######## pwm_deadtime_inserter ########
==> src/rtl/pwm_pkg.sv <==
// Shared types and defaults for the PWM dead-time inserter.
package pwm_pkg;

    localparam int PWM_DT_WIDTH_DEFAULT = 8;

    typedef enum logic [2:0] {
        ST_OFF,
        ST_DT_TO_HI,
        ST_HI_ON,
        ST_DT_TO_LO,
        ST_LO_ON,
        ST_FAULT
    } pwm_dt_state_t;

endpackage

==> src/rtl/pwm_dt_timer.sv <==
// Loadable dead-time down-counter; a load of 0 is clamped to 1 and the count
// parks at 1, so it never wraps.
module pwm_dt_timer
    import pwm_pkg::*;
#(
    parameter int DT_WIDTH = PWM_DT_WIDTH_DEFAULT
) (
    input  logic                clk,
    input  logic                rst,
    input  logic                load,
    input  logic [DT_WIDTH-1:0] value,
    output logic                done
);

    logic [DT_WIDTH-1:0] cnt_q;
    logic [DT_WIDTH-1:0] cnt_d;

    // NOTE: every signal written here gets a default first, so no latch is inferred.
    always_comb begin
        cnt_d = cnt_q;
        if (load) begin
            cnt_d = (value == '0) ? DT_WIDTH'(1) : value;
        end else if (cnt_q > DT_WIDTH'(1)) begin
            cnt_d = cnt_q - DT_WIDTH'(1);
        end
    end

    // NOTE: state updates use non-blocking assignments; reset is asynchronous.
    always_ff @(posedge clk or posedge rst) begin
        if (rst) begin
            cnt_q <= '0;
        end else begin
            cnt_q <= cnt_d;
        end
    end

    assign done = (cnt_q <= DT_WIDTH'(1));

endmodule

==> src/rtl/pwm_deadtime_inserter.sv <==
// Complementary gate driver with dead-time insertion, short-pulse swallowing
// and a latched fault that holds both gates low until cleared.
module pwm_deadtime_inserter
    import pwm_pkg::*;
#(
    parameter int DT_WIDTH = PWM_DT_WIDTH_DEFAULT
) (
    input  logic                clk,
    input  logic                rst,
    input  logic                enable,
    input  logic                pwm_in,
    input  logic [DT_WIDTH-1:0] dead_time,
    input  logic                fault,
    input  logic                fault_clear,
    output logic                out_hi,
    output logic                out_lo,
    output logic                fault_latched,
    output logic                pulse_drop
);

    pwm_dt_state_t state_q, state_d;
    logic pwm_q;
    logic out_hi_q, out_hi_d;
    logic out_lo_q, out_lo_d;
    logic fault_latched_q, fault_latched_d;
    logic pulse_drop_q, pulse_drop_d;
    logic load_d;
    logic dt_done;

    pwm_dt_timer #(.DT_WIDTH(DT_WIDTH)) u_timer (
        .clk   (clk),
        .rst   (rst),
        .load  (load_d),
        .value (dead_time),
        .done  (dt_done)
    );

    always_comb begin
        state_d      = state_q;
        load_d       = 1'b0;
        pulse_drop_d = 1'b0;
        if (fault) begin
            state_d = ST_FAULT;
        end else if (state_q == ST_FAULT) begin
            if (fault_clear) state_d = ST_OFF;
        end else if (!enable) begin
            state_d = ST_OFF;
        end else begin
            case (state_q)
                ST_OFF: begin
                    state_d = pwm_q ? ST_DT_TO_HI : ST_DT_TO_LO;
                    load_d  = 1'b1;
                end
                ST_LO_ON: if (pwm_q) begin
                    state_d = ST_DT_TO_HI;
                    load_d  = 1'b1;
                end
                ST_HI_ON: if (!pwm_q) begin
                    state_d = ST_DT_TO_LO;
                    load_d  = 1'b1;
                end
                // A reversal of the input aborts the gap and returns to the side that was on.
                ST_DT_TO_HI: begin
                    if (!pwm_q) begin
                        state_d      = ST_LO_ON;
                        pulse_drop_d = 1'b1;
                    end else if (dt_done) begin
                        state_d = ST_HI_ON;
                    end
                end
                ST_DT_TO_LO: begin
                    if (pwm_q) begin
                        state_d      = ST_HI_ON;
                        pulse_drop_d = 1'b1;
                    end else if (dt_done) begin
                        state_d = ST_LO_ON;
                    end
                end
                default: state_d = ST_OFF;
            endcase
        end
        out_hi_d        = (state_d == ST_HI_ON);
        out_lo_d        = (state_d == ST_LO_ON);
        fault_latched_d = (state_d == ST_FAULT);
    end

    always_ff @(posedge clk or posedge rst) begin
        if (rst) begin
            state_q         <= ST_OFF;
            pwm_q           <= 1'b0;
            out_hi_q        <= 1'b0;
            out_lo_q        <= 1'b0;
            fault_latched_q <= 1'b0;
            pulse_drop_q    <= 1'b0;
        end else begin
            state_q         <= state_d;
            pwm_q           <= pwm_in;
            out_hi_q        <= out_hi_d;
            out_lo_q        <= out_lo_d;
            fault_latched_q <= fault_latched_d;
            pulse_drop_q    <= pulse_drop_d;
        end
    end

    assign out_hi        = out_hi_q;
    assign out_lo        = out_lo_q;
    assign fault_latched = fault_latched_q;
    assign pulse_drop    = pulse_drop_q;

endmodule

==> config.mk <==
export PLATFORM = sky130hd
export DESIGN_NAME = pwm_deadtime_inserter
export DESIGN_NICKNAME = d
export VERILOG_FILES = /design/src/rtl/pwm_pkg.sv /design/src/rtl/pwm_dt_timer.sv /design/src/rtl/pwm_deadtime_inserter.sv
export SDC_FILE = /design/constraint.sdc
export NUM_CORES = 1
export LEC_CHECK = 0
export CAP_MARGIN = 20
export CORE_ASPECT_RATIO = 1.1
export CORE_MARGIN = 3
export CORE_UTILIZATION = 53
export CTS_CLUSTER_DIAMETER = 50
export DETAILED_ROUTE_END_ITERATION = 12
export MAX_ROUTING_LAYER = met4
export PLACE_DENSITY_LB_ADDON = 0.2
export SLEW_MARGIN = 10
export SYNTH_ARGS = -nofsm -noshare
export SYNTH_HDL_FRONTEND = slang
export SYNTH_HIERARCHICAL = 1
export SYNTH_SLANG_ARGS = --single-unit
==> constraint.sdc <==
create_clock -name clk -period 3.2 [get_ports clk]
set_input_delay 0.64 -clock clk [delete_from_list [all_inputs] [get_ports clk]]
set_output_delay 0.64 -clock clk [all_outputs]
set_load 0.02 [all_outputs]
==> pwm_deadtime_inserter/layer_met1.png <==
Supply wires on this layer in gray.
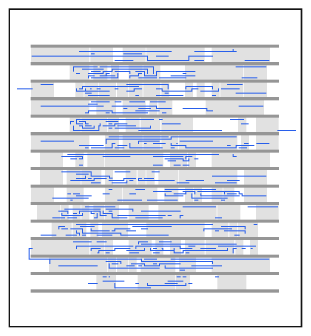
nets with wire on the layer: 113
longest straight run: 23.5 um
main direction: horizontal
Total Wirelength: 1913 um
Vias: 767

==> pwm_deadtime_inserter/sizes.png <==
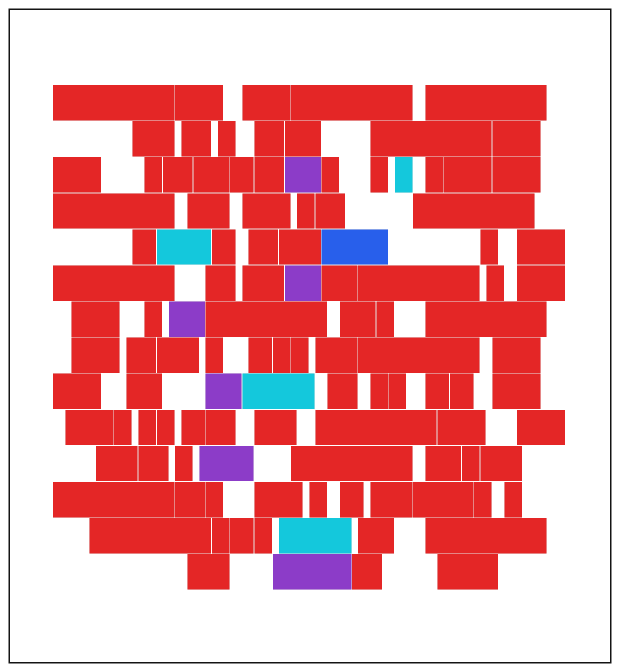
[red] _0 and _1 cells | cells: 102 | share: 90%
[purple] _3 and _4 cells | cells: 6 | share: 5.3%
[blue] _6 and larger | cells: 1 | share: 0.88%
[cyan] _2 cells | cells: 4 | share: 3.5%
post-synthesis to final-layout area growth: 24.27%
Buffers excl. clock: 18
Setup WS post-layout: 1.005 ns

==> summary.txt <==
The full implementation flow was run.

Per the layout area report, the combinational gate area comes to 454.2 sq um. The flow inserted 16 tap cells. The number of flops mapped to enable cells by yosys stands at 0. The most critical setup path has its endpoint at out_hi$_DFF_PP0_.

Multi-input gates account for 40.74% of the area. The startpoint identified for the worst register-to-register timing path is u_timer/cnt_q[3]$_DFFE_PP0P_. The maximum clock path buffer count stands at 2. After layout, the minimum clock period comes to 2.195 ns. The reported leakage power stands at 0.4672 nW.

The sum of met3 wire segment lengths after detailed routing stands at 96 um. The core region is 0.001471 sq mm. The run finished with clean final reports. The group that draws the most power in this run is combinational logic. The number of buffers added to fix hold violations after cts stands at 0.

The number of flip-flops under the largest register name stands at 8. Non-clock buffers make up 15.94% of the layout cell area. STA lists the maximum fanout along the critical path as 9. The accumulated negative setup slack stands at 0 ns.

For this run, the script counts the antenna cells in the layout as 0. The final weighted congestion recorded by global placement is 0.8260. The number of stages on the worst setup path stands at 5. After layout, the inverter instance count without clock inverters stands at 7. Recorded from the global router log, the overflow total was 0. For reference, the top cells by area after synthesis are sky130_fd_sc_hd__dfrtp_1 (45%), sky130_fd_sc_hd__xnor2_1 (4.9%), sky130_fd_sc_hd__nand2_1 (4.2%). The combinational gate power stands at 337 uW. Across the run, the number of max-cap violations was 0. The endpoint of the worst hold path is reported as u_timer/cnt_q[7]$_DFFE_PP0P_. The share of cell area taken by flip-flops and latches stands at 35.91%.

The worst slew slack as a fraction of its limit stands at 55.68%.
==> pwm_deadtime_inserter/clk_routes.png <==
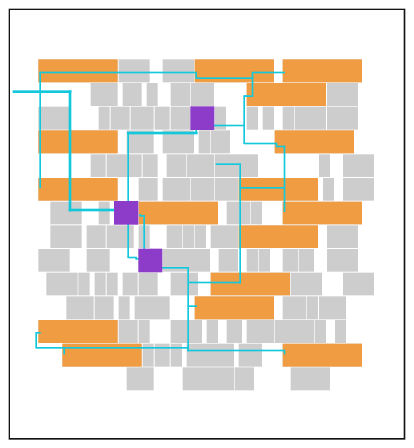
[cyan] clock wires | length: 199 um
[orange] flip-flops | count: 16
[purple] clock drivers | count: 3
flops lie: all over the die
routed clock nets: 4
part of the total power dissipated in the clock network: 16.8%
clock latency on the worst-skew pair: 0.29 ns
worst clock skew on the final layout: 0.006984 ns
clock network power consumption: 134 uW


######## omem_write_queue_flat ########
<file path="src/rtl/omem_write_queue_if.sv">
// Write-queue bus bundle: the core-side push port, the OMEM-side write port,
// and the flush/status signals.
interface omem_write_queue_if #(
  parameter int ROW_WIDTH = 96,
  parameter int CNT_W     = 4
);
  logic                 iWriteEnable;
  logic [ROW_WIDTH-1:0] iWriteAddress;
  logic [ROW_WIDTH-1:0] iWriteData;
  logic                 oAccept;
  logic                 oOMEM_WriteEnable;
  logic [ROW_WIDTH-1:0] oOMEM_WriteAddress;
  logic [ROW_WIDTH-1:0] oOMEM_WriteData;
  logic                 iOMEM_Ready;
  logic                 iFlush;
  logic                 oFlushDone;
  logic                 oFull;
  logic                 oEmpty;
  logic [CNT_W-1:0]     oCount;
  logic                 oOverflow;

  // The queue itself.
  modport slave (
    input  iWriteEnable, iWriteAddress, iWriteData, iOMEM_Ready, iFlush,
    output oAccept, oOMEM_WriteEnable, oOMEM_WriteAddress, oOMEM_WriteData,
           oFlushDone, oFull, oEmpty, oCount, oOverflow
  );

  // Whoever drives pushes and consumes the OMEM writes.
  modport master (
    output iWriteEnable, iWriteAddress, iWriteData, iOMEM_Ready, iFlush,
    input  oAccept, oOMEM_WriteEnable, oOMEM_WriteAddress, oOMEM_WriteData,
           oFlushDone, oFull, oEmpty, oCount, oOverflow
  );
endinterface

</file>
<file path="src/rtl/omem_write_queue.sv">
// Elastic write buffer in front of the OMEM write port. Entries leave one per
// ready cycle, in push order, with no same-cycle bypass. A flush request
// produces a one-cycle done pulse once the queue has drained.
module omem_write_queue #(
  parameter int ROW_WIDTH = 96,
  parameter int DEPTH     = 8,
  parameter int CNT_W     = 4
) (
  input  logic             Clock,
  input  logic             Reset,
  omem_write_queue_if.slave bus
);
  localparam int PTR_W = $clog2(DEPTH);

  typedef enum logic [1:0] {S_IDLE, S_FLUSHING, S_DONE} state_t;

  state_t               r_state, w_state_nxt;
  logic [ROW_WIDTH-1:0] r_addr_mem [DEPTH];
  logic [ROW_WIDTH-1:0] r_data_mem [DEPTH];
  logic [PTR_W-1:0]     r_wptr, r_rptr;
  logic [CNT_W-1:0]     r_count, w_count_nxt;
  logic                 r_ovf;
  logic                 w_empty, w_full, w_pop, w_push;

  assign w_empty = (r_count == '0);
  assign w_full  = (r_count == CNT_W'(DEPTH));
  assign w_pop   = !w_empty && bus.iOMEM_Ready;
  // A full queue still takes a push when the head leaves in the same cycle.
  assign w_push  = bus.iWriteEnable && (!w_full || w_pop);

  assign bus.oAccept            = w_push;
  assign bus.oOMEM_WriteEnable  = w_pop;
  assign bus.oOMEM_WriteAddress = w_empty ? '0 : r_addr_mem[r_rptr];
  assign bus.oOMEM_WriteData    = w_empty ? '0 : r_data_mem[r_rptr];
  assign bus.oFull              = w_full;
  assign bus.oEmpty             = w_empty;
  assign bus.oCount             = r_count;
  assign bus.oOverflow          = r_ovf;
  assign bus.oFlushDone         = (r_state == S_DONE);

  // Occupancy after this cycle; the flush FSM keys off it.
  always_comb begin
    w_count_nxt = r_count;
    case ({w_push, w_pop})
      2'b10:   w_count_nxt = r_count + CNT_W'(1);
      2'b01:   w_count_nxt = r_count - CNT_W'(1);
      default: w_count_nxt = r_count;
    endcase
  end

  // Entry storage; stale contents are harmless since the outputs are masked when empty.
  always_ff @(posedge Clock) begin
    if (w_push) begin
      r_addr_mem[r_wptr] <= bus.iWriteAddress;
      r_data_mem[r_wptr] <= bus.iWriteData;
    end
  end

  // Pointers, occupancy and the sticky overflow flag.
  always_ff @(posedge Clock) begin
    if (Reset) begin
      r_wptr  <= '0;
      r_rptr  <= '0;
      r_count <= '0;
      r_ovf   <= 1'b0;
    end else begin
      if (w_push) r_wptr <= r_wptr + PTR_W'(1);
      if (w_pop)  r_rptr <= r_rptr + PTR_W'(1);
      r_count <= w_count_nxt;
      if (bus.iWriteEnable && w_full && !w_pop) r_ovf <= 1'b1;
    end
  end

  // Flush state register.
  always_ff @(posedge Clock) begin
    if (Reset) r_state <= S_IDLE;
    else       r_state <= w_state_nxt;
  end

  // Flush sequencing: wait for the queue to empty, pulse done, and let a new
  // request arriving during the pulse restart the wait straight away.
  always_comb begin
    w_state_nxt = r_state;
    case (r_state)
      S_IDLE:     if (bus.iFlush) w_state_nxt = S_FLUSHING;
      S_FLUSHING: if (w_count_nxt == '0) w_state_nxt = S_DONE;
      S_DONE:     w_state_nxt = bus.iFlush ? S_FLUSHING : S_IDLE;
      default:    w_state_nxt = S_IDLE;
    endcase
  end
endmodule

</file>
<file path="src/flat_wrapper.sv">
// flat-port wrapper written by rule: the top's interface ports become plain ports
module omem_write_queue_flat 
#(
  parameter int ROW_WIDTH = 96,
  parameter int DEPTH     = 8,
  parameter int CNT_W     = 4
)
  (Clock, Reset, bus_iWriteEnable, bus_iWriteAddress, bus_iWriteData, bus_iOMEM_Ready, bus_iFlush, bus_oAccept, bus_oOMEM_WriteEnable, bus_oOMEM_WriteAddress, bus_oOMEM_WriteData, bus_oFlushDone, bus_oFull, bus_oEmpty, bus_oCount, bus_oOverflow);
  omem_write_queue_if #(.ROW_WIDTH(ROW_WIDTH), .CNT_W(CNT_W)) bus_i ();
  input  logic Clock;
  input  logic Reset;
  input wire logic [$bits(bus_i.iWriteEnable)-1:0] bus_iWriteEnable;
  input wire logic [$bits(bus_i.iWriteAddress)-1:0] bus_iWriteAddress;
  input wire logic [$bits(bus_i.iWriteData)-1:0] bus_iWriteData;
  input wire logic [$bits(bus_i.iOMEM_Ready)-1:0] bus_iOMEM_Ready;
  input wire logic [$bits(bus_i.iFlush)-1:0] bus_iFlush;
  output wire logic [$bits(bus_i.oAccept)-1:0] bus_oAccept;
  output wire logic [$bits(bus_i.oOMEM_WriteEnable)-1:0] bus_oOMEM_WriteEnable;
  output wire logic [$bits(bus_i.oOMEM_WriteAddress)-1:0] bus_oOMEM_WriteAddress;
  output wire logic [$bits(bus_i.oOMEM_WriteData)-1:0] bus_oOMEM_WriteData;
  output wire logic [$bits(bus_i.oFlushDone)-1:0] bus_oFlushDone;
  output wire logic [$bits(bus_i.oFull)-1:0] bus_oFull;
  output wire logic [$bits(bus_i.oEmpty)-1:0] bus_oEmpty;
  output wire logic [$bits(bus_i.oCount)-1:0] bus_oCount;
  output wire logic [$bits(bus_i.oOverflow)-1:0] bus_oOverflow;
  assign bus_i.iWriteEnable = bus_iWriteEnable;
  assign bus_i.iWriteAddress = bus_iWriteAddress;
  assign bus_i.iWriteData = bus_iWriteData;
  assign bus_i.iOMEM_Ready = bus_iOMEM_Ready;
  assign bus_i.iFlush = bus_iFlush;
  assign bus_oAccept = bus_i.oAccept;
  assign bus_oOMEM_WriteEnable = bus_i.oOMEM_WriteEnable;
  assign bus_oOMEM_WriteAddress = bus_i.oOMEM_WriteAddress;
  assign bus_oOMEM_WriteData = bus_i.oOMEM_WriteData;
  assign bus_oFlushDone = bus_i.oFlushDone;
  assign bus_oFull = bus_i.oFull;
  assign bus_oEmpty = bus_i.oEmpty;
  assign bus_oCount = bus_i.oCount;
  assign bus_oOverflow = bus_i.oOverflow;
  omem_write_queue #(.ROW_WIDTH(ROW_WIDTH), .DEPTH(DEPTH), .CNT_W(CNT_W)) u_core (.Clock(Clock), .Reset(Reset), .bus(bus_i));
endmodule
</file>
<file path="config.mk">
export PLATFORM = sky130hd
export DESIGN_NAME = omem_write_queue_flat
export DESIGN_NICKNAME = d
export VERILOG_FILES = /design/src/rtl/omem_write_queue_if.sv /design/src/rtl/omem_write_queue.sv /design/src/flat_wrapper.sv
export SDC_FILE = /design/constraint.sdc
export NUM_CORES = 1
export LEC_CHECK = 0
export CAP_MARGIN = 15
export CORE_MARGIN = 10
export CORE_UTILIZATION = 53
export CTS_CLUSTER_DIAMETER = 200
export DETAILED_ROUTE_END_ITERATION = 10
export PLACE_DENSITY = 0.83
export SLEW_MARGIN = 10
export SYNTH_ARGS = -nofsm -noshare
export SYNTH_HDL_FRONTEND = slang
export SYNTH_SLANG_ARGS = --single-unit
export TNS_END_PERCENT = 20
</file>
<file path="constraint.sdc">
create_clock -name Clock -period 17.55 [get_ports Clock]
set_input_delay 4.3875 -clock Clock [delete_from_list [all_inputs] [get_ports Clock]]
set_output_delay 4.3875 -clock Clock [all_outputs]
set_load 0.05 [all_outputs]
</file>
==> summary.txt <==
The full implementation flow was run.

The final layout report lists a filler cell count of 7179. The number of buffers added to fix hold violations after cts stands at 0. The maximum clock frequency stands at 93.27 MHz. The net switching power in the latest report is 3.273 mW.

The number of nets in the synthesized netlist stands at 2733. At the placement stage, the worst setup path has a slack of 6.839 ns. For met3 alone, demand over resource in global routing was 6.013%.

The netlist area before placement stands at 0.05884 sq mm. The number of flops mapped to enable cells by yosys stands at 1536. The post-synth register bit count is 1552. The number of standard cells in the final layout excluding fillers stands at 4624. The critical path maximum fanout is 8. The buffering stage count on the worst path with inverters included stands at 2. The mux contribution to synthesized area stands at 18.03%. The run finished with clean final reports.

The area of the core stands at 0.1105 sq mm. For the worst min-delay path, the startpoint reported by OpenROAD is u_core.bus.oOverflow$_SDFFE_PP0P_. The clock buffer count from CTS stands at 154. The OpenROAD warning count stands at 38.

The via count of the first global-routing pass stands at 29790.
==> omem_write_queue_flat/layer_met1.png <==
Supply wires on this layer in gray.
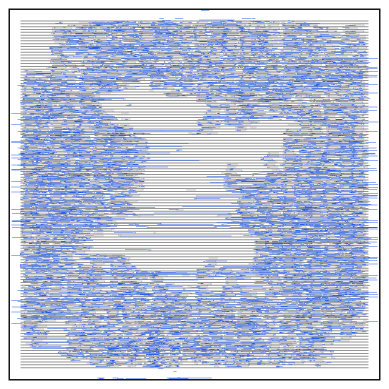
nets with wire on the layer: 3048
longest straight run: 112 um
Vias: 27710
GR Util met1: 26.12%

==> omem_write_queue_flat/placement_by_type.png <==
Bar = 100 um.
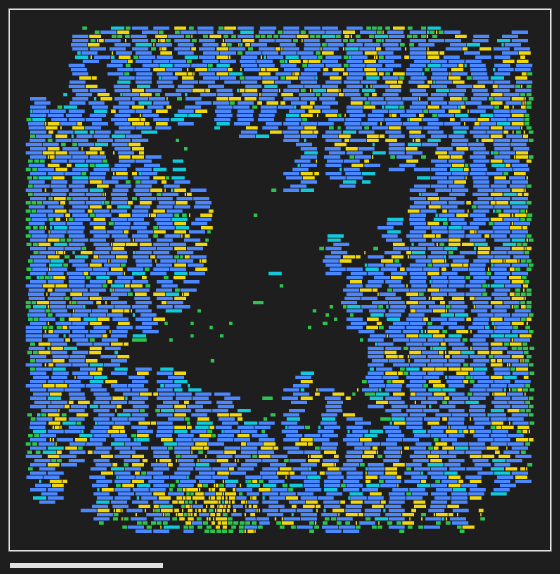
[cyan] clock drivers and dummy loads | cells: 281
[yellow] combinational and other logic | cells: 846
[green] remaining buffers and delay cells | cells: 446
[blue] sequential cells | cells: 1552
Finished Core Util: 62.96%
post-route standard cell area excluding fillers: 0.06958 sq mm
number of placement rows: 122


######## ctrl_pipe_hazard ########
==> ctrl_pipe_hazard/clk_routes.png <==
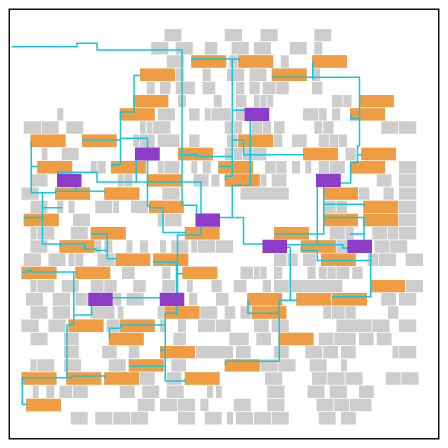
File: config.mk
export PLATFORM = sky130hd
export DESIGN_NAME = ctrl_pipe_hazard
export DESIGN_NICKNAME = d
export VERILOG_FILES = /design/src/rtl/ctrl_pipe_hazard.sv
export SDC_FILE = /design/constraint.sdc
export NUM_CORES = 1
export LEC_CHECK = 0
export CORE_MARGIN = 2
export CORE_UTILIZATION = 35
export CTS_CLUSTER_SIZE = 14
export DETAILED_ROUTE_END_ITERATION = 16
export PLACE_DENSITY = 0.65
export RECOVER_POWER = 25
export SLEW_MARGIN = 20
export SYNTH_ARGS = -nofsm -noshare
export SYNTH_HDL_FRONTEND = slang
export SYNTH_SLANG_ARGS = --single-unit
File: constraint.sdc
create_clock -name clk -period 5.3 [get_ports clk]
set_clock_uncertainty 0.05 [all_clocks]
set_input_delay 0.53 -clock clk [delete_from_list [all_inputs] [get_ports clk]]
set_output_delay 0.53 -clock clk [all_outputs]
set_load 0.05 [all_outputs]
File: src/rtl/ctrl_pipe_hazard.sv
// Stall/flush-aware control pipeline ID/EX -> EX/MEM -> MEM/WB with load-use bubble insertion.
// One cycle per stage; stall_all freezes every stage, id_hold tells PC and IF/ID to hold.
module ctrl_pipe_hazard #(
  parameter int CTRL_W    = 8,
  parameter int MEMRD_BIT = 1,
  parameter int REGWR_BIT = 0,
  parameter int CNT_W     = 16
) (
  input  logic              clk,
  input  logic              reset,
  input  logic [CTRL_W-1:0] ctrl_in,
  input  logic              valid_in,
  input  logic [4:0]        rd_in,
  input  logic [4:0]        rn_in,
  input  logic [4:0]        rm_in,
  input  logic              use_rn,
  input  logic              use_rm,
  input  logic              stall_all,
  input  logic              flush,
  output logic              id_hold,
  output logic [CTRL_W-1:0] ex_ctrl,
  output logic [4:0]        ex_rd,
  output logic              ex_valid,
  output logic [CTRL_W-1:0] mem_ctrl,
  output logic [4:0]        mem_rd,
  output logic              mem_valid,
  output logic [CTRL_W-1:0] wb_ctrl,
  output logic [4:0]        wb_rd,
  output logic              wb_valid,
  output logic [CNT_W-1:0]  stall_cnt
);

  if (MEMRD_BIT >= CTRL_W || REGWR_BIT >= CTRL_W) begin : g_bad_bit_index
    $error("control bit index outside the control bundle");
  end

  typedef struct packed {
    logic [CTRL_W-1:0] ctrl;
    logic [4:0]        rd;
    logic              vld;
  } stage_t;

  localparam stage_t BUBBLE = '{ctrl: '0, rd: 5'd31, vld: 1'b0};

  stage_t           ex_q, ex_d, mem_q, mem_d, wb_q, wb_d;
  logic [CNT_W-1:0] cnt_q, cnt_d;
  logic             src_match;
  logic             hazard;

  // XZR destination never creates a dependency, even for a load.
  always_comb begin
    src_match = (use_rn && (rn_in == ex_q.rd)) || (use_rm && (rm_in == ex_q.rd));
    hazard    = valid_in && ex_q.vld && ex_q.ctrl[MEMRD_BIT] &&
                (ex_q.rd != 5'd31) && src_match;
  end

  assign id_hold = (hazard | stall_all) & ~reset;

  always_comb begin
    ex_d  = ex_q;
    mem_d = mem_q;
    wb_d  = wb_q;
    cnt_d = cnt_q;
    if (!stall_all) begin
      wb_d = mem_q;
      if (flush) begin
        ex_d  = BUBBLE;
        mem_d = BUBBLE;
      end else if (hazard) begin
        ex_d  = BUBBLE;
        mem_d = ex_q;
        if (cnt_q != '1) cnt_d = cnt_q + 1'b1;
      end else begin
        mem_d = ex_q;
        ex_d  = valid_in ? '{ctrl: ctrl_in, rd: rd_in, vld: 1'b1} : BUBBLE;
      end
    end
  end

  always_ff @(posedge clk) begin
    if (reset) begin
      ex_q  <= BUBBLE;
      mem_q <= BUBBLE;
      wb_q  <= BUBBLE;
      cnt_q <= '0;
    end else begin
      ex_q  <= ex_d;
      mem_q <= mem_d;
      wb_q  <= wb_d;
      cnt_q <= cnt_d;
    end
  end

  assign ex_ctrl   = ex_q.ctrl;
  assign ex_rd     = ex_q.rd;
  assign ex_valid  = ex_q.vld;
  assign mem_ctrl  = mem_q.ctrl;
  assign mem_rd    = mem_q.rd;
  assign mem_valid = mem_q.vld;
  assign wb_ctrl   = wb_q.ctrl;
  assign wb_rd     = wb_q.rd;
  assign wb_valid  = wb_q.vld;
  assign stall_cnt = cnt_q;

endmodule
==> summary.txt <==
The full implementation flow was run.

On the critical path the data arrives at 3.36 ns. The via count of the first global-routing pass stands at 2096. The clock period minus worst slack stands at 3.943 ns. The proportion of synthesized chip area in sequential cells stands at 46.87%. The mean instance size in the synthesized netlist stands at 9.602 sq um. The cell-mix breakdown from Yosys lists the compound-gate area share as 16.57%. STA classifies the critical path endpoint as an output pin. The final reports fail on capacitance limit, slew limit.

The reported max-cap violation count stands at 1. The setup slack of the critical path after layout stands at 1.357 ns. The combinational cell area excluding buffers and inverters stands at 0.001239 sq mm.

Per the OpenROAD floorplan log, the area of the core is 0.006832 sq mm. The aggregate routed wire length stands at 6147 um. The initial antenna violation count was 0.

The launch point of the worst min-delay path is recorded as wb_rd[0]$_SDFFE_PP1N_. Max fanout on the critical path was recorded as 55. The flow ran to the end, but the final reports show violations. The instance count along the most critical hold path stands at 1.

The part of the cycle the worst path needs stands at 74.39%. The critical path is of the input pin to output pin type. The class occupying the most area after layout is reported as multi-input combinational cells. The number of antenna diodes in the final layout is 0. The detailed placer's ending HPWL stands at 4250 um.

The final max-slew violation count recorded for this run is 56. The synthesized netlist devotes 23.23% of its cell area to simple gates. The footprint of the flip-flops and latches stands at 0.001161 sq mm. The net count of the finished layout stands at 371.

The share of final-layout standard cells stronger than drive strength 1 stands at 6.957%. 89 I/O pins were placed. The combinational gate power stands at 92.9 uW.
## Picture notes: ctrl_pipe_hazard/clk_routes.png
[cyan] clock wires | length: 771 um
[orange] flip-flops | count: 58
[purple] clock drivers | count: 9
routed clock nets: 10
clock network power consumption: 405 uW
clock latency on the worst-skew pair: 0.33 ns


######## nco_epoch ########
==> nco_epoch/placement_by_type.png <==
Bar = 50 um.
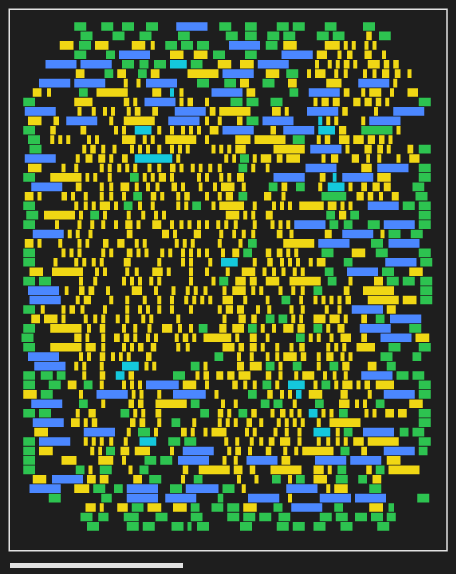
==> nco_epoch/sizes.png <==
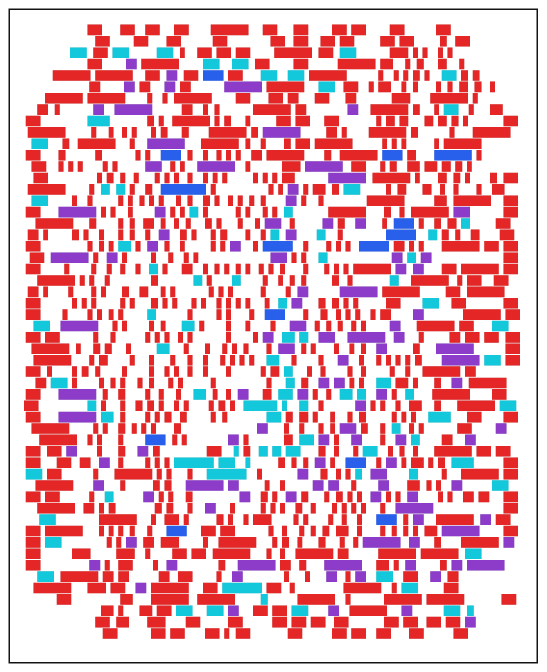
--- config.mk ---
export PLATFORM = sky130hd
export DESIGN_NAME = nco_epoch
export DESIGN_NICKNAME = d
export VERILOG_FILES = /design/src/rtl/nco_epoch.sv
export SDC_FILE = /design/constraint.sdc
export NUM_CORES = 1
export LEC_CHECK = 0
export ABC_AREA = 1
export CELL_PAD_IN_SITES_DETAIL_PLACEMENT = 1
export CELL_PAD_IN_SITES_GLOBAL_PLACEMENT = 1
export CORE_ASPECT_RATIO = 1.25
export CORE_MARGIN = 3
export CORE_UTILIZATION = 32
export CTS_BUF_LIST = sky130_fd_sc_hd__clkbuf_8
export CTS_CLUSTER_SIZE = 12
export DETAILED_ROUTE_END_ITERATION = 8
export PLACE_DENSITY_LB_ADDON = 0.05
export RECOVER_POWER = 100
export SYNTH_ARGS = -nofsm -noshare
export SYNTH_HDL_FRONTEND = slang
export SYNTH_SLANG_ARGS = --single-unit
--- constraint.sdc ---
create_clock -name clk -period 2 [get_ports clk]
set_input_delay 0.2 -clock clk [delete_from_list [all_inputs] [get_ports clk]]
set_output_delay 0.2 -clock clk [all_outputs]
set_load 0.03 [all_outputs]
--- src/rtl/nco_epoch.sv ---
// Parametrised NCO for GPS tracking channels: phase accumulator with 2-bit I/Q
// decode, modulo rollover counter with epoch pulse, and optionally deferred step updates.
module nco_epoch #(
  parameter int WIDTH    = 32,
  parameter int CNT_BITS = 10,
  parameter int CNT_LEN  = 1023,
  parameter int DEFER    = 0
) (
  input  logic                clk,
  input  logic                reset,
  input  logic                enable,
  input  logic                phase_sync,
  input  logic [WIDTH-1:0]    phase_in,
  input  logic [WIDTH-1:0]    step_in,
  input  logic                step_load,
  output logic [WIDTH-1:0]    phase_out,
  output logic [WIDTH-1:0]    step_out,
  output logic                carry,
  output logic [CNT_BITS-1:0] count,
  output logic                epoch,
  output logic                sin_sign,
  output logic                sin_mag,
  output logic                cos_sign,
  output logic                cos_mag
);

  localparam logic [CNT_BITS-1:0] CNT_MAX = CNT_BITS'(CNT_LEN - 1);
  localparam logic [CNT_BITS-1:0] CNT_ONE = CNT_BITS'(1);

  logic [WIDTH-1:0]    acc_r;
  logic [WIDTH-1:0]    step_active_r;
  logic [WIDTH-1:0]    step_pending_r;
  logic                pend_flag_r;
  logic [CNT_BITS-1:0] count_r;
  logic                carry_r;
  logic                epoch_r;

  logic [WIDTH:0]      sum_s;
  logic                ovf_s;
  logic                cnt_last_s;
  logic                epoch_set_s;
  logic                transfer_s;
  logic [2:0]          octant_s;
  logic [3:0]          iq_s;

  // Next-sum, overflow and step-transfer qualifiers
  always_comb begin
    sum_s       = {1'b0, acc_r} + {1'b0, step_active_r};
    ovf_s       = sum_s[WIDTH];
    cnt_last_s  = (count_r == CNT_MAX);
    epoch_set_s = enable & ~phase_sync & ovf_s & cnt_last_s;
    transfer_s  = phase_sync | epoch_set_s;
  end

  // Accumulator, rollover counter and carry/epoch pulses
  always_ff @(posedge clk or negedge reset) begin
    if (!reset) begin
      acc_r   <= '0;
      count_r <= '0;
      carry_r <= 1'b0;
      epoch_r <= 1'b0;
    end else if (phase_sync) begin
      acc_r   <= phase_in;
      count_r <= '0;
      carry_r <= 1'b0;
      epoch_r <= 1'b0;
    end else if (enable) begin
      acc_r   <= sum_s[WIDTH-1:0];
      carry_r <= ovf_s;
      if (ovf_s) begin
        count_r <= cnt_last_s ? '0 : count_r + CNT_ONE;
        epoch_r <= cnt_last_s;
      end else begin
        epoch_r <= 1'b0;
      end
    end else begin
      carry_r <= 1'b0;
      epoch_r <= 1'b0;
    end
  end

  // Active/pending step registers; a load coinciding with a transfer bypasses pending
  always_ff @(posedge clk or negedge reset) begin
    if (!reset) begin
      step_active_r  <= '0;
      step_pending_r <= '0;
      pend_flag_r    <= 1'b0;
    end else if (DEFER == 0) begin
      if (step_load) begin
        step_active_r <= step_in;
      end
    end else if (transfer_s && (pend_flag_r || step_load)) begin
      step_active_r <= step_load ? step_in : step_pending_r;
      pend_flag_r   <= 1'b0;
    end else if (step_load) begin
      step_pending_r <= step_in;
      pend_flag_r    <= 1'b1;
    end
  end

  // Octant to {sin_sign, sin_mag, cos_sign, cos_mag}
  always_comb begin
    octant_s = acc_r[WIDTH-1:WIDTH-3];
    case (octant_s)
      3'd0:    iq_s = 4'b0001;
      3'd1:    iq_s = 4'b0100;
      3'd2:    iq_s = 4'b0110;
      3'd3:    iq_s = 4'b0011;
      3'd4:    iq_s = 4'b1011;
      3'd5:    iq_s = 4'b1110;
      3'd6:    iq_s = 4'b1100;
      3'd7:    iq_s = 4'b1001;
      default: iq_s = 4'b0001;
    endcase
  end

  assign phase_out = acc_r;
  assign step_out  = step_active_r;
  assign carry     = carry_r;
  assign count     = count_r;
  assign epoch     = epoch_r;
  assign sin_sign  = iq_s[3];
  assign sin_mag   = iq_s[2];
  assign cos_sign  = iq_s[1];
  assign cos_mag   = iq_s[0];

endmodule

==> summary.txt <==
The full implementation flow was run.

For this run, the post-layout net count is 1157. Of the total power, the share spent switching nets is 43.53%. The flow ran to the end, and the final reports show no timing, DRC or antenna violations. The adder-cell share of the synthesized area stands at 7.763%.

The die footprint stands at 0.01958 sq mm. The flow reports that the clock network draws 16.2% of the design power. The fraction of final cell area spent on clock buffers and inverters in this run is 2.126%.

For this run, the script counts the antenna cells in the layout as 0. Entering global routing, the biggest net connects 45 pins. Clock latency on the worst-skew pair, taken at its later pin, is 0.39 ns.

During synthesis, Yosys emitted a total of 0 warnings. The met2 wire length stands at 11180 um. After detailed routing, no signal wire sits above met4.

The area of the core stands at 0.01750 sq mm. The wire length of the first global-routing pass stands at 32220 um. STA puts the critical path data required time at 2.28 ns. The critical path goes through ha_1 -> inv_1 -> o21bai_1 -> nor2_1 -> nand2_1 -> a21oi_2 -> buf_4 -> nand2_8 -> clkbuf_16 -> nand4_1 -> nand2_1.

The number of logic gates stands at 586.
Notes on nco_epoch/placement_by_type.png above:
[cyan] clock drivers and dummy loads | cells: 16
[green] remaining buffers and delay cells | cells: 228
[blue] sequential cells | cells: 76
[yellow] combinational and other logic | cells: 738
post-route standard cell area excluding fillers: 0.008712 sq mm
register fraction of the total cell area: 21.87%
Finished Core Util: 49.79%

Notes on nco_epoch/sizes.png above:
[blue] _6 and larger | cells: 14 | share: 1.3%
[red] _0 and _1 cells | cells: 845 | share: 80%
[purple] _3 and _4 cells | cells: 110 | share: 10%
[cyan] _2 cells | cells: 89 | share: 8.4%
post-synthesis to final-layout area growth: 51.83%
Setup WS post-layout: 0.004126 ns
Buffers excl. clock: 228


######## risc5_sram16_ctrl ########
[src/rtl/risc5_sram16_ctrl.sv]
// risc5_sram16_ctrl: RISC5 data-bus responder backed by an asynchronous 16-bit SRAM.
// Words take two half-accesses (low half first), bytes take one; stallX holds the
// CPU for the duration. All outputs except io_sel are registered.
// Optional feature macro: RISC5_SRAM_IO_BYPASS_EN (adds io_sel, keeps IO-page
// requests off the SRAM).
module risc5_sram16_ctrl #(
    parameter int unsigned ADR_W       = 19,
    parameter int unsigned WAIT_CYCLES = 1
) (
    input  logic             clk,
    input  logic             rst,
    input  logic [23:0]      adr,
    input  logic             rd,
    input  logic             wr,
    input  logic             ben,
    input  logic [31:0]      outbus,
    output logic [31:0]      inbus,
    output logic             stallX,
    output logic [ADR_W-1:0] sram_adr,
    output logic [15:0]      sram_dout,
    input  logic [15:0]      sram_din,
    output logic             sram_doe,
    output logic             sram_ce_n,
    output logic             sram_oe_n,
    output logic             sram_we_n,
    output logic             sram_ub_n,
    output logic             sram_lb_n
`ifdef RISC5_SRAM_IO_BYPASS_EN
    ,
    output logic             io_sel
`endif
);

    localparam int unsigned CNT_W = 4;
    localparam logic [CNT_W-1:0] LAST = CNT_W'(WAIT_CYCLES);

    typedef enum logic [1:0] {IDLE, LO, HI, DONE} state_t;

    state_t             state_q, state_d;
    logic [CNT_W-1:0]   cnt_q, cnt_d;
    logic               op_wr_q, op_ben_q;
    logic [ADR_W:0]     op_adr_q;
    logic [31:0]        op_data_q;
    logic [15:0]        lo_q, lo_d;

    logic [31:0]        inbus_d;
    logic               stall_d;
    logic [ADR_W-1:0]   adr_d;
    logic [15:0]        dout_d;
    logic               doe_d, ce_n_d, oe_n_d, we_n_d, ub_n_d, lb_n_d;

    logic               idle, req, io_hit;
    logic               ph_en, ph_hi;
    logic [CNT_W-1:0]   ph_cnt;
    logic               p_wr, p_ben;
    logic [ADR_W:0]     p_adr;
    logic [31:0]        p_data;

    // Address bits above the SRAM window alias; keep them visibly consumed.
    logic               unused_adr_hi;
    assign unused_adr_hi = ^adr[23:ADR_W+1];

`ifdef RISC5_SRAM_IO_BYPASS_EN
    // IO page decode: requests to adr[23:6]=all ones never reach the SRAM.
    assign io_hit = &adr[23:6];
    assign io_sel = (rd | wr) & io_hit;
`else
    assign io_hit = 1'b0;
`endif

    assign idle = (state_q == IDLE);
    assign req  = (rd | wr) & ~io_hit;

    // Next state, phase sequencing and next-cycle pad/bus values.
    always_comb begin
        state_d   = state_q;
        cnt_d     = cnt_q;
        stall_d   = stallX;
        inbus_d   = inbus;
        lo_d      = lo_q;
        adr_d     = sram_adr;
        dout_d    = sram_dout;
        doe_d     = 1'b0;
        ce_n_d    = 1'b1;
        oe_n_d    = 1'b1;
        we_n_d    = 1'b1;
        ub_n_d    = 1'b1;
        lb_n_d    = 1'b1;
        ph_en     = 1'b0;
        ph_hi     = 1'b0;
        ph_cnt    = '0;
        // In IDLE the phase being set up belongs to the incoming request.
        p_wr      = idle ? wr : op_wr_q;
        p_ben     = idle ? ben : op_ben_q;
        p_adr     = idle ? adr[ADR_W:0] : op_adr_q;
        p_data    = idle ? outbus : op_data_q;

        case (state_q)
            IDLE: begin
                if (req) begin
                    state_d = LO;
                    cnt_d   = '0;
                    stall_d = 1'b1;
                    ph_en   = 1'b1;
                end
            end
            LO, HI: begin
                if (cnt_q != LAST) begin
                    cnt_d  = cnt_q + CNT_W'(1);
                    ph_en  = 1'b1;
                    ph_hi  = (state_q == HI);
                    ph_cnt = cnt_d;
                end else begin
                    cnt_d = '0;
                    if (!op_wr_q) begin
                        if (op_ben_q) begin
                            inbus_d = op_adr_q[1] ? {sram_din, 16'h0000} : {16'h0000, sram_din};
                        end else if (state_q == LO) begin
                            lo_d = sram_din;
                        end else begin
                            inbus_d = {sram_din, lo_q};
                        end
                    end
                    if (state_q == LO && !op_ben_q) begin
                        state_d = HI;
                        ph_en   = 1'b1;
                        ph_hi   = 1'b1;
                    end else begin
                        state_d = DONE;
                    end
                end
            end
            DONE: begin
                state_d = IDLE;
                stall_d = 1'b0;
            end
            default: state_d = IDLE;
        endcase

        if (ph_en) begin
            ce_n_d = 1'b0;
            if (p_ben) begin
                adr_d  = p_adr[ADR_W:1];
                ub_n_d = ~p_adr[0];
                lb_n_d = p_adr[0];
            end else begin
                adr_d  = {p_adr[ADR_W:2], ph_hi};
                ub_n_d = 1'b0;
                lb_n_d = 1'b0;
            end
            if (p_wr) begin
                doe_d  = 1'b1;
                we_n_d = (ph_cnt == LAST);
                dout_d = (p_ben ? p_adr[1] : ph_hi) ? p_data[31:16] : p_data[15:0];
            end else begin
                oe_n_d = 1'b0;
            end
        end
    end

    // State, phase counter and registered outputs.
    always_ff @(posedge clk or negedge rst) begin
        if (!rst) begin
            state_q   <= IDLE;
            cnt_q     <= '0;
            lo_q      <= '0;
            inbus     <= '0;
            stallX    <= 1'b0;
            sram_adr  <= '0;
            sram_dout <= '0;
            sram_doe  <= 1'b0;
            sram_ce_n <= 1'b1;
            sram_oe_n <= 1'b1;
            sram_we_n <= 1'b1;
            sram_ub_n <= 1'b1;
            sram_lb_n <= 1'b1;
        end else begin
            state_q   <= state_d;
            cnt_q     <= cnt_d;
            lo_q      <= lo_d;
            inbus     <= inbus_d;
            stallX    <= stall_d;
            sram_adr  <= adr_d;
            sram_dout <= dout_d;
            sram_doe  <= doe_d;
            sram_ce_n <= ce_n_d;
            sram_oe_n <= oe_n_d;
            sram_we_n <= we_n_d;
            sram_ub_n <= ub_n_d;
            sram_lb_n <= lb_n_d;
        end
    end

    // Request capture on accept.
    always_ff @(posedge clk or negedge rst) begin
        if (!rst) begin
            op_wr_q   <= 1'b0;
            op_ben_q  <= 1'b0;
            op_adr_q  <= '0;
            op_data_q <= '0;
        end else if (idle && req) begin
            op_wr_q   <= wr;
            op_ben_q  <= ben;
            op_adr_q  <= adr[ADR_W:0];
            op_data_q <= outbus;
        end
    end

endmodule

[config.mk]
export PLATFORM = sky130hd
export DESIGN_NAME = risc5_sram16_ctrl
export DESIGN_NICKNAME = d
export VERILOG_FILES = /design/src/rtl/risc5_sram16_ctrl.sv
export SDC_FILE = /design/constraint.sdc
export NUM_CORES = 1
export LEC_CHECK = 0
export CAP_MARGIN = 5
export CORE_MARGIN = 2
export CORE_UTILIZATION = 45
export CTS_CLUSTER_DIAMETER = 80
export DETAILED_ROUTE_END_ITERATION = 16
export PLACE_DENSITY = 0.73
export SYNTH_ARGS = -nofsm -noshare
export SYNTH_HDL_FRONTEND = slang
export SYNTH_SLANG_ARGS = --single-unit
[constraint.sdc]
create_clock -name clk -period 4.2 [get_ports clk]
set_input_delay 0.42 -clock clk [delete_from_list [all_inputs] [get_ports clk]]
set_output_delay 0.42 -clock clk [all_outputs]
set_load 0.02 [all_outputs]
==> risc5_sram16_ctrl/clocks.png <==
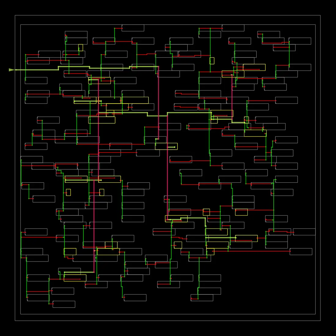
Flops: 150
clock buffer count from CTS: 17
number of clock buffers in the layout: 20
clock network power consumption: 1.52 mW
Num Clock Sinks: 150

==> summary.txt <==
The full implementation flow was run.

The number of multi-input combinational cells in the layout is 382. The global-route total usage across every layer stands at 19.20%. The share of cell area taken by flip-flops and latches stands at 42.07%. The layout has 8 inverters outside the clock class.

The H-tree generated during clock tree synthesis spans 4 levels. The final number of max-transition violations stands at 0. The worst hold path terminates at inbus[28]$_DFFE_PN0P_. The power consumption stands at 7.660 mW. The number of cells in the design after placement stands at 874. At the end of the flow the core is filled with cells to 61.26%. The layout stage reports a final design area of 0.008937 sq mm. The count of unresolved DRC violations after routing stands at 0. The area share of the largest cell type after synthesis stands at 53.94%. The pin count of the biggest net entering global routing stands at 65. Routed signal wires occupy layers up through met4.

Among all cell classes, the greatest summed area belongs to flip-flops and latches. The largest part of the power goes to combinational logic. Once detail routing completed, the nets flagged for antenna violations numbered 0.

The global route stage reports its total congestion overflow as 0. In this design, the critical path's most frequently occurring cell is sky130_fd_sc_hd__o21ai_0. The run finished with clean final reports. Setup repair after global routing left no endpoint under its margin.

The final timing report derives a shortest allowable period of 3.195 ns. Yosys mapped a number of flops with a built-in enable equal to 0. Global routing put the most usage on met2.

The floorplan step records an initial core utilization of 46.11%. Setup slack on the worst path after placement came out at 0.9228 ns.

######## pipe_hazard_ctrl ########
==> pipe_hazard_ctrl/sizes.png <==
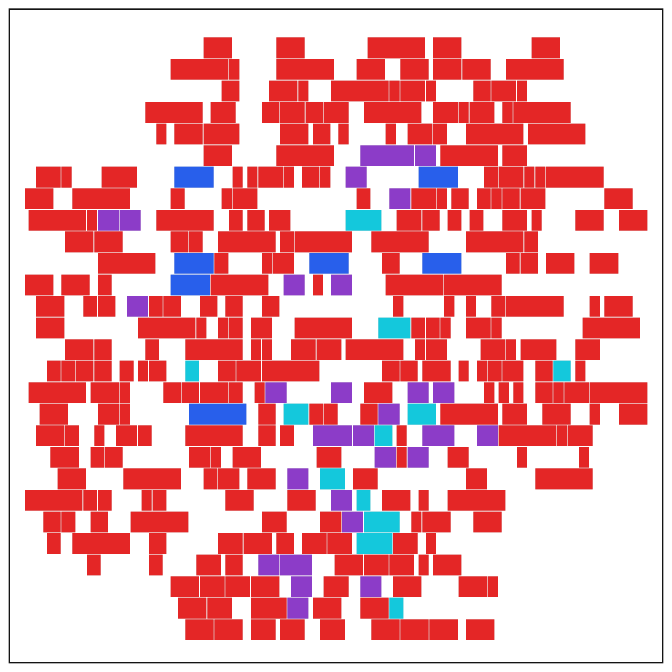
==> pipe_hazard_ctrl/clocks.png <==
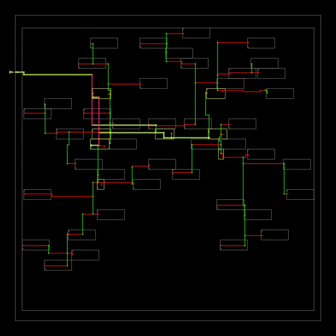
## src/rtl/pipe_hazard_ctrl.sv

```systemverilog
// Pipeline sequencing controller for the five-stage datapath: register enables,
// bubble injection, redirect control, memory-wait freeze and statistics.
module pipe_hazard_ctrl #(
    parameter int MEM_TIMEOUT = 64,
    parameter int CNT_W       = 16
) (
    input  logic             CLK,
    input  logic             RSTn,
    input  logic [4:0]       id_rs,
    input  logic [4:0]       id_rt,
    input  logic             id_use_rs,
    input  logic             id_use_rt,
    input  logic             idex_MemRead,
    input  logic [4:0]       idex_Wreg_addr,
    input  logic             ex_branch_taken,
    input  logic             ex_jump,
    input  logic             mem_req,
    input  logic             mem_ready,
    output logic             pc_we,
    output logic             ifid_we,
    output logic             idex_we,
    output logic             exmem_we,
    output logic             memwb_we,
    output logic             ifid_flush,
    output logic             idex_flush,
    output logic             pc_sel_target,
    output logic             mem_timeout_err,
    output logic [CNT_W-1:0] stall_cnt,
    output logic [CNT_W-1:0] flush_cnt
);

    localparam int WAIT_W = $clog2(MEM_TIMEOUT + 1);
    localparam logic [WAIT_W-1:0] WAIT_LAST = WAIT_W'(MEM_TIMEOUT - 1);

    typedef enum logic [1:0] {
        RUN      = 2'd0,
        MEM_WAIT = 2'd1,
        ERROR    = 2'd2
    } state_t;

    state_t            state_q, state_nxt;
    logic [WAIT_W-1:0] wait_q, wait_nxt;
    logic [CNT_W-1:0]  stall_q, flush_q;
    logic              err_q;

    logic       load_use, redirect, mem_busy;
    logic       decode_run;
    logic [4:0] we_c;          // {pc, ifid, idex, exmem, memwb}
    logic       ifid_flush_c, idex_flush_c, pc_sel_c;
    logic       stall_ev, flush_ev;

    function automatic logic [CNT_W-1:0] sat_inc(input logic [CNT_W-1:0] v, input logic en);
        if (en && (v != {CNT_W{1'b1}}))
            return v + CNT_W'(1);
        return v;
    endfunction

    assign load_use = idex_MemRead && (idex_Wreg_addr != 5'd0) &&
                      ((id_use_rs && (id_rs == idex_Wreg_addr)) ||
                       (id_use_rt && (id_rt == idex_Wreg_addr)));
    assign redirect = ex_branch_taken || ex_jump;
    assign mem_busy = mem_req && !mem_ready;

    always_comb begin
        state_nxt    = state_q;
        wait_nxt     = wait_q;
        decode_run   = 1'b0;
        we_c         = 5'b00000;
        ifid_flush_c = 1'b0;
        idex_flush_c = 1'b0;
        pc_sel_c     = 1'b0;
        flush_ev     = 1'b0;

        case (state_q)
            RUN: begin
                if (mem_busy) begin
                    // The freezing RUN cycle counts as the first wait cycle.
                    state_nxt = MEM_WAIT;
                    wait_nxt  = WAIT_W'(1);
                end else begin
                    decode_run = 1'b1;
                end
            end
            MEM_WAIT: begin
                if (!mem_ready) begin
                    wait_nxt = wait_q + WAIT_W'(1);
                    if (wait_q >= WAIT_LAST)
                        state_nxt = ERROR;
                end else begin
                    decode_run = 1'b1;
                    state_nxt  = RUN;
                    wait_nxt   = '0;
                end
            end
            ERROR: begin
                state_nxt = ERROR;
            end
            default: begin
                state_nxt = RUN;
                wait_nxt  = '0;
            end
        endcase

        if (decode_run) begin
            if (redirect) begin
                we_c         = 5'b11111;
                ifid_flush_c = 1'b1;
                idex_flush_c = 1'b1;
                pc_sel_c     = 1'b1;
                flush_ev     = 1'b1;
            end else if (load_use) begin
                // Hold PC and IF/ID, push one bubble into ID/EX, let the rest drain.
                we_c         = 5'b00111;
                idex_flush_c = 1'b1;
            end else begin
                we_c = 5'b11111;
            end
        end

        stall_ev = !we_c[4] && (state_q != ERROR);
    end

    always_comb begin
        if (!RSTn) begin
            {pc_we, ifid_we, idex_we, exmem_we, memwb_we} = 5'b00000;
            ifid_flush    = 1'b1;
            idex_flush    = 1'b1;
            pc_sel_target = 1'b0;
        end else begin
            {pc_we, ifid_we, idex_we, exmem_we, memwb_we} = we_c;
            ifid_flush    = ifid_flush_c;
            idex_flush    = idex_flush_c;
            pc_sel_target = pc_sel_c;
        end
    end

    always_ff @(posedge CLK) begin
        if (!RSTn) begin
            state_q <= RUN;
            wait_q  <= '0;
            stall_q <= '0;
            flush_q <= '0;
            err_q   <= 1'b0;
        end else begin
            state_q <= state_nxt;
            wait_q  <= wait_nxt;
            stall_q <= sat_inc(stall_q, stall_ev);
            flush_q <= sat_inc(flush_q, flush_ev);
            if (state_nxt == ERROR)
                err_q <= 1'b1;
        end
    end

    assign mem_timeout_err = err_q;
    assign stall_cnt       = stall_q;
    assign flush_cnt       = flush_q;

endmodule
```

## config.mk

```make
export PLATFORM = sky130hd
export DESIGN_NAME = pipe_hazard_ctrl
export DESIGN_NICKNAME = d
export VERILOG_FILES = /design/src/rtl/pipe_hazard_ctrl.sv
export SDC_FILE = /design/constraint.sdc
export NUM_CORES = 1
export LEC_CHECK = 0
export CORE_MARGIN = 1.5
export CORE_UTILIZATION = 35
export DETAILED_ROUTE_END_ITERATION = 8
export GPL_ROUTABILITY_DRIVEN = 0
export PLACE_DENSITY = 0.64
export SLEW_MARGIN = 25
export SYNTH_ARGS = -nofsm -noshare
export SYNTH_HDL_FRONTEND = slang
export SYNTH_SLANG_ARGS = --single-unit
```

## constraint.sdc

```tcl
create_clock -name CLK -period 2.66 [get_ports CLK]
set_input_delay 0.532 -clock CLK [delete_from_list [all_inputs] [get_ports CLK]]
set_output_delay 0.532 -clock CLK [all_outputs]
set_load 0.005 [all_outputs]
```

==> summary.txt <==
The full implementation flow was run.

The clock share of power stands at 33.5%. The most numerous cell type found on the critical path is sky130_fd_sc_hd__clkdlybuf4s50_1. The logs give a warning total of 26. Looking at the area split, the leading class of cells is multi-input combinational cells. A synthesized cell averages 8.465 sq um.

Detailed routing placed a total of 240 um of wire on met3. STA classifies the critical path startpoint as an input pin. Setup repair after global routing left no endpoint under its margin. The report lists the number of cells resized after CTS as 15. The share of the synthesized netlist area taken by xor and xnor gates stands at 11.94%. After detailed routing, the average wire length per cell comes to 13.03 um. The number of standard cells in the final layout excluding fillers stands at 421. The count of unresolved DRC violations after routing stands at 0. Measured along the y axis, the die boundary spans 82.30 um. The proportion of synthesized chip area in sequential cells stands at 38.20%. The number of buffers added to fix hold violations after cts stands at 0. The analysis attributes to net switching a power of 302.1 uW. The area share of the largest cell type after synthesis stands at 38.20%.

The part of the cycle the worst path needs stands at 96.77%. Looking at the clock tree report, the root buffer type is sky130_fd_sc_hd__clkbuf_8. Measured on the final layout, buffering overhead outside the clock network stands at 26.25%. Looking at hold timing, the worst path starts from mem_timeout_err$_SDFFE_PN0N_.

The die span in x stands at 82.30 um. The netlist area before placement stands at 0.002201 sq mm. The repair_antennas step left the layout with diodes totalling 0. Multi-input gates account for 40.71% of the area. The count of cells along the worst register-to-register path stands at 7.

The compound-cell area share of the yosys netlist stands at 14.38%. For the worst setup path, the data required time is 2.13 ns. Looking at the hold checks, the worst path lands on mem_timeout_err$_SDFFE_PN0N_. Among all cell types in the netlist, the one instantiated most often is sky130_fd_sc_hd__dfxtp_1.

The vias after detailed routing stands at 2154. Listed in order, past its start point the critical path passes clkdlybuf4s50_1 -> o21ba_2 -> nor2_2 -> nand2_1 -> inv_1 -> clkdlybuf4s50_1. In the routed layout, each cell is associated on average with a via count of 5.116. The initial antenna violation count stands at 0.

Yosys attributes the largest share of cell area to sky130_fd_sc_hd__dfxtp_1 (38%), sky130_fd_sc_hd__xor2_1 (6.8%), sky130_fd_sc_hd__xnor2_1 (5.2%). By startpoint and endpoint, the worst setup path is classified as input pin to output pin. The combinational gate power stands at 190 uW. The total grt overflow stands at 0. The run finished with clean final reports. The number of multi-input combinational cells in the layout is 203. The number of cells in the design after placement stands at 412.

For this design the ratio of total power to cell area is 399.9 mW/mm^2. The library cell used most frequently in the layout, excluding fill and tap cells, is sky130_fd_sc_hd__clkdlybuf4s50_1. The net count of the finished layout stands at 372.
About pipe_hazard_ctrl/sizes.png:
[blue] _6 and larger | cells: 7 | share: 2.0%
[purple] _3 and _4 cells | cells: 28 | share: 8.1%
[cyan] _2 cells | cells: 12 | share: 3.5%
[red] _0 and _1 cells | cells: 299 | share: 86%
Setup WS post-layout: 0.08605 ns
post-route standard cell area excluding fillers: 0.003151 sq mm
Buffers excl. clock: 89

About pipe_hazard_ctrl/clocks.png:
Flops: 42
clock buffer count from CTS: 5
clock latency on the worst-skew pair: 0.29 ns
Num Clock Sinks: 42


######## max10flash_arbiter ########
## src/rtl/max10flash_arbiter.sv

```systemverilog
// Two-port round-robin read arbiter in front of the MAX10 on-chip flash
// Avalon-MM data port. One burst is owned at a time: the winner's command is
// latched, issued to the flash, and the returned beats go back to the owner.
//
// state   | meaning
// --------+-----------------------------------------------------------
// IDLE    | no owner; arbitrate among pending requesters
// CMD     | latched command driven to flash, waiting for acceptance
// DATA    | burst accepted, steering beats to owner until count hits 0
module max10flash_arbiter #(
    parameter int ADDR_W  = 16,
    parameter int DATA_W  = 32,
    parameter int BURST_W = 4
) (
    input  logic               clock,
    input  logic               reset_n,
    input  logic [ADDR_W-1:0]  s0_addr,
    input  logic               s0_read,
    input  logic [BURST_W-1:0] s0_burstcount,
    output logic               s0_waitrequest,
    output logic [DATA_W-1:0]  s0_readdata,
    output logic               s0_readdatavalid,
    input  logic [ADDR_W-1:0]  s1_addr,
    input  logic               s1_read,
    input  logic [BURST_W-1:0] s1_burstcount,
    output logic               s1_waitrequest,
    output logic [DATA_W-1:0]  s1_readdata,
    output logic               s1_readdatavalid,
    output logic [ADDR_W-1:0]  avmm_data_addr,
    output logic               avmm_data_read,
    output logic [BURST_W-1:0] avmm_data_burstcount,
    input  logic               avmm_data_waitrequest,
    input  logic [DATA_W-1:0]  avmm_data_readdata,
    input  logic               avmm_data_readdatavalid,
    output logic [1:0]         grant,
    output logic               err_spurious
);

    localparam logic [1:0] ST_IDLE = 2'd0;
    localparam logic [1:0] ST_CMD  = 2'd1;
    localparam logic [1:0] ST_DATA = 2'd2;

    localparam logic [BURST_W-1:0] ONE_BEAT = {{(BURST_W-1){1'b0}}, 1'b1};

    logic [1:0]         state;
    logic [ADDR_W-1:0]  cmd_addr;
    logic [BURST_W-1:0] cmd_burst;
    logic [BURST_W-1:0] beat_cnt;
    logic               last_grant;   // 1: port 1 owned the previous burst

    logic               pick1;
    logic [ADDR_W-1:0]  sel_addr;
    logic [BURST_W-1:0] sel_burst;

    // Round-robin winner: port 1 wins alone, or on a tie when port 0 went last
    always_comb begin
        pick1     = s1_read && (!s0_read || !last_grant);
        sel_addr  = pick1 ? s1_addr : s0_addr;
        sel_burst = pick1 ? s1_burstcount : s0_burstcount;
        if (sel_burst == '0) begin
            sel_burst = ONE_BEAT;
        end
    end

    // Burst sequencer: latch winner, issue command, count returned beats
    always_ff @(posedge clock or negedge reset_n) begin
        if (!reset_n) begin
            state      <= ST_IDLE;
            grant      <= 2'b00;
            cmd_addr   <= '0;
            cmd_burst  <= '0;
            beat_cnt   <= '0;
            last_grant <= 1'b1;
        end else begin
            case (state)
                ST_IDLE: begin
                    if (s0_read || s1_read) begin
                        cmd_addr  <= sel_addr;
                        cmd_burst <= sel_burst;
                        grant     <= pick1 ? 2'b10 : 2'b01;
                        state     <= ST_CMD;
                    end
                end
                ST_CMD: begin
                    if (!avmm_data_waitrequest) begin
                        beat_cnt   <= cmd_burst;
                        last_grant <= grant[1];
                        state      <= ST_DATA;
                    end
                end
                ST_DATA: begin
                    if (avmm_data_readdatavalid) begin
                        beat_cnt <= beat_cnt - ONE_BEAT;
                        if (beat_cnt == ONE_BEAT) begin
                            grant <= 2'b00;
                            state <= ST_IDLE;
                        end
                    end
                end
                default: begin
                    grant <= 2'b00;
                    state <= ST_IDLE;
                end
            endcase
        end
    end

    // Sticky flag for flash beats arriving when no burst is outstanding
    always_ff @(posedge clock or negedge reset_n) begin
        if (!reset_n) begin
            err_spurious <= 1'b0;
        end else if (avmm_data_readdatavalid && (state != ST_DATA)) begin
            err_spurious <= 1'b1;
        end
    end

    // Flash command and per-port handshake/data steering
    always_comb begin
        avmm_data_read       = (state == ST_CMD);
        avmm_data_addr       = cmd_addr;
        avmm_data_burstcount = cmd_burst;
        s0_waitrequest       = !((state == ST_CMD) && grant[0] && !avmm_data_waitrequest);
        s1_waitrequest       = !((state == ST_CMD) && grant[1] && !avmm_data_waitrequest);
        s0_readdatavalid     = avmm_data_readdatavalid && (state == ST_DATA) && grant[0];
        s1_readdatavalid     = avmm_data_readdatavalid && (state == ST_DATA) && grant[1];
        s0_readdata          = avmm_data_readdata;
        s1_readdata          = avmm_data_readdata;
    end

endmodule

```

## config.mk

```make
export PLATFORM = sky130hd
export DESIGN_NAME = max10flash_arbiter
export DESIGN_NICKNAME = d
export VERILOG_FILES = /design/src/rtl/max10flash_arbiter.sv
export SDC_FILE = /design/constraint.sdc
export NUM_CORES = 1
export LEC_CHECK = 0
export ABC_AREA = 1
export CAP_MARGIN = 15
export CORE_ASPECT_RATIO = 0.75
export CORE_MARGIN = 10
export CORE_UTILIZATION = 34
export CTS_CLUSTER_SIZE = 12
export DETAILED_ROUTE_END_ITERATION = 10
export PLACE_DENSITY = 0.94
export SYNTH_ARGS = -nofsm -noshare
export SYNTH_HDL_FRONTEND = slang
export SYNTH_SLANG_ARGS = --single-unit
```

## constraint.sdc

```tcl
create_clock -name clock -period 1.44 [get_ports clock]
set_input_delay 0.216 -clock clock [delete_from_list [all_inputs] [get_ports clock]]
set_output_delay 0.216 -clock clock [all_outputs]
set_load 0.01 [all_outputs]
```

==> summary.txt <==
The full implementation flow was run.

The final layout report lists a filler cell count of 567. Measured on the finished design, the core utilization comes to 47.33%. The net switching component of the power stands at 2.055 mW. The multi-input combinational cells in the finished layout cover a total of 777.0 sq um. TritonRoute reported its final design rule violation total as 0.

The cell-mix breakdown from Yosys lists the XOR/XNOR area share as 0.4098%. The fraction of standard cell area in multi-input logic stands at 27.61%. Per the detail_route report, vias per standard cell equal 4.784.

The maximum clock path buffer count stands at 2. The commonest cells after synthesis are sky130_fd_sc_hd__buf_4 (67), sky130_fd_sc_hd__nand2_1 (47), sky130_fd_sc_hd__dfrtp_1 (29), sky130_fd_sc_hd__nand3_1 (29), sky130_fd_sc_hd__nand4_1 (16). The instance tally after logic synthesis stands at 259. STA classifies the critical path startpoint as a flop.

The net switching share of the total power stands at 38.15%. In the final layout, clock buffers and inverters account for 5.069% of the cell area. sky130_fd_sc_hd__dfrtp_1 takes more of the synthesized area than any other cell. The finished layout holds 370 standard cells, fillers aside.

The flow ran to the end, and the final reports show no timing, DRC or antenna violations. The detailed placer's ending HPWL stands at 4607 um. Across the VDD grid, the largest voltage drop is 0.6823 mV. The most critical setup path has its endpoint at s1_readdatavalid. The synth_stat.txt file lists the number of cells as 259. In the final layout, flip-flops and latches occupy 753.2 sq um. For this run, the detailed router's first-pass iteration total came to 4. The floorplan step records an initial core utilization of 35.94%. The largest part of the power goes to combinational logic. Leaving out the clock tree, the finished layout contains a buffer count of 98. The setup slack of the critical path after layout stands at 0.01684 ns. The floorplan step set the die height to 88.66 um. The number of top-level pins stands at 170. The OpenROAD report gives the critical path a required time of 1.22 ns. Counting only logic cells after layout, the most numerous master is sky130_fd_sc_hd__clkdlybuf4s50_1. The number of logic gates stands at 138.

Among the non-sequential cells, buffers and inverters take the most area. The share of final-layout standard cells stronger than drive strength 1 stands at 23.29%. Sequential cells were found to cover 35.19% of the synthesized design area.

STA classifies the critical path endpoint as an output pin. The script computed a power per unit cell area of 1915 mW/mm^2. The chip area line of the yosys report stands at 0.002137 sq mm. The maximum clock frequency stands at 702.7 MHz.
==> max10flash_arbiter/clocks.png <==
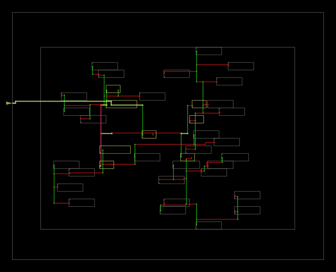
clock network power consumption: 1.08 mW
clock buffer count from CTS: 5
Flops: 30
number of clock buffers in the layout: 6

==> max10flash_arbiter/clk_routes.png <==
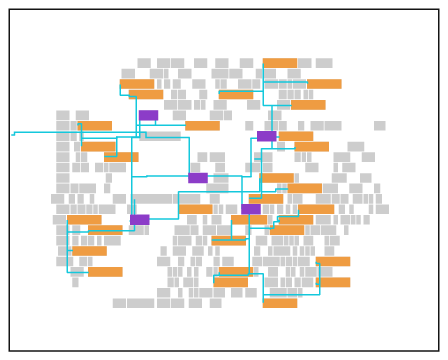
[orange] flip-flops | count: 30
[purple] clock drivers | count: 5
[cyan] clock wires | length: 485 um
routed clock nets: 6
clock latency on the worst-skew pair: 0.28 ns
part of the total power dissipated in the clock network: 20.0%
worst clock skew on the final layout: 0.01019 ns

==> max10flash_arbiter/layer_met1.png <==
Supply wires on this layer in gray.
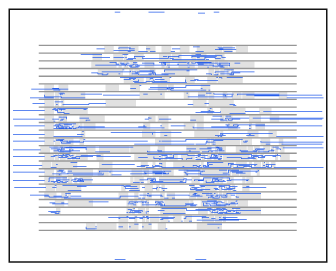
longest straight run: 31.3 um
main direction: horizontal
wire length on this layer: 2540 um
nets with wire on the layer: 306
share of all routed wire: 43%
Vias: 1770
GR Util met1: 12.48%
Total Wirelength: 5950 um


######## colour_channel_regs ########
==> colour_channel_regs/layer_met1.png <==
Supply wires on this layer in gray.
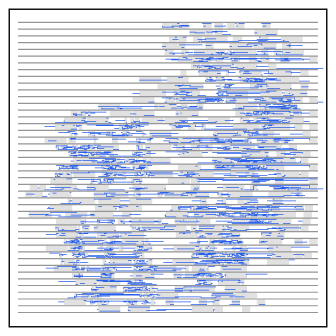
==> colour_channel_regs/clocks.png <==
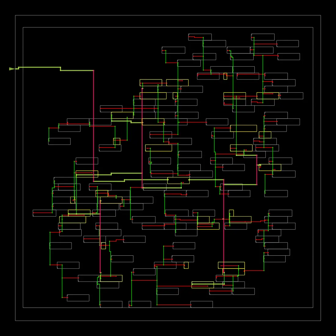
## src/rtl/colour_channel_regs.sv

```systemverilog
// Button-driven colour register bank: debounced set/next buttons write a pending
// bank that commits to the DAC-facing bank immediately or on frame_start.
module colour_channel_regs #(
   parameter int NUM_CHANNELS    = 3,
   parameter int CHANNEL_WIDTH   = 8,
   parameter int DEBOUNCE_CYCLES = 250000,
   parameter bit COMMIT_ON_FRAME = 1'b1,
   parameter logic [NUM_CHANNELS*CHANNEL_WIDTH-1:0] RESET_VALUES = {8'hDE, 8'h00, 8'hFF}
) (
   input  logic                                    clk_ref,
   input  logic                                    rst,
   input  logic                                    btn_set_n,
   input  logic                                    btn_next_n,
   input  logic [CHANNEL_WIDTH-1:0]                value_in,
   input  logic                                    frame_start,
   output logic [NUM_CHANNELS*CHANNEL_WIDTH-1:0]   channel_values,
   output logic [3:0]                              sel_channel,
   output logic [CHANNEL_WIDTH-1:0]                led_value,
   output logic [6:0]                              segment_leds,
   output logic                                    pending_flag
);

   localparam int BW = NUM_CHANNELS * CHANNEL_WIDTH;
   localparam int CW = (DEBOUNCE_CYCLES > 1) ? $clog2(DEBOUNCE_CYCLES) : 1;
   localparam logic [CW-1:0] CNT_LAST = CW'(DEBOUNCE_CYCLES - 1);

   // Bit 0 is the set button, bit 1 the next button.
   logic [1:0]    btn_raw;
   logic [1:0]    sync1_q, sync2_q;
   logic [1:0]    deb_q, deb_d, deb_prev_q;
   logic [1:0]    evt_q;
   logic [CW-1:0] cnt_q [2];
   logic [CW-1:0] cnt_d [2];

   logic          set_evt, next_evt;
   logic [3:0]    sel_q, sel_d;
   logic [BW-1:0] pending_q, pending_d;
   logic [BW-1:0] committed_q, committed_d;
   logic [CHANNEL_WIDTH-1:0] led_q, led_d;
   logic [6:0]    segment_q;
   logic          pending_flag_q;

   assign btn_raw  = {btn_next_n, btn_set_n};
   assign set_evt  = evt_q[0];
   assign next_evt = evt_q[1];

   function automatic logic [6:0] hex_glyph(input logic [3:0] v);
      logic [6:0] g;
      case (v)
         4'h0: g = 7'h40;  4'h1: g = 7'h79;  4'h2: g = 7'h24;  4'h3: g = 7'h30;
         4'h4: g = 7'h19;  4'h5: g = 7'h12;  4'h6: g = 7'h02;  4'h7: g = 7'h78;
         4'h8: g = 7'h00;  4'h9: g = 7'h10;  4'hA: g = 7'h08;  4'hB: g = 7'h03;
         4'hC: g = 7'h46;  4'hD: g = 7'h21;  4'hE: g = 7'h06;  default: g = 7'h0E;
      endcase
      return g;
   endfunction

   // A level is accepted only after DEBOUNCE_CYCLES consecutive differing samples.
   always_comb begin
      deb_d = deb_q;
      for (int i = 0; i < 2; i++) begin
         cnt_d[i] = '0;
         if (sync2_q[i] != deb_q[i]) begin
            if (cnt_q[i] == CNT_LAST) begin
               deb_d[i] = sync2_q[i];
            end else begin
               cnt_d[i] = cnt_q[i] + 1'b1;
            end
         end
      end
   end

   always_ff @(posedge clk_ref or posedge rst) begin
      if (rst) begin
         sync1_q    <= 2'b11;
         sync2_q    <= 2'b11;
         deb_q      <= 2'b11;
         deb_prev_q <= 2'b11;
         evt_q      <= 2'b00;
         cnt_q[0]   <= '0;
         cnt_q[1]   <= '0;
      end else begin
         sync1_q    <= btn_raw;
         sync2_q    <= sync1_q;
         deb_q      <= deb_d;
         deb_prev_q <= deb_q;
         evt_q      <= deb_prev_q & ~deb_q;
         cnt_q[0]   <= cnt_d[0];
         cnt_q[1]   <= cnt_d[1];
      end
   end

   // The write uses the pre-advance selection when both events coincide.
   always_comb begin
      pending_d = pending_q;
      for (int i = 0; i < NUM_CHANNELS; i++) begin
         if (set_evt && (sel_q == 4'(i))) begin
            pending_d[i*CHANNEL_WIDTH +: CHANNEL_WIDTH] = value_in;
         end
      end

      sel_d = sel_q;
      if (next_evt) begin
         sel_d = (sel_q == 4'(NUM_CHANNELS - 1)) ? 4'd0 : sel_q + 4'd1;
      end

      committed_d = committed_q;
      if (!COMMIT_ON_FRAME || frame_start) begin
         committed_d = pending_d;
      end

      led_d = '0;
      for (int i = 0; i < NUM_CHANNELS; i++) begin
         if (sel_q == 4'(i)) begin
            led_d = pending_q[i*CHANNEL_WIDTH +: CHANNEL_WIDTH];
         end
      end
   end

   always_ff @(posedge clk_ref or posedge rst) begin
      if (rst) begin
         pending_q      <= RESET_VALUES;
         committed_q    <= RESET_VALUES;
         sel_q          <= 4'd0;
         led_q          <= RESET_VALUES[CHANNEL_WIDTH-1:0];
         segment_q      <= 7'h40;
         pending_flag_q <= 1'b0;
      end else begin
         pending_q      <= pending_d;
         committed_q    <= committed_d;
         sel_q          <= sel_d;
         led_q          <= led_d;
         segment_q      <= hex_glyph(sel_q);
         pending_flag_q <= (pending_q != committed_q);
      end
   end

   assign channel_values = committed_q;
   assign sel_channel    = sel_q;
   assign led_value      = led_q;
   assign segment_leds   = segment_q;
   assign pending_flag   = pending_flag_q;

endmodule

```

## config.mk

```make
export PLATFORM = sky130hd
export DESIGN_NAME = colour_channel_regs
export DESIGN_NICKNAME = d
export VERILOG_FILES = /design/src/rtl/colour_channel_regs.sv
export SDC_FILE = /design/constraint.sdc
export NUM_CORES = 1
export LEC_CHECK = 0
export CORE_MARGIN = 3
export CORE_UTILIZATION = 35
export CTS_CLUSTER_DIAMETER = 150
export CTS_CLUSTER_SIZE = 10
export DETAILED_ROUTE_END_ITERATION = 12
export PLACE_DENSITY_LB_ADDON = 0.25
export SLEW_MARGIN = 15
export SYNTH_ARGS = -nofsm -noshare
export SYNTH_HDL_FRONTEND = slang
export SYNTH_SLANG_ARGS = --single-unit
```

## constraint.sdc

```tcl
create_clock -name clk_ref -period 5.15 [get_ports clk_ref]
set_input_delay 0.515 -clock clk_ref [delete_from_list [all_inputs] [get_ports clk_ref]]
set_output_delay 0.515 -clock clk_ref [all_outputs]
set_load 0.005 [all_outputs]
```

==> summary.txt <==
The full implementation flow was run.

The run finished with clean final reports. The number of flip-flops under the largest register name stands at 36. The number of logic inverters in the finished layout stands at 12. Per STA, the worst path is made up of inv_1 -> ha_1 -> nor3b_2 -> and2_1 -> mux2_2 -> mux2_2. The internal portion of the total power is 1.813 mW.

The initial antenna violation count stands at 0. The number of antenna diodes in the final layout is 0. From the final report, the count of setup violators was given as 0. The largest total area in the synthesized netlist belongs to sky130_fd_sc_hd__dfrtp_1. Looking at the reg2reg group, the worst path ends at channel_values[15]$_DFFE_PP0P_. The area after detailed placement stands at 0.005907 sq mm. On the critical path, the stage with the largest delay is an instance of sky130_fd_sc_hd__nor3b_2. For the worst reg-to-reg path, the startpoint reported by OpenROAD is sel_channel[1]$_DFFE_PP0P_. The clock passes through at most 2 buffers. Of the total synthesized cell area, the portion taken by AND-OR and OR-AND cells is 5.456%. The number of iterations in the first detailed-routing pass stands at 4. In the final layout, multi-input gates take up 32.64% of the cell area. The clock arrives with 0.008350 ns of skew.
Notes on colour_channel_regs/layer_met1.png above:
nets with wire on the layer: 453
main direction: horizontal
share of all routed wire: 47%
wire length on this layer: 4950 um
longest straight run: 33.1 um
Total Wirelength: 10590 um
Vias: 3424

Notes on colour_channel_regs/clocks.png above:
number of clock buffers in the layout: 21
Flops: 114
clock buffer count from CTS: 17
Num Clock Sinks: 114
clock latency on the worst-skew pair: 0.41 ns


######## get_token_ring_flat ########
--- config.mk ---
export PLATFORM = sky130hd
export DESIGN_NAME = get_token_ring_flat
export DESIGN_NICKNAME = d
export VERILOG_FILES = /design/src/rtl/fir_tok_pkg.sv /design/src/rtl/get_token_ring_if.sv /design/src/rtl/get_tok_cell.sv /design/src/rtl/get_token_ring.sv /design/src/flat_wrapper.sv
export SDC_FILE = /design/constraint.sdc
export NUM_CORES = 1
export LEC_CHECK = 0
export ABC_AREA = 1
export CORE_MARGIN = 2
export CORE_UTILIZATION = 32
export DETAILED_ROUTE_END_ITERATION = 16
export HOLD_SLACK_MARGIN = 0.03
export PLACE_DENSITY = 0.76
export SKIP_CTS_REPAIR_TIMING = 1
export SYNTH_ARGS = -nofsm -noshare
export SYNTH_HDL_FRONTEND = slang
export SYNTH_SLANG_ARGS = --single-unit
export TNS_END_PERCENT = 20
--- constraint.sdc ---
create_clock -name clk_get -period 1.1 [get_ports clk_get]
set_input_delay 0.22 -clock clk_get [delete_from_list [all_inputs] [get_ports clk_get]]
set_output_delay 0.22 -clock clk_get [all_outputs]
set_load 0.01 [all_outputs]
--- src/rtl/fir_tok_pkg.sv ---
// ============================================================================
// Module  : fir_tok_pkg
// Brief   : Shared constants and helpers for the FIR token-ring FIFO.
// Revision: 1.0 - initial release
// ============================================================================
`default_nettype none

package fir_tok_pkg;

  localparam int c_DEPTH_DEF     = 4;
  localparam int c_WIDTH_DEF     = 16;
  // Ring position that holds the token after reset or reload.
  localparam int c_TOK_RESET_IDX = 0;
  // Widest ring the one-hot checker accepts.
  localparam int c_TOK_MAX       = 64;

  function automatic logic tok_is_onehot(input logic [c_TOK_MAX-1:0] tok);
    return ($countones(tok) == 1);
  endfunction

endpackage

`default_nettype wire

--- src/rtl/get_token_ring_if.sv ---
// ============================================================================
// Module  : get_token_ring_if
// Brief   : Cell-side and consumer-side signals of the get token ring.
//           tok_err exists only when GET_TOK_ERR_EN is defined.
// Revision: 1.0 - initial release
// ============================================================================
`default_nettype none

interface get_token_ring_if
  import fir_tok_pkg::*;
#(
  parameter int DEPTH = c_DEPTH_DEF,
  parameter int WIDTH = c_WIDTH_DEF
);

  logic                   enable;
  logic                   hold;
  logic [DEPTH-1:0]       cell_full;
  logic [DEPTH*WIDTH-1:0] cell_data;
  logic                   get_req;
  logic                   get_valid;
  logic [WIDTH-1:0]       get_data;
  logic [DEPTH-1:0]       cell_clr;
  logic [DEPTH-1:0]       tok_get;
  logic                   empty;
`ifdef GET_TOK_ERR_EN
  logic                   tok_err;
`endif

  modport master (
    input  enable, hold, cell_full, cell_data, get_req,
    output get_valid, get_data, cell_clr, tok_get, empty
`ifdef GET_TOK_ERR_EN
    , output tok_err
`endif
  );

  modport slave (
    output enable, hold, cell_full, cell_data, get_req,
    input  get_valid, get_data, cell_clr, tok_get, empty
`ifdef GET_TOK_ERR_EN
    , input tok_err
`endif
  );

endinterface

`default_nettype wire

--- src/rtl/get_tok_cell.sv ---
// ============================================================================
// Module  : get_tok_cell
// Brief   : One ring position: token flop, capture-enable gate, clear pulse.
// Revision: 1.0 - initial release
// ============================================================================
`default_nettype none

module get_tok_cell
  import fir_tok_pkg::*;
#(
  parameter bit RESET_TOK = 1'b0
) (
  input  wire logic clk_get,
  input  wire logic init_n,
  input  wire logic i_tok_left,
  input  wire logic i_capture,
  input  wire logic i_reload,
  output logic      o_tok,
  output logic      o_clr
);

  logic r_tok;
  logic r_clr;
  logic w_take;

  assign w_take = i_capture & r_tok;

  always_ff @(posedge clk_get) begin
    if (!init_n) begin
      r_tok <= RESET_TOK;
      r_clr <= 1'b0;
    end else begin
      r_clr <= w_take;
      if (i_reload) begin
        r_tok <= RESET_TOK;
      end else if (i_capture) begin
        r_tok <= i_tok_left;
      end
    end
  end

  assign o_tok = r_tok;
  assign o_clr = r_clr;

endmodule

`default_nettype wire

--- src/rtl/get_token_ring.sv ---
// ============================================================================
// Module  : get_token_ring
// Brief   : Get-side token ring controller; moves the token cell's word into
//           an output register. Optional macro GET_TOK_ERR_EN adds a sticky
//           one-hot checker (tok_err) that reloads a corrupted token.
// Revision: 1.0 - initial release
// ============================================================================
`default_nettype none

module get_token_ring
  import fir_tok_pkg::*;
#(
  parameter int DEPTH = c_DEPTH_DEF,
  parameter int WIDTH = c_WIDTH_DEF
) (
  input  wire logic         clk_get,
  input  wire logic         init_n,
  get_token_ring_if.master  bus
);

  logic [DEPTH-1:0] w_tok;
  logic [DEPTH-1:0] w_clr;
  logic [WIDTH-1:0] w_sel_data;
  logic             w_empty;
  logic             w_out_free;
  logic             w_capture;
  logic             w_drain;
  logic             w_tok_bad;
  logic             r_valid;
  logic [WIDTH-1:0] r_data;

  assign w_empty    = ~init_n | ~|(w_tok & bus.cell_full);
  assign w_out_free = ~r_valid | bus.get_req;
  assign w_capture  = bus.enable & ~bus.hold & ~w_empty & w_out_free & ~w_tok_bad;
  assign w_drain    = bus.enable & bus.get_req & r_valid & ~w_capture;

  generate
    for (genvar gi = 0; gi < DEPTH; gi++) begin : g_cell
      localparam int c_LEFT = (gi == 0) ? DEPTH - 1 : gi - 1;
      get_tok_cell #(
        .RESET_TOK (gi == c_TOK_RESET_IDX)
      ) u_cell (
        .clk_get    (clk_get),
        .init_n     (init_n),
        .i_tok_left (w_tok[c_LEFT]),
        .i_capture  (w_capture),
        .i_reload   (w_tok_bad),
        .o_tok      (w_tok[gi]),
        .o_clr      (w_clr[gi])
      );
    end
  endgenerate

  // AND-OR select; the token is one-hot whenever a capture is allowed.
  always_comb begin
    w_sel_data = '0;
    for (int i = 0; i < DEPTH; i++) begin
      if (w_tok[i]) begin
        w_sel_data = w_sel_data | bus.cell_data[i*WIDTH +: WIDTH];
      end
    end
  end

  always_ff @(posedge clk_get) begin
    if (!init_n) begin
      r_valid <= 1'b0;
      r_data  <= '0;
    end else if (w_capture) begin
      r_valid <= 1'b1;
      r_data  <= w_sel_data;
    end else if (w_drain) begin
      r_valid <= 1'b0;
    end
  end

`ifdef GET_TOK_ERR_EN
  logic [c_TOK_MAX-1:0] w_tok_ext;
  logic                 r_tok_err;

  always_comb begin
    w_tok_ext            = '0;
    w_tok_ext[DEPTH-1:0] = w_tok;
  end

  assign w_tok_bad = ~tok_is_onehot(w_tok_ext);

  always_ff @(posedge clk_get) begin
    if (!init_n) begin
      r_tok_err <= 1'b0;
    end else if (w_tok_bad) begin
      r_tok_err <= 1'b1;
    end
  end

  assign bus.tok_err = r_tok_err & init_n;
`else
  assign w_tok_bad = 1'b0;
`endif

  assign bus.get_valid = r_valid & bus.enable;
  assign bus.get_data  = r_data;
  assign bus.cell_clr  = w_clr;
  assign bus.tok_get   = w_tok;
  assign bus.empty     = w_empty;

endmodule

`default_nettype wire

--- src/flat_wrapper.sv ---
// flat-port wrapper written by rule: the top's interface ports become plain ports
module get_token_ring_flat import fir_tok_pkg::*;
#(
  parameter int DEPTH = c_DEPTH_DEF,
  parameter int WIDTH = c_WIDTH_DEF
)
  (clk_get, init_n, bus_enable, bus_hold, bus_cell_full, bus_cell_data, bus_get_req, bus_get_valid, bus_get_data, bus_cell_clr, bus_tok_get, bus_empty);
  get_token_ring_if #(.DEPTH(DEPTH), .WIDTH(WIDTH)) bus_i ();
  input  wire logic clk_get;
  input  wire logic init_n;
  input wire logic [$bits(bus_i.enable)-1:0] bus_enable;
  input wire logic [$bits(bus_i.hold)-1:0] bus_hold;
  input wire logic [$bits(bus_i.cell_full)-1:0] bus_cell_full;
  input wire logic [$bits(bus_i.cell_data)-1:0] bus_cell_data;
  input wire logic [$bits(bus_i.get_req)-1:0] bus_get_req;
  output wire logic [$bits(bus_i.get_valid)-1:0] bus_get_valid;
  output wire logic [$bits(bus_i.get_data)-1:0] bus_get_data;
  output wire logic [$bits(bus_i.cell_clr)-1:0] bus_cell_clr;
  output wire logic [$bits(bus_i.tok_get)-1:0] bus_tok_get;
  output wire logic [$bits(bus_i.empty)-1:0] bus_empty;
  assign bus_i.enable = bus_enable;
  assign bus_i.hold = bus_hold;
  assign bus_i.cell_full = bus_cell_full;
  assign bus_i.cell_data = bus_cell_data;
  assign bus_i.get_req = bus_get_req;
  assign bus_get_valid = bus_i.get_valid;
  assign bus_get_data = bus_i.get_data;
  assign bus_cell_clr = bus_i.cell_clr;
  assign bus_tok_get = bus_i.tok_get;
  assign bus_empty = bus_i.empty;
  get_token_ring #(.DEPTH(DEPTH), .WIDTH(WIDTH)) u_core (.clk_get(clk_get), .init_n(init_n), .bus(bus_i));
endmodule
==> get_token_ring_flat/placement_by_type.png <==
Bar = 20 um.
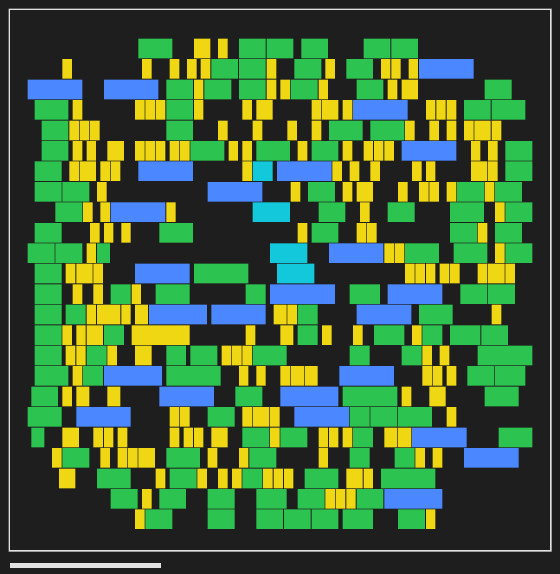
[cyan] clock drivers and dummy loads | cells: 4
[green] remaining buffers and delay cells | cells: 122
[yellow] combinational and other logic | cells: 197
[blue] sequential cells | cells: 25
register fraction of the total cell area: 18.67%
Floorplan Core Area: 0.004384 sq mm
Finished Core Util: 62.21%
post-route standard cell area excluding fillers: 0.002728 sq mm
number of placement rows: 24

==> get_token_ring_flat/clocks.png <==
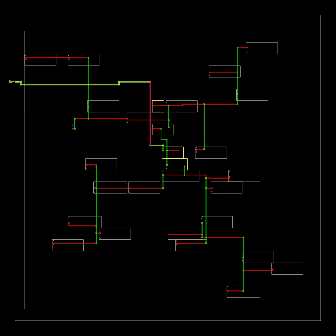
Flops: 25
Num Clock Sinks: 25
worst clock skew on the final layout: 0.006519 ns
clock network power consumption: 558 uW

==> summary.txt <==
The full implementation flow was run.

The proportion of synthesized chip area in sequential cells stands at 34.07%. The setup violation total in the final timing report stands at 26. The internal portion of total power stands at 1.558 mW.

Non-clock inverters in the final layout number 27. The number of logic gates stands at 170. The aggregate routed wire length stands at 4762 um.

The clock period minus worst slack stands at 1.388 ns. The relative area of non-clock buffer cells in the final design stands at 46.97%. Among the stages of the critical path, the cell type that occurs most often is sky130_fd_sc_hd__nand2_1.

Per the STA report, the cell with the highest stage delay on the worst path is sky130_fd_sc_hd__clkdlybuf4s50_1. From left edge to right edge, the die measures 71.75 um. The footprint of the flip-flops and latches stands at 509.2 sq um. The clock-pin slew on the worst setup and hold paths stands at 0.10 ns. Averaged over all synthesized cells, the footprint is 6.020 sq um.

The mux contribution to synthesized area stands at 0%. The biggest cell delay along the critical path stands at 0.45 ns. The script reports the combined buffer and inverter count of the critical path as 4. The setup slack of the critical path after layout stands at -0.2879 ns.

The final reports fail on setup timing. Looking at the global route congestion table, the highest-usage layer is met2. By area the synthesized netlist is led by sky130_fd_sc_hd__dfxtp_1 (34%), sky130_fd_sc_hd__nand2_1 (27%), sky130_fd_sc_hd__nor2_1 (9.2%). The met3 track demand over resource in global routing stands at 5.345%.

Listed in order, past its start point the critical path passes clkdlybuf4s50_1 -> nand2_1 -> nand2_1 -> inv_2 -> a21oi_2 -> inv_1 -> clkbuf_2. Logic depth along the worst register-to-register path is recorded as 9. The final number of max-transition violations stands at 0. The detailed placer's ending HPWL stands at 3335 um. The final layout reports a setup TNS of -4.927 ns.

Summing the areas of all xor and xnor instances in the mapped netlist gives 0% of the synthesized area. The kind of cell with the highest combined delay along the critical path is buffers and inverters. The worst slew slack as a fraction of its limit stands at 81.97%. The number of nets in the synthesized netlist stands at 317. The combinational fraction of design power stands at 27.4%.

Among the non-sequential cells, simple AND/OR/NAND/NOR gates take the most area. Synthesis handed over a netlist of 244 instances. The total overflow left after global routing is 0. Nets still carrying antenna violations after routing amount to 0. The flow ran to the end, but the final reports show violations. The die footprint stands at 0.005148 sq mm.

######## spi_reg_ctrl ########
==> spi_reg_ctrl/sizes.png <==
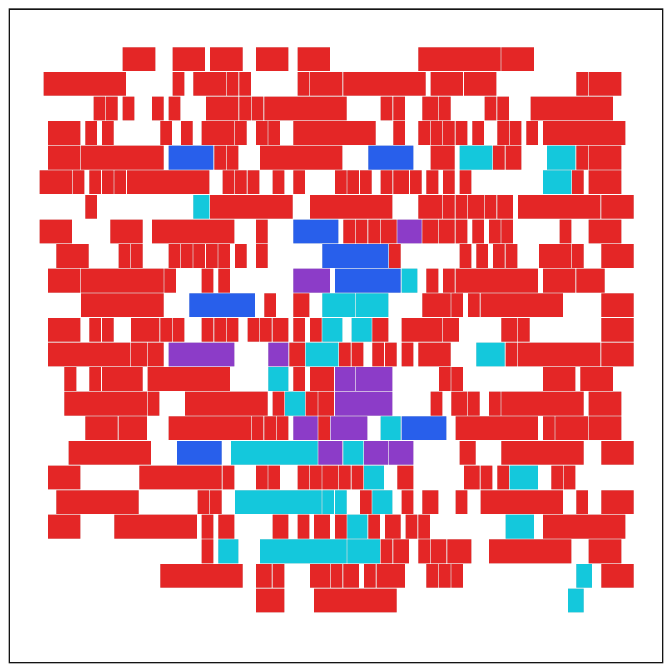
`src/rtl/spi_reg_ctrl.sv`:
```
// spi_reg_ctrl: turns SPI frames into register-bus transactions.
// The command byte sets the direction and start address. Each later byte is
// either a burst write, or the trigger that prefetches the next read byte.
module spi_reg_ctrl #(
  parameter int ADDR_W      = 7,
  parameter int ACK_TIMEOUT = 15
) (
  input  logic              clk,
  input  logic              rst_n,
  input  logic              ss,
  input  logic              byte_rdy,
  input  logic [7:0]        rx_byte,
  output logic [7:0]        tx_byte,
  output logic              tx_latch,
  output logic              reg_req,
  output logic              reg_we,
  output logic [ADDR_W-1:0] reg_addr,
  output logic [7:0]        reg_wdata,
  input  logic [7:0]        reg_rdata,
  input  logic              reg_ack,
  output logic              busy,
  output logic              err
);

  localparam int CNT_W = (ACK_TIMEOUT < 2) ? 1 : $clog2(ACK_TIMEOUT + 1);

  typedef enum logic [2:0] {
    IDLE, CMD, WR_WAIT, WR_BUS, RD_BUS, RD_LOAD, RD_WAIT
  } state_t;

  state_t             state_q, state_d;
  logic [ADDR_W-1:0]  addr_q, addr_d;
  logic [7:0]         wdata_q, wdata_d;
  logic [7:0]         tx_byte_q, tx_byte_d;
  logic               tx_latch_q, tx_latch_d;
  logic               err_q, err_d;
  logic               end_pend_q, end_pend_d;
  logic [CNT_W-1:0]   cnt_q, cnt_d;

  // Two synchroniser flops per async input, plus a third for edge detection.
  logic ss_s1_q, ss_s2_q, ss_s3_q;
  logic br_s1_q, br_s2_q, br_s3_q;

  logic frame_start, frame_fall, frame_end, byte_evt;
  logic bus_state, ack_expired, bus_done;

  assign frame_start = ss_s2_q & ~ss_s3_q;
  assign frame_fall  = ~ss_s2_q & ss_s3_q;
  assign byte_evt    = br_s2_q & ~br_s3_q;
  // A frame end seen mid-access is remembered until the access finishes.
  assign frame_end   = frame_fall | end_pend_q;

  assign bus_state   = (state_q == WR_BUS) || (state_q == RD_BUS);
  assign ack_expired = bus_state && (cnt_q == CNT_W'(ACK_TIMEOUT)) && !reg_ack;
  assign bus_done    = bus_state && (reg_ack || (cnt_q == CNT_W'(ACK_TIMEOUT)));

  // Next-state and datapath updates for the frame sequencer.
  always_comb begin
    state_d    = state_q;
    addr_d     = addr_q;
    wdata_d    = wdata_q;
    tx_byte_d  = tx_byte_q;
    tx_latch_d = 1'b0;
    err_d      = err_q;
    end_pend_d = end_pend_q;
    cnt_d      = '0;

    if (bus_state && !bus_done) begin
      cnt_d = cnt_q + 1'b1;
    end

    case (state_q)
      IDLE: begin
        end_pend_d = 1'b0;
        if (frame_start) begin
          err_d   = 1'b0;
          state_d = CMD;
        end
      end
      CMD: begin
        if (frame_end) begin
          state_d = IDLE;
        end else if (byte_evt) begin
          addr_d = rx_byte[ADDR_W-1:0];
          if (rx_byte[7]) begin
            state_d = RD_BUS;
          end else begin
            tx_byte_d  = 8'h00;
            tx_latch_d = 1'b1;
            state_d    = WR_WAIT;
          end
        end
      end
      WR_WAIT: begin
        if (frame_end) begin
          state_d = IDLE;
        end else if (byte_evt) begin
          wdata_d    = rx_byte;
          tx_byte_d  = 8'h00;
          tx_latch_d = 1'b1;
          state_d    = WR_BUS;
        end
      end
      WR_BUS: begin
        if (frame_fall) end_pend_d = 1'b1;
        if (byte_evt) err_d = 1'b1;
        if (bus_done) begin
          if (ack_expired) err_d = 1'b1;
          addr_d  = addr_q + 1'b1;
          state_d = frame_end ? IDLE : WR_WAIT;
        end
      end
      RD_BUS: begin
        if (frame_fall) end_pend_d = 1'b1;
        if (byte_evt) err_d = 1'b1;
        if (bus_done) begin
          if (ack_expired) begin
            err_d     = 1'b1;
            tx_byte_d = 8'hEE;
          end else begin
            tx_byte_d = reg_rdata;
          end
          addr_d  = addr_q + 1'b1;
          state_d = frame_end ? IDLE : RD_LOAD;
        end
      end
      RD_LOAD: begin
        if (byte_evt) err_d = 1'b1;
        if (frame_end) begin
          state_d = IDLE;
        end else begin
          tx_latch_d = 1'b1;
          state_d    = RD_WAIT;
        end
      end
      RD_WAIT: begin
        if (frame_end) begin
          state_d = IDLE;
        end else if (byte_evt) begin
          state_d = RD_BUS;
        end
      end
      default: state_d = IDLE;
    endcase
  end

  // State, datapath and synchroniser registers; reset clears everything at once.
  always_ff @(posedge clk or negedge rst_n) begin
    if (!rst_n) begin
      state_q    <= IDLE;
      addr_q     <= '0;
      wdata_q    <= 8'h00;
      tx_byte_q  <= 8'h00;
      tx_latch_q <= 1'b0;
      err_q      <= 1'b0;
      end_pend_q <= 1'b0;
      cnt_q      <= '0;
      ss_s1_q    <= 1'b0;
      ss_s2_q    <= 1'b0;
      ss_s3_q    <= 1'b0;
      br_s1_q    <= 1'b0;
      br_s2_q    <= 1'b0;
      br_s3_q    <= 1'b0;
    end else begin
      state_q    <= state_d;
      addr_q     <= addr_d;
      wdata_q    <= wdata_d;
      tx_byte_q  <= tx_byte_d;
      tx_latch_q <= tx_latch_d;
      err_q      <= err_d;
      end_pend_q <= end_pend_d;
      cnt_q      <= cnt_d;
      ss_s1_q    <= ss;
      ss_s2_q    <= ss_s1_q;
      ss_s3_q    <= ss_s2_q;
      br_s1_q    <= byte_rdy;
      br_s2_q    <= br_s1_q;
      br_s3_q    <= br_s2_q;
    end
  end

  assign tx_byte   = tx_byte_q;
  assign tx_latch  = tx_latch_q;
  assign reg_req   = bus_state;
  assign reg_we    = (state_q == WR_BUS);
  assign reg_addr  = addr_q;
  assign reg_wdata = wdata_q;
  assign busy      = (state_q != IDLE);
  assign err       = err_q;

endmodule

```
`config.mk`:
```
export PLATFORM = sky130hd
export DESIGN_NAME = spi_reg_ctrl
export DESIGN_NICKNAME = d
export VERILOG_FILES = /design/src/rtl/spi_reg_ctrl.sv
export SDC_FILE = /design/constraint.sdc
export NUM_CORES = 1
export LEC_CHECK = 0
export ABC_AREA = 1
export CAP_MARGIN = 20
export CORE_MARGIN = 3
export CORE_UTILIZATION = 50
export CTS_CLUSTER_DIAMETER = 40
export DETAILED_ROUTE_END_ITERATION = 16
export PLACE_DENSITY = 0.79
export RECOVER_POWER = 50
export SYNTH_ARGS = -nofsm -noshare
export SYNTH_HDL_FRONTEND = slang
export SYNTH_SLANG_ARGS = --single-unit
```
`constraint.sdc`:
```
create_clock -name clk -period 2.02 [get_ports clk]
set_input_delay 0.404 -clock clk [delete_from_list [all_inputs] [get_ports clk]]
set_output_delay 0.404 -clock clk [all_outputs]
set_load 0.02 [all_outputs]
```
==> summary.txt <==
The full implementation flow was run.

The flow ran to the end, and the final reports show no timing, DRC or antenna violations. Summing all flip-flop and latch instances after layout gives 979.7 sq um. Logic depth along the worst register-to-register path is recorded as 10. After layout, the buffer instance count without clock buffers stands at 53. Recorded from the global router log, the overflow total was 0. The maximum clock frequency stands at 524.5 MHz. The number of cells in the yosys synthesis report stands at 274.

The buffer count from post-CTS setup fixing stands at 2. The tally of nets with antenna violations remaining after routing stands at 0. Sequential power for this build is 1.30 mW. The via count of the first global-routing pass stands at 1727.

Yosys mapped a number of flops with a built-in enable equal to 0. The final weighted congestion recorded by global placement is 0.8419. Looking at the reg2reg group, the worst path ends at tx_byte[0]$_DFFE_PN0P_. The share of final-layout standard cells stronger than drive strength 1 stands at 14.85%. The post-place setup slack stands at 0.09319 ns. The combinational fraction of design power stands at 55.1%.

Wire segments on met2 add up to 2064 um in the final route. The area after detailed placement stands at 0.002684 sq mm. At the pin with the least slew margin, the transition time is 0.9435 ns. The switching component of the power was reported as 1.828 mW. The mux contribution to synthesized area stands at 0%. The clock buffer count from CTS stands at 5. Dividing the final minimum period by the clock period gives 94.38%. The chip area line of the yosys report stands at 0.002183 sq mm. In the synthesized netlist, the dominant kind of combinational cell is simple AND/OR/NAND/NOR gates. Per the area breakdown, the dominant cell category is multi-input combinational cells. The filler cell count stands at 347.

Per the detail_route log, the uppermost layer with routed signals is met4. The vias per cell stands at 4.945. Looking at the gate-level netlist, the highest instance count belongs to sky130_fd_sc_hd__nand2_1. The netlist area before placement stands at 0.002183 sq mm.

Per the CTS log, the root buffer master is sky130_fd_sc_hd__clkbuf_8. The mean instance size in the synthesized netlist stands at 7.968 sq um.
## Picture notes: spi_reg_ctrl/sizes.png
[cyan] _2 cells | cells: 29 | share: 8.8%
[red] _0 and _1 cells | cells: 281 | share: 85%
[blue] _6 and larger | cells: 8 | share: 2.4%
[purple] _3 and _4 cells | cells: 12 | share: 3.6%
Setup WS post-layout: 0.1135 ns
post-synthesis to final-layout area growth: 27.11%


######## mem_port_arbiter_flat ########
==> mem_port_arbiter_flat/sizes.png <==
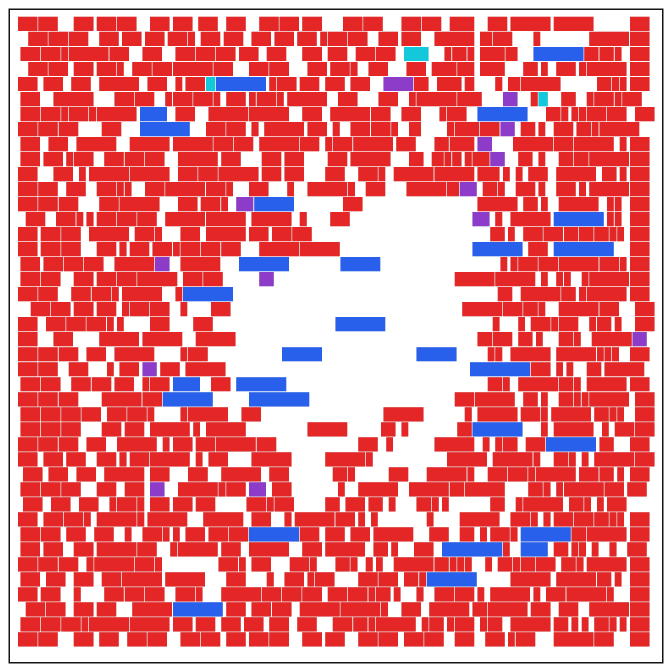
==> mem_port_arbiter_flat/clk_routes.png <==
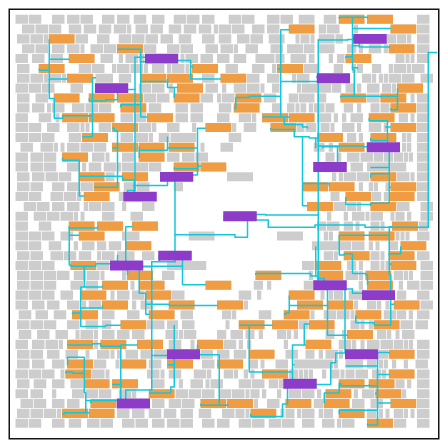
## src/rtl/mem_port_arbiter_if.sv

```systemverilog
// Bus bundle for mem_port_arbiter: core and loader request ports plus the shared memory port.
// slave = arbiter view, master = environment (requesters and memory) view.
interface mem_port_arbiter_if #(
   parameter int AW = 32,
   parameter int DW = 32
);
   logic          c_req;
   logic          c_we;
   logic [AW-1:0] c_addr;
   logic [DW-1:0] c_wdata;
   logic [DW-1:0] c_rdata;
   logic          c_done;

   logic          l_req;
   logic          l_we;
   logic [AW-1:0] l_addr;
   logic [DW-1:0] l_wdata;
   logic [DW-1:0] l_rdata;
   logic          l_done;

   logic          m_en;
   logic          m_we;
   logic [AW-1:0] m_addr;
   logic [DW-1:0] m_wdata;
   logic [DW-1:0] m_rdata;

   modport slave (
      input  c_req, c_we, c_addr, c_wdata,
      output c_rdata, c_done,
      input  l_req, l_we, l_addr, l_wdata,
      output l_rdata, l_done,
      output m_en, m_we, m_addr, m_wdata,
      input  m_rdata
   );

   modport master (
      output c_req, c_we, c_addr, c_wdata,
      input  c_rdata, c_done,
      output l_req, l_we, l_addr, l_wdata,
      input  l_rdata, l_done,
      input  m_en, m_we, m_addr, m_wdata,
      output m_rdata
   );
endinterface

```

## src/rtl/mem_port_arbiter.sv

```systemverilog
// Arbiter/sequencer for the shared instruction/data memory port: IDLE -> ISSUE -> WAIT -> RESP.
// Define ARB_ROUND_ROBIN_EN for round-robin arbitration; default is fixed loader priority.
module mem_port_arbiter #(
   parameter int AW  = 32,
   parameter int DW  = 32,
   parameter int LAT = 2
) (
   input  logic              clk,
   input  logic              rst,
   mem_port_arbiter_if.slave bus,
   output logic              busy,
   output logic              owner
);

   localparam int CW = $clog2(LAT + 1);

   typedef enum logic [1:0] {
      IDLE  = 2'd0,
      ISSUE = 2'd1,
      WAIT  = 2'd2,
      RESP  = 2'd3
   } state_t;

   state_t        state, state_nxt;
   logic [CW-1:0] cnt;
   logic          lat_we;
   logic [AW-1:0] lat_addr;
   logic [DW-1:0] lat_wdata;
   logic [DW-1:0] c_rdata_q, l_rdata_q;
   logic          any_req;
   logic          grant_l;
   logic          m_en, m_we, c_done, l_done;

`ifdef ARB_ROUND_ROBIN_EN
   logic last_l;  // 1 = loader was granted last; reset favours the loader next

   always_comb begin
      any_req = bus.c_req | bus.l_req;
      grant_l = bus.l_req & (~bus.c_req | ~last_l);
   end

   always_ff @(posedge clk) begin
      if (!rst)
         last_l <= 1'b0;
      else if (state == IDLE && any_req)
         last_l <= grant_l;
   end
`else
   always_comb begin
      any_req = bus.c_req | bus.l_req;
      grant_l = bus.l_req;
   end
`endif

   // NOTE: state and datapath registers use non-blocking assignments so every
   // flop samples pre-edge values regardless of process evaluation order.
   always_ff @(posedge clk) begin
      if (!rst)
         state <= IDLE;
      else
         state <= state_nxt;
   end

   // NOTE: every output of this block gets a default first, so no path leaves
   // a signal unassigned and no latch is inferred.
   always_comb begin
      state_nxt = state;
      m_en      = 1'b0;
      m_we      = 1'b0;
      c_done    = 1'b0;
      l_done    = 1'b0;
      busy      = 1'b1;
      unique case (state)
         IDLE: begin
            busy = 1'b0;
            if (any_req) state_nxt = ISSUE;
         end
         ISSUE: begin
            m_en      = 1'b1;
            m_we      = lat_we;
            state_nxt = WAIT;
         end
         WAIT: begin
            if (cnt == CW'(1)) state_nxt = RESP;
         end
         RESP: begin
            c_done    = ~owner;
            l_done    = owner;
            state_nxt = IDLE;
         end
         default: state_nxt = IDLE;
      endcase
   end

   always_ff @(posedge clk) begin
      if (!rst) begin
         owner     <= 1'b0;
         lat_we    <= 1'b0;
         lat_addr  <= '0;
         lat_wdata <= '0;
         cnt       <= '0;
         c_rdata_q <= '0;
         l_rdata_q <= '0;
      end else begin
         unique case (state)
            IDLE: begin
               // Requester inputs are only sampled here; later changes are ignored.
               if (any_req) begin
                  owner     <= grant_l;
                  lat_we    <= grant_l ? bus.l_we    : bus.c_we;
                  lat_addr  <= grant_l ? bus.l_addr  : bus.c_addr;
                  lat_wdata <= grant_l ? bus.l_wdata : bus.c_wdata;
               end
            end
            ISSUE: cnt <= CW'(LAT);
            WAIT: begin
               cnt <= cnt - CW'(1);
               if (cnt == CW'(1) && !lat_we) begin
                  if (owner) l_rdata_q <= bus.m_rdata;
                  else       c_rdata_q <= bus.m_rdata;
               end
            end
            default: ;
         endcase
      end
   end

   assign bus.m_en    = m_en;
   assign bus.m_we    = m_we;
   assign bus.m_addr  = lat_addr;
   assign bus.m_wdata = lat_wdata;
   assign bus.c_done  = c_done;
   assign bus.l_done  = l_done;
   assign bus.c_rdata = c_rdata_q;
   assign bus.l_rdata = l_rdata_q;

endmodule
```

## src/flat_wrapper.sv

```systemverilog
// flat-port wrapper written by rule: the top's interface ports become plain ports
module mem_port_arbiter_flat 
#(
   parameter int AW  = 32,
   parameter int DW  = 32,
   parameter int LAT = 2
)
  (clk, rst, busy, owner, bus_c_req, bus_c_we, bus_c_addr, bus_c_wdata, bus_c_rdata, bus_c_done, bus_l_req, bus_l_we, bus_l_addr, bus_l_wdata, bus_l_rdata, bus_l_done, bus_m_en, bus_m_we, bus_m_addr, bus_m_wdata, bus_m_rdata);
  mem_port_arbiter_if #(.AW(AW), .DW(DW)) bus_i ();
  input  logic clk;
  input  logic rst;
  output logic busy;
  output logic owner;
  input wire logic [$bits(bus_i.c_req)-1:0] bus_c_req;
  input wire logic [$bits(bus_i.c_we)-1:0] bus_c_we;
  input wire logic [$bits(bus_i.c_addr)-1:0] bus_c_addr;
  input wire logic [$bits(bus_i.c_wdata)-1:0] bus_c_wdata;
  output wire logic [$bits(bus_i.c_rdata)-1:0] bus_c_rdata;
  output wire logic [$bits(bus_i.c_done)-1:0] bus_c_done;
  input wire logic [$bits(bus_i.l_req)-1:0] bus_l_req;
  input wire logic [$bits(bus_i.l_we)-1:0] bus_l_we;
  input wire logic [$bits(bus_i.l_addr)-1:0] bus_l_addr;
  input wire logic [$bits(bus_i.l_wdata)-1:0] bus_l_wdata;
  output wire logic [$bits(bus_i.l_rdata)-1:0] bus_l_rdata;
  output wire logic [$bits(bus_i.l_done)-1:0] bus_l_done;
  output wire logic [$bits(bus_i.m_en)-1:0] bus_m_en;
  output wire logic [$bits(bus_i.m_we)-1:0] bus_m_we;
  output wire logic [$bits(bus_i.m_addr)-1:0] bus_m_addr;
  output wire logic [$bits(bus_i.m_wdata)-1:0] bus_m_wdata;
  input wire logic [$bits(bus_i.m_rdata)-1:0] bus_m_rdata;
  assign bus_i.c_req = bus_c_req;
  assign bus_i.c_we = bus_c_we;
  assign bus_i.c_addr = bus_c_addr;
  assign bus_i.c_wdata = bus_c_wdata;
  assign bus_c_rdata = bus_i.c_rdata;
  assign bus_c_done = bus_i.c_done;
  assign bus_i.l_req = bus_l_req;
  assign bus_i.l_we = bus_l_we;
  assign bus_i.l_addr = bus_l_addr;
  assign bus_i.l_wdata = bus_l_wdata;
  assign bus_l_rdata = bus_i.l_rdata;
  assign bus_l_done = bus_i.l_done;
  assign bus_m_en = bus_i.m_en;
  assign bus_m_we = bus_i.m_we;
  assign bus_m_addr = bus_i.m_addr;
  assign bus_m_wdata = bus_i.m_wdata;
  assign bus_i.m_rdata = bus_m_rdata;
  mem_port_arbiter #(.AW(AW), .DW(DW), .LAT(LAT)) u_core (.clk(clk), .rst(rst), .bus(bus_i), .busy(busy), .owner(owner));
endmodule
```

## config.mk

```make
export PLATFORM = sky130hd
export DESIGN_NAME = mem_port_arbiter_flat
export DESIGN_NICKNAME = d
export VERILOG_FILES = /design/src/rtl/mem_port_arbiter_if.sv /design/src/rtl/mem_port_arbiter.sv /design/src/flat_wrapper.sv
export SDC_FILE = /design/constraint.sdc
export NUM_CORES = 1
export LEC_CHECK = 0
export CORE_MARGIN = 1
export CORE_UTILIZATION = 43
export DETAILED_ROUTE_END_ITERATION = 8
export PLACE_DENSITY = 0.86
export SYNTH_ARGS = -nofsm -noshare
export SYNTH_HDL_FRONTEND = slang
export SYNTH_SLANG_ARGS = --single-unit
```

## constraint.sdc

```tcl
create_clock -name clk -period 3.1 [get_ports clk]
set_input_delay 0.62 -clock clk [delete_from_list [all_inputs] [get_ports clk]]
set_output_delay 0.62 -clock clk [all_outputs]
set_load 0.05 [all_outputs]
```

==> summary.txt <==
The full implementation flow was run.

The net switching component of the power stands at 2.936 mW. The switching portion of total power comes to 38.59%. The combinational fraction of design power stands at 41.9%. The post-synth count of flops with an enable pin is 0. The wire length of the first global-routing pass stands at 26740 um. The accumulated negative setup slack stands at 0 ns. The biggest fanout along the worst timing path stands at 5. The commonest cells after synthesis are sky130_fd_sc_hd__nand2_1 (196), sky130_fd_sc_hd__dfxtp_1 (134), sky130_fd_sc_hd__mux2i_1 (66), sky130_fd_sc_hd__a21boi_1 (65), sky130_fd_sc_hd__o211a_1 (65). The run finished with clean final reports.

Per the synthesis report, the simple-gate share of the synthesized area is 14.30%. Of the total synthesized cell area, the portion taken by full adders, half adders and majority gates is 1.510%. By area, the combinational part of the netlist is dominated by AND-OR/OR-AND gates. The area share of the largest cell type after synthesis stands at 46.26%.

The main area contributors are sky130_fd_sc_hd__dfxtp_1 (46%), sky130_fd_sc_hd__nand2_1 (13%), sky130_fd_sc_hd__mux2i_1 (11%). The OpenROAD report gives the critical path a required time of 2.48 ns. TritonCTS built the clock tree. The biggest cell delay along the critical path stands at 0.80 ns.
## Picture notes: mem_port_arbiter_flat/sizes.png
[cyan] _2 cells | cells: 3 | share: 0.33%
[red] _0 and _1 cells | cells: 853 | share: 95%
[purple] _3 and _4 cells | cells: 14 | share: 1.6%
[blue] _6 and larger | cells: 28 | share: 3.1%
Setup WS post-layout: 0.4063 ns
post-synthesis to final-layout area growth: 63.00%
Buffers excl. clock: 309
post-route standard cell area excluding fillers: 0.009453 sq mm

## Picture notes: mem_port_arbiter_flat/clk_routes.png
[orange] flip-flops | count: 134
[purple] clock drivers | count: 17
[cyan] clock wires | length: 1670 um
routed clock nets: 18
clock network power consumption: 2.16 mW
worst clock skew on the final layout: 0.005598 ns


######## dds_ook_ctrl ########
$ cat config.mk
export PLATFORM = sky130hd
export DESIGN_NAME = dds_ook_ctrl
export DESIGN_NICKNAME = d
export VERILOG_FILES = /design/src/rtl/dds_ook_ctrl.sv
export SDC_FILE = /design/constraint.sdc
export NUM_CORES = 1
export LEC_CHECK = 0
export CAP_MARGIN = 20
export CORE_MARGIN = 2
export CORE_UTILIZATION = 35
export CTS_CLUSTER_SIZE = 40
export DETAILED_ROUTE_END_ITERATION = 12
export PLACE_DENSITY = 0.63
export SLEW_MARGIN = 25
export SYNTH_ARGS = -nofsm -noshare
export SYNTH_HDL_FRONTEND = slang
export SYNTH_SLANG_ARGS = --single-unit
$ cat constraint.sdc
create_clock -name clk -period 5.4 [get_ports clk]
set_input_delay 1.35 -clock clk [delete_from_list [all_inputs] [get_ports clk]]
set_output_delay 1.35 -clock clk [all_outputs]
set_load 0.005 [all_outputs]
$ cat src/rtl/dds_ook_ctrl.sv
// OOK frame serialiser (start mark, 8 data bits MSB first, stop space) and DDS tuning-word owner.
// Frame starts the cycle after acceptance and lasts 10*P cycles. A byte or config is accepted only in IDLE, and config takes priority over a byte.
module dds_ook_ctrl #(
  parameter logic [31:0] RESET_FREQ = 32'h0100_0000,
  parameter int          PERIOD_W   = 16
) (
  input  logic                clk,
  input  logic                rst,
  input  logic                cfg_valid,
  input  logic [31:0]         cfg_word,
  output logic                cfg_ready,
  input  logic                tx_valid,
  input  logic [7:0]          tx_data,
  output logic                tx_ready,
  input  logic [PERIOD_W-1:0] bit_period,
  output logic                ook_data,
  output logic [31:0]         freq_word,
  output logic                busy,
  output logic                frame_done
);

  typedef enum logic [1:0] {IDLE, START, DATA, STOP} state_t;

  localparam logic [PERIOD_W-1:0] ONE = {{(PERIOD_W-1){1'b0}}, 1'b1};

  state_t              state, state_nxt;
  logic [PERIOD_W-1:0] per_cnt, per_nxt;
  logic [PERIOD_W-1:0] p_lat, p_nxt;
  logic [2:0]          bit_cnt, bit_nxt;
  logic [7:0]          shreg, sh_nxt;
  logic                ook_nxt;
  logic [31:0]         freq_nxt;
  logic                done_nxt;
  logic                last;

  assign cfg_ready = (state == IDLE);
  assign tx_ready  = (state == IDLE) & ~cfg_valid;
  assign last      = (per_cnt == p_lat - ONE);

  always_comb begin
    state_nxt = state;
    per_nxt   = per_cnt;
    p_nxt     = p_lat;
    bit_nxt   = bit_cnt;
    sh_nxt    = shreg;
    ook_nxt   = ook_data;
    freq_nxt  = freq_word;
    unique case (state)
      IDLE: begin
        if (cfg_valid) begin
          freq_nxt = cfg_word;
        end else if (tx_valid) begin
          state_nxt = START;
          sh_nxt    = tx_data;
          p_nxt     = (bit_period == '0) ? ONE : bit_period;
          per_nxt   = '0;
          bit_nxt   = 3'd0;
          ook_nxt   = 1'b1;
        end
      end
      START: begin
        if (last) begin
          per_nxt   = '0;
          state_nxt = DATA;
          ook_nxt   = shreg[7];
        end else begin
          per_nxt = per_cnt + ONE;
        end
      end
      DATA: begin
        if (last) begin
          per_nxt = '0;
          if (bit_cnt == 3'd7) begin
            state_nxt = STOP;
            ook_nxt   = 1'b0;
          end else begin
            // Next bit is the one that becomes MSB after this shift.
            bit_nxt = bit_cnt + 3'd1;
            sh_nxt  = {shreg[6:0], 1'b0};
            ook_nxt = shreg[6];
          end
        end else begin
          per_nxt = per_cnt + ONE;
        end
      end
      STOP: begin
        if (last) begin
          per_nxt   = '0;
          state_nxt = IDLE;
        end else begin
          per_nxt = per_cnt + ONE;
        end
      end
      default: state_nxt = IDLE;
    endcase
    // Registered pulse: high during the final STOP cycle.
    done_nxt = (state_nxt == STOP) && (per_nxt == p_nxt - ONE);
  end

  always_ff @(posedge clk or negedge rst) begin
    if (!rst) begin
      state      <= IDLE;
      per_cnt    <= '0;
      p_lat      <= ONE;
      bit_cnt    <= 3'd0;
      shreg      <= 8'd0;
      ook_data   <= 1'b0;
      freq_word  <= RESET_FREQ;
      busy       <= 1'b0;
      frame_done <= 1'b0;
    end else begin
      state      <= state_nxt;
      per_cnt    <= per_nxt;
      p_lat      <= p_nxt;
      bit_cnt    <= bit_nxt;
      shreg      <= sh_nxt;
      ook_data   <= ook_nxt;
      freq_word  <= freq_nxt;
      busy       <= (state_nxt != IDLE);
      frame_done <= done_nxt;
    end
  end

endmodule

==> summary.txt <==
The full implementation flow was run.

Summed over all layers, the routed wires come to 15370 um. The number of flops mapped to enable cells by yosys stands at 0. The mean instance size in the synthesized netlist stands at 9.171 sq um. The number of iterations in the first detailed-routing pass stands at 6. The met1 capacity usage during global routing stands at 25.39%.

The design received a total of 184 well taps at floorplan. Looking at the clock tree report, the H-tree level count equals 3. Summing the areas of all xor and xnor instances in the mapped netlist gives 8.044% of the synthesized area.

Post-CTS timing repair inserted 0 buffers for setup. Among the stages of the critical path, the cell type that occurs most often is sky130_fd_sc_hd__mux2i_1. The share of total power dissipated in sequential elements is 31.5%. Setup repair after global routing left no endpoint under its margin. The run finished with clean final reports.

Timing would allow up to 199.4 MHz. Summed over all instances, the cell type with the most area after synthesis is sky130_fd_sc_hd__dfrtp_1. Ranked by total area, the top cell class in this layout is multi-input combinational cells. The number of nets in the synthesized netlist stands at 627. All stages included, the depth of the critical timing path comes to 17. The fraction of standard cell area in multi-input logic stands at 42.96%.

OpenSTA lists the critical path endpoint as frame_done$_DFF_PN0_. The capture point of the worst register-to-register path is recorded as frame_done$_DFF_PN0_. Of the post-synthesis cell area, the part taken by muxes is 11.20%.

The number of different library cells in the post-synthesis netlist stands at 68. The final timing summary puts the cycle share of the worst path at 92.85%. Per the GRT log, the top usage layer is met2. The commonest register cell is sky130_fd_sc_hd__dfrtp_1. By area the synthesized netlist is led by sky130_fd_sc_hd__dfrtp_1 (38%), sky130_fd_sc_hd__mux2_2 (7.3%), sky130_fd_sc_hd__nand2_1 (5.2%). Looking at the VDD voltage map, the peak drop is 0.2426 mV.

Subtracting the final worst setup slack from the clock period gives 5.014 ns. The number of cells in the design after placement stands at 840. The clock buffer count from CTS stands at 9.
==> dds_ook_ctrl/clk_routes.png <==
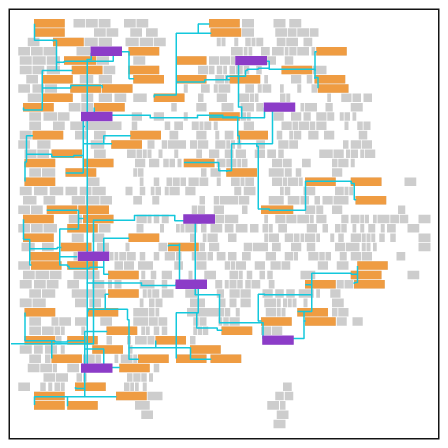
[orange] flip-flops | count: 80
[cyan] clock wires | length: 1160 um
[purple] clock drivers | count: 9
flops lie: all over the die
routed clock nets: 10
worst clock skew on the final layout: 0.01095 ns
clock network power consumption: 653 uW
clock latency on the worst-skew pair: 0.35 ns
part of the total power dissipated in the clock network: 17.7%

==> dds_ook_ctrl/clocks.png <==
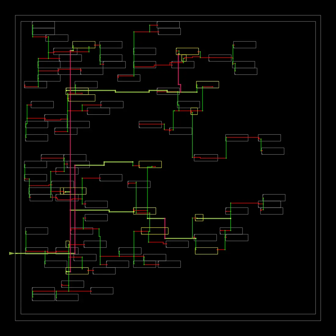
number of clock buffers in the layout: 11
Num Clock Sinks: 80


######## output_port_fifo ########
$ cat src/rtl/output_port_fifo.sv
// output_port_fifo
//   Show-ahead FIFO between the CPU write path and an external consumer.
//   The head word is always presented on OutputData (zero when empty) and
//   handed over on a valid/ready handshake. Writes arriving while Full is
//   high are dropped and latch the sticky Overflow flag.
//
// Ports
//   Clock          rising-edge clock for all state
//   Reset          synchronous, active-high reset
//   WriteEnable    CPU write request
//   WriteData      word written by the CPU
//   Full           count == DEPTH (registered)
//   OutputData     head-of-FIFO word, 0 when empty
//   OutputValid    OutputData holds a valid word
//   OutputReady    consumer accepts OutputData this cycle
//   Count          number of occupied entries
//   Overflow       sticky flag: a write was dropped
//   ClearOverflow  clears Overflow on the next edge (a drop in the same cycle wins)
module output_port_fifo #(
    parameter int WIDTH = 17,
    parameter int DEPTH = 4
) (
    input  logic                     Clock,
    input  logic                     Reset,
    input  logic                     WriteEnable,
    input  logic [WIDTH-1:0]         WriteData,
    output logic                     Full,
    output logic [WIDTH-1:0]         OutputData,
    output logic                     OutputValid,
    input  logic                     OutputReady,
    output logic [$clog2(DEPTH):0]   Count,
    output logic                     Overflow,
    input  logic                     ClearOverflow
);

    localparam int AW = $clog2(DEPTH);
    localparam int CW = AW + 1;
    localparam logic [CW-1:0] FULL_COUNT = CW'(DEPTH);

    logic [WIDTH-1:0] mem [DEPTH];
    logic [AW-1:0]    wr_ptr_q;
    logic [AW-1:0]    rd_ptr_q;
    logic [CW-1:0]    count_q;
    logic [CW-1:0]    count_d;
    logic             full_q;
    logic             overflow_q;

    logic             wr_accept;
    logic             wr_drop;
    logic             rd_hs;

    // Full is the registered flag, so a read in the same cycle cannot make
    // room for a write: there is no write-through when full.
    assign wr_accept = WriteEnable & ~full_q;
    assign wr_drop   = WriteEnable & full_q;
    assign rd_hs     = OutputValid & OutputReady;

    always_comb begin
        count_d = count_q;
        case ({wr_accept, rd_hs})
            2'b10:   count_d = count_q + 1'b1;
            2'b01:   count_d = count_q - 1'b1;
            default: count_d = count_q;
        endcase
    end

    // Pointers are AW bits wide and DEPTH is a power of two, so the
    // increment wraps from DEPTH-1 to 0 on its own.
    always_ff @(posedge Clock) begin
        if (Reset) begin
            wr_ptr_q   <= '0;
            rd_ptr_q   <= '0;
            count_q    <= '0;
            full_q     <= 1'b0;
            overflow_q <= 1'b0;
        end else begin
            if (wr_accept) begin
                wr_ptr_q <= wr_ptr_q + 1'b1;
            end
            if (rd_hs) begin
                rd_ptr_q <= rd_ptr_q + 1'b1;
            end
            count_q <= count_d;
            full_q  <= (count_d == FULL_COUNT);
            if (wr_drop) begin
                overflow_q <= 1'b1;
            end else if (ClearOverflow) begin
                overflow_q <= 1'b0;
            end
        end
    end

    // Storage is not reset; its contents are only visible while count != 0.
    always_ff @(posedge Clock) begin
        if (!Reset && wr_accept) begin
            mem[wr_ptr_q] <= WriteData;
        end
    end

    assign OutputValid = (count_q != '0);
    assign OutputData  = OutputValid ? mem[rd_ptr_q] : '0;
    assign Full        = full_q;
    assign Count       = count_q;
    assign Overflow    = overflow_q;

endmodule
$ cat config.mk
export PLATFORM = sky130hd
export DESIGN_NAME = output_port_fifo
export DESIGN_NICKNAME = d
export VERILOG_FILES = /design/src/rtl/output_port_fifo.sv
export SDC_FILE = /design/constraint.sdc
export NUM_CORES = 1
export LEC_CHECK = 0
export ABC_AREA = 1
export ABC_CLOCK_PERIOD_IN_PS = 2300
export CAP_MARGIN = 5
export CORE_AREA = 2 2 88 90
export CTS_CLUSTER_SIZE = 20
export DETAILED_ROUTE_END_ITERATION = 12
export DIE_AREA = 0 0 90 92
export PLACE_DENSITY = 0.77
export SYNTH_ARGS = -nofsm -noshare
export SYNTH_HDL_FRONTEND = slang
export SYNTH_SLANG_ARGS = --single-unit
$ cat constraint.sdc
create_clock -name Clock -period 2.3 [get_ports Clock]
set_input_delay 0.345 -clock Clock [delete_from_list [all_inputs] [get_ports Clock]]
set_output_delay 0.345 -clock Clock [all_outputs]
set_load 0.005 [all_outputs]
==> output_port_fifo/placement_by_type.png <==
Bar = 20 um.
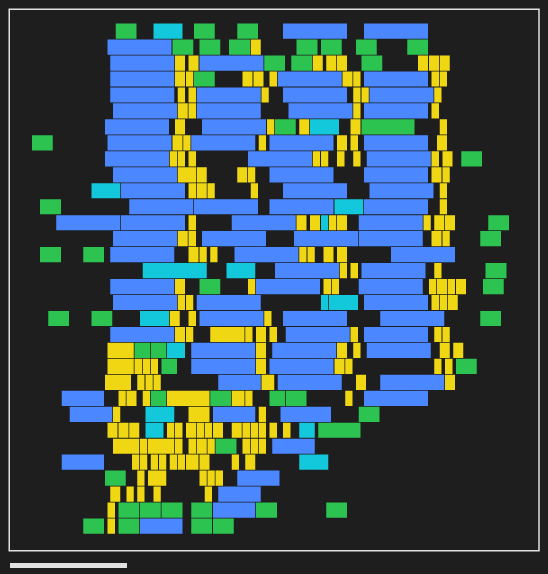
[cyan] clock drivers and dummy loads | cells: 15
[yellow] combinational and other logic | cells: 186
[blue] sequential cells | cells: 79
[green] remaining buffers and delay cells | cells: 51
Floorplan Core Area: 0.007447 sq mm
Finished Core Util: 53.36%

==> summary.txt <==
The full implementation flow was run.

The proportion of synthesized chip area in sequential cells stands at 70.49%. The maximum clock path buffer count stands at 2. The area taken by sequential standard cells is reported as 0.002266 sq mm. The detailed router finished its first iteration with 138 violations. Among all stages on the critical path, the largest delay is contributed by sky130_fd_sc_hd__clkdlybuf4s50_1. The worst slew slack as a fraction of its limit stands at 81.98%. The post-route report lists met1 wire length as 2244 um. The number of cells in the design after placement stands at 417. The portion of synthesized area spent on multiplexers is 0%. Per the post-synthesis stats, the area per cell is 11.63 sq um. The part of the cycle the worst path needs stands at 97.67%. The layout has 51 buffers outside the clock class. The buffering stage count on the worst path with inverters included stands at 3. The height of the die stands at 92 um. The clock buffer count from CTS stands at 9. The number of clock sinks came to 79. The internal portion of total power stands at 2.813 mW. In this run the clock root is driven by a sky130_fd_sc_hd__clkbuf_8. The tally of nets with antenna violations remaining after routing stands at 0.

The timing report gives the worst reg2reg path a setup slack of 0.39 ns. The script extracted a net switching power of 1.218 mW. The pin closest to its max-slew limit shows a slew of 0.2703 ns. The register share of total power stands at 42.7%. Per report_power, the Sequential row totals 1.72 mW. Per the power-grid run, VDD falls by no more than 0.3744 mV. Global routing put the most usage on met2. Summing all non-filler instances in the final layout gives an area of 0.003974 sq mm.

The detailed router placed 2076 vias in this run. The report counts max-capacitance violations totalling 0. The combinational fraction of design power stands at 33.5%.

The count of cells along the worst register-to-register path stands at 11. The aggregate routed wire length stands at 6011 um. The flow ran to the end, and the final reports show no timing, DRC or antenna violations. Per the detail_route log, met3 wirelength is 494 um.

The met1 capacity usage during global routing stands at 14.91%. The compound-cell area share of the yosys netlist stands at 9.201%. The via count of the first global-routing pass stands at 2005. The capture point of the critical path was reported as OutputData[4]. Yosys instantiated no cell more often than sky130_fd_sc_hd__nor2_1. The clock period minus worst slack stands at 2.246 ns. For reference, simple AND, OR, NAND and NOR cells occupy 11.73% of the area reported after synthesis. The most common logic cell in the final layout is sky130_fd_sc_hd__nor2_1.
==> output_port_fifo/clocks.png <==
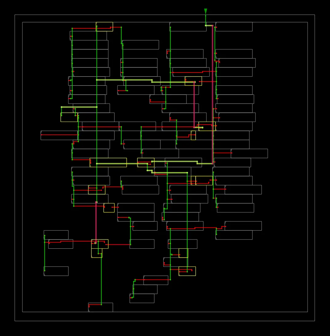
worst clock skew on the final layout: 0.005203 ns
number of clock buffers in the layout: 10



==> gallery <==
Clock distribution.
(a)
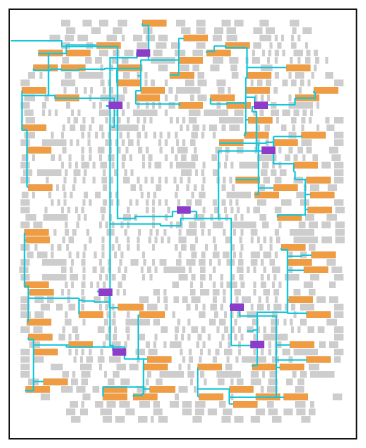
(b)
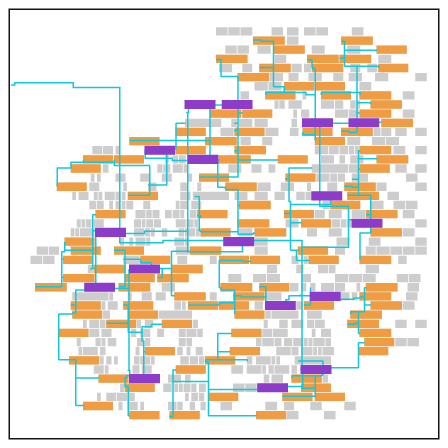
(c)
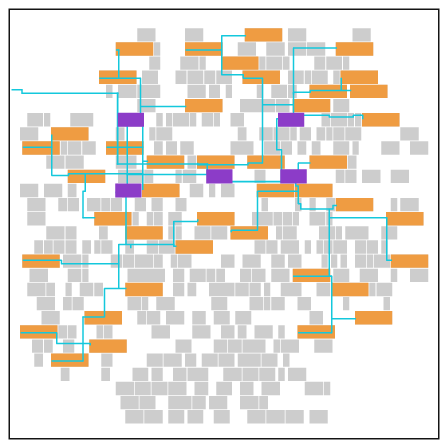
(d)
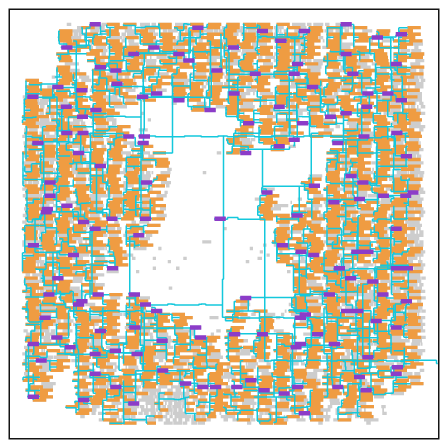
(e)
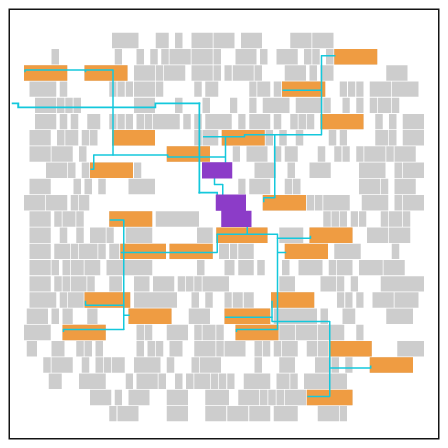
(f)
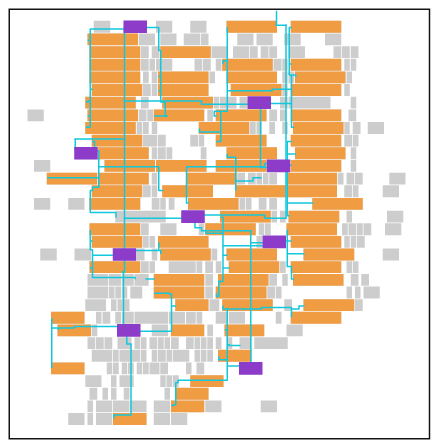
- (f) = output_port_fifo
- (a) = nco_epoch
- (e) = get_token_ring_flat
- (b) = colour_channel_regs
- (c) = pipe_hazard_ctrl
- (d) = omem_write_queue_flat
Of these, fewest sequential cells: (e)
Of these, most sequential cells: (d)


==> gallery <==
Placement by cell class.
Plate I
Bar = 20 um.
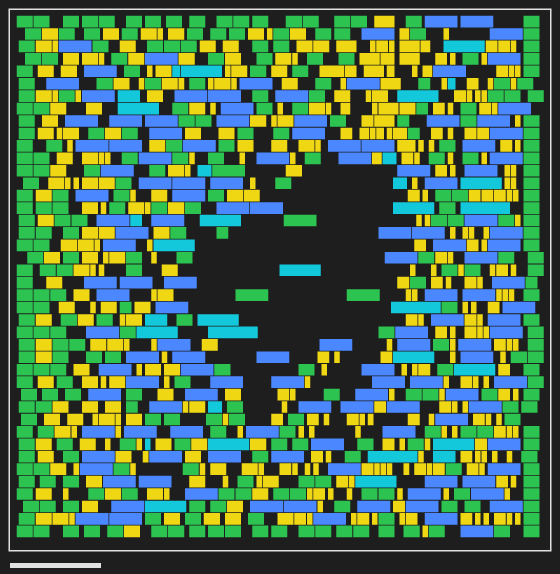
Plate II
Bar = 20 um.
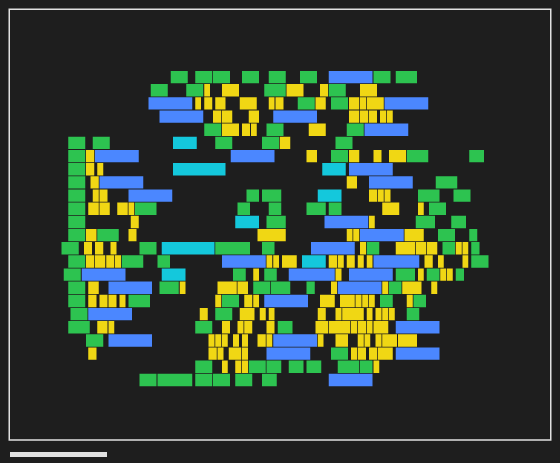
Plate III
Bar = 50 um.
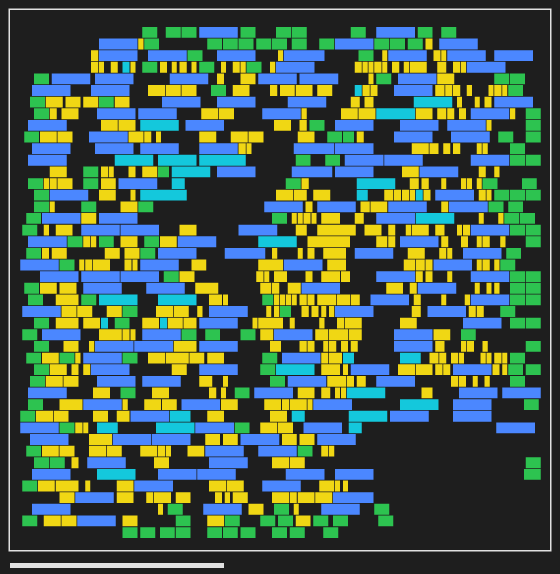
Plate IV
Bar = 10 um.
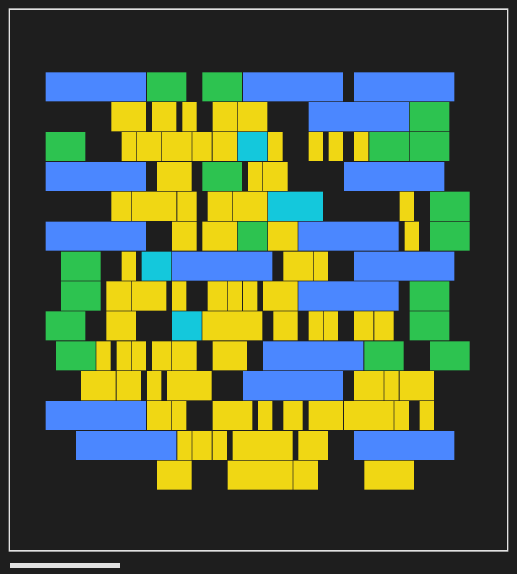
Plate V
Bar = 20 um.
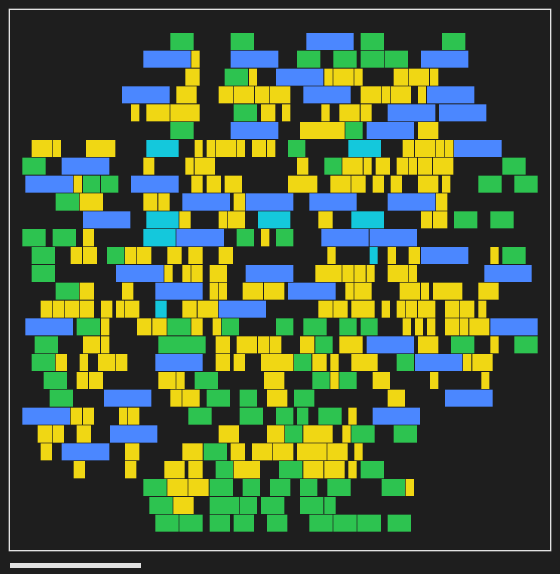
Plate VI
Bar = 20 um.
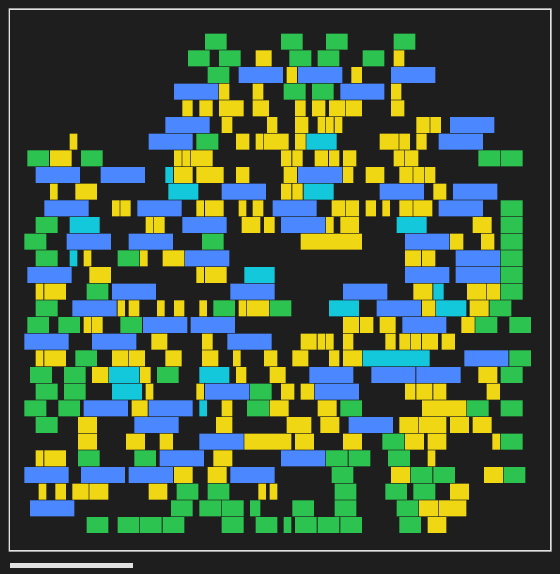
Plate V comes from pipe_hazard_ctrl.
Plate VI comes from ctrl_pipe_hazard.
Plate IV comes from pwm_deadtime_inserter.
Plate III comes from risc5_sram16_ctrl.
Plate I comes from mem_port_arbiter_flat.
Plate II comes from max10flash_arbiter.

Key to Plate V:
[cyan] clock drivers and dummy loads | cells: 8
[yellow] combinational and other logic | cells: 207
[green] remaining buffers and delay cells | cells: 89
[blue] sequential cells | cells: 42

Power figures rest on the tool's default switching activity, not on a simulated workload.
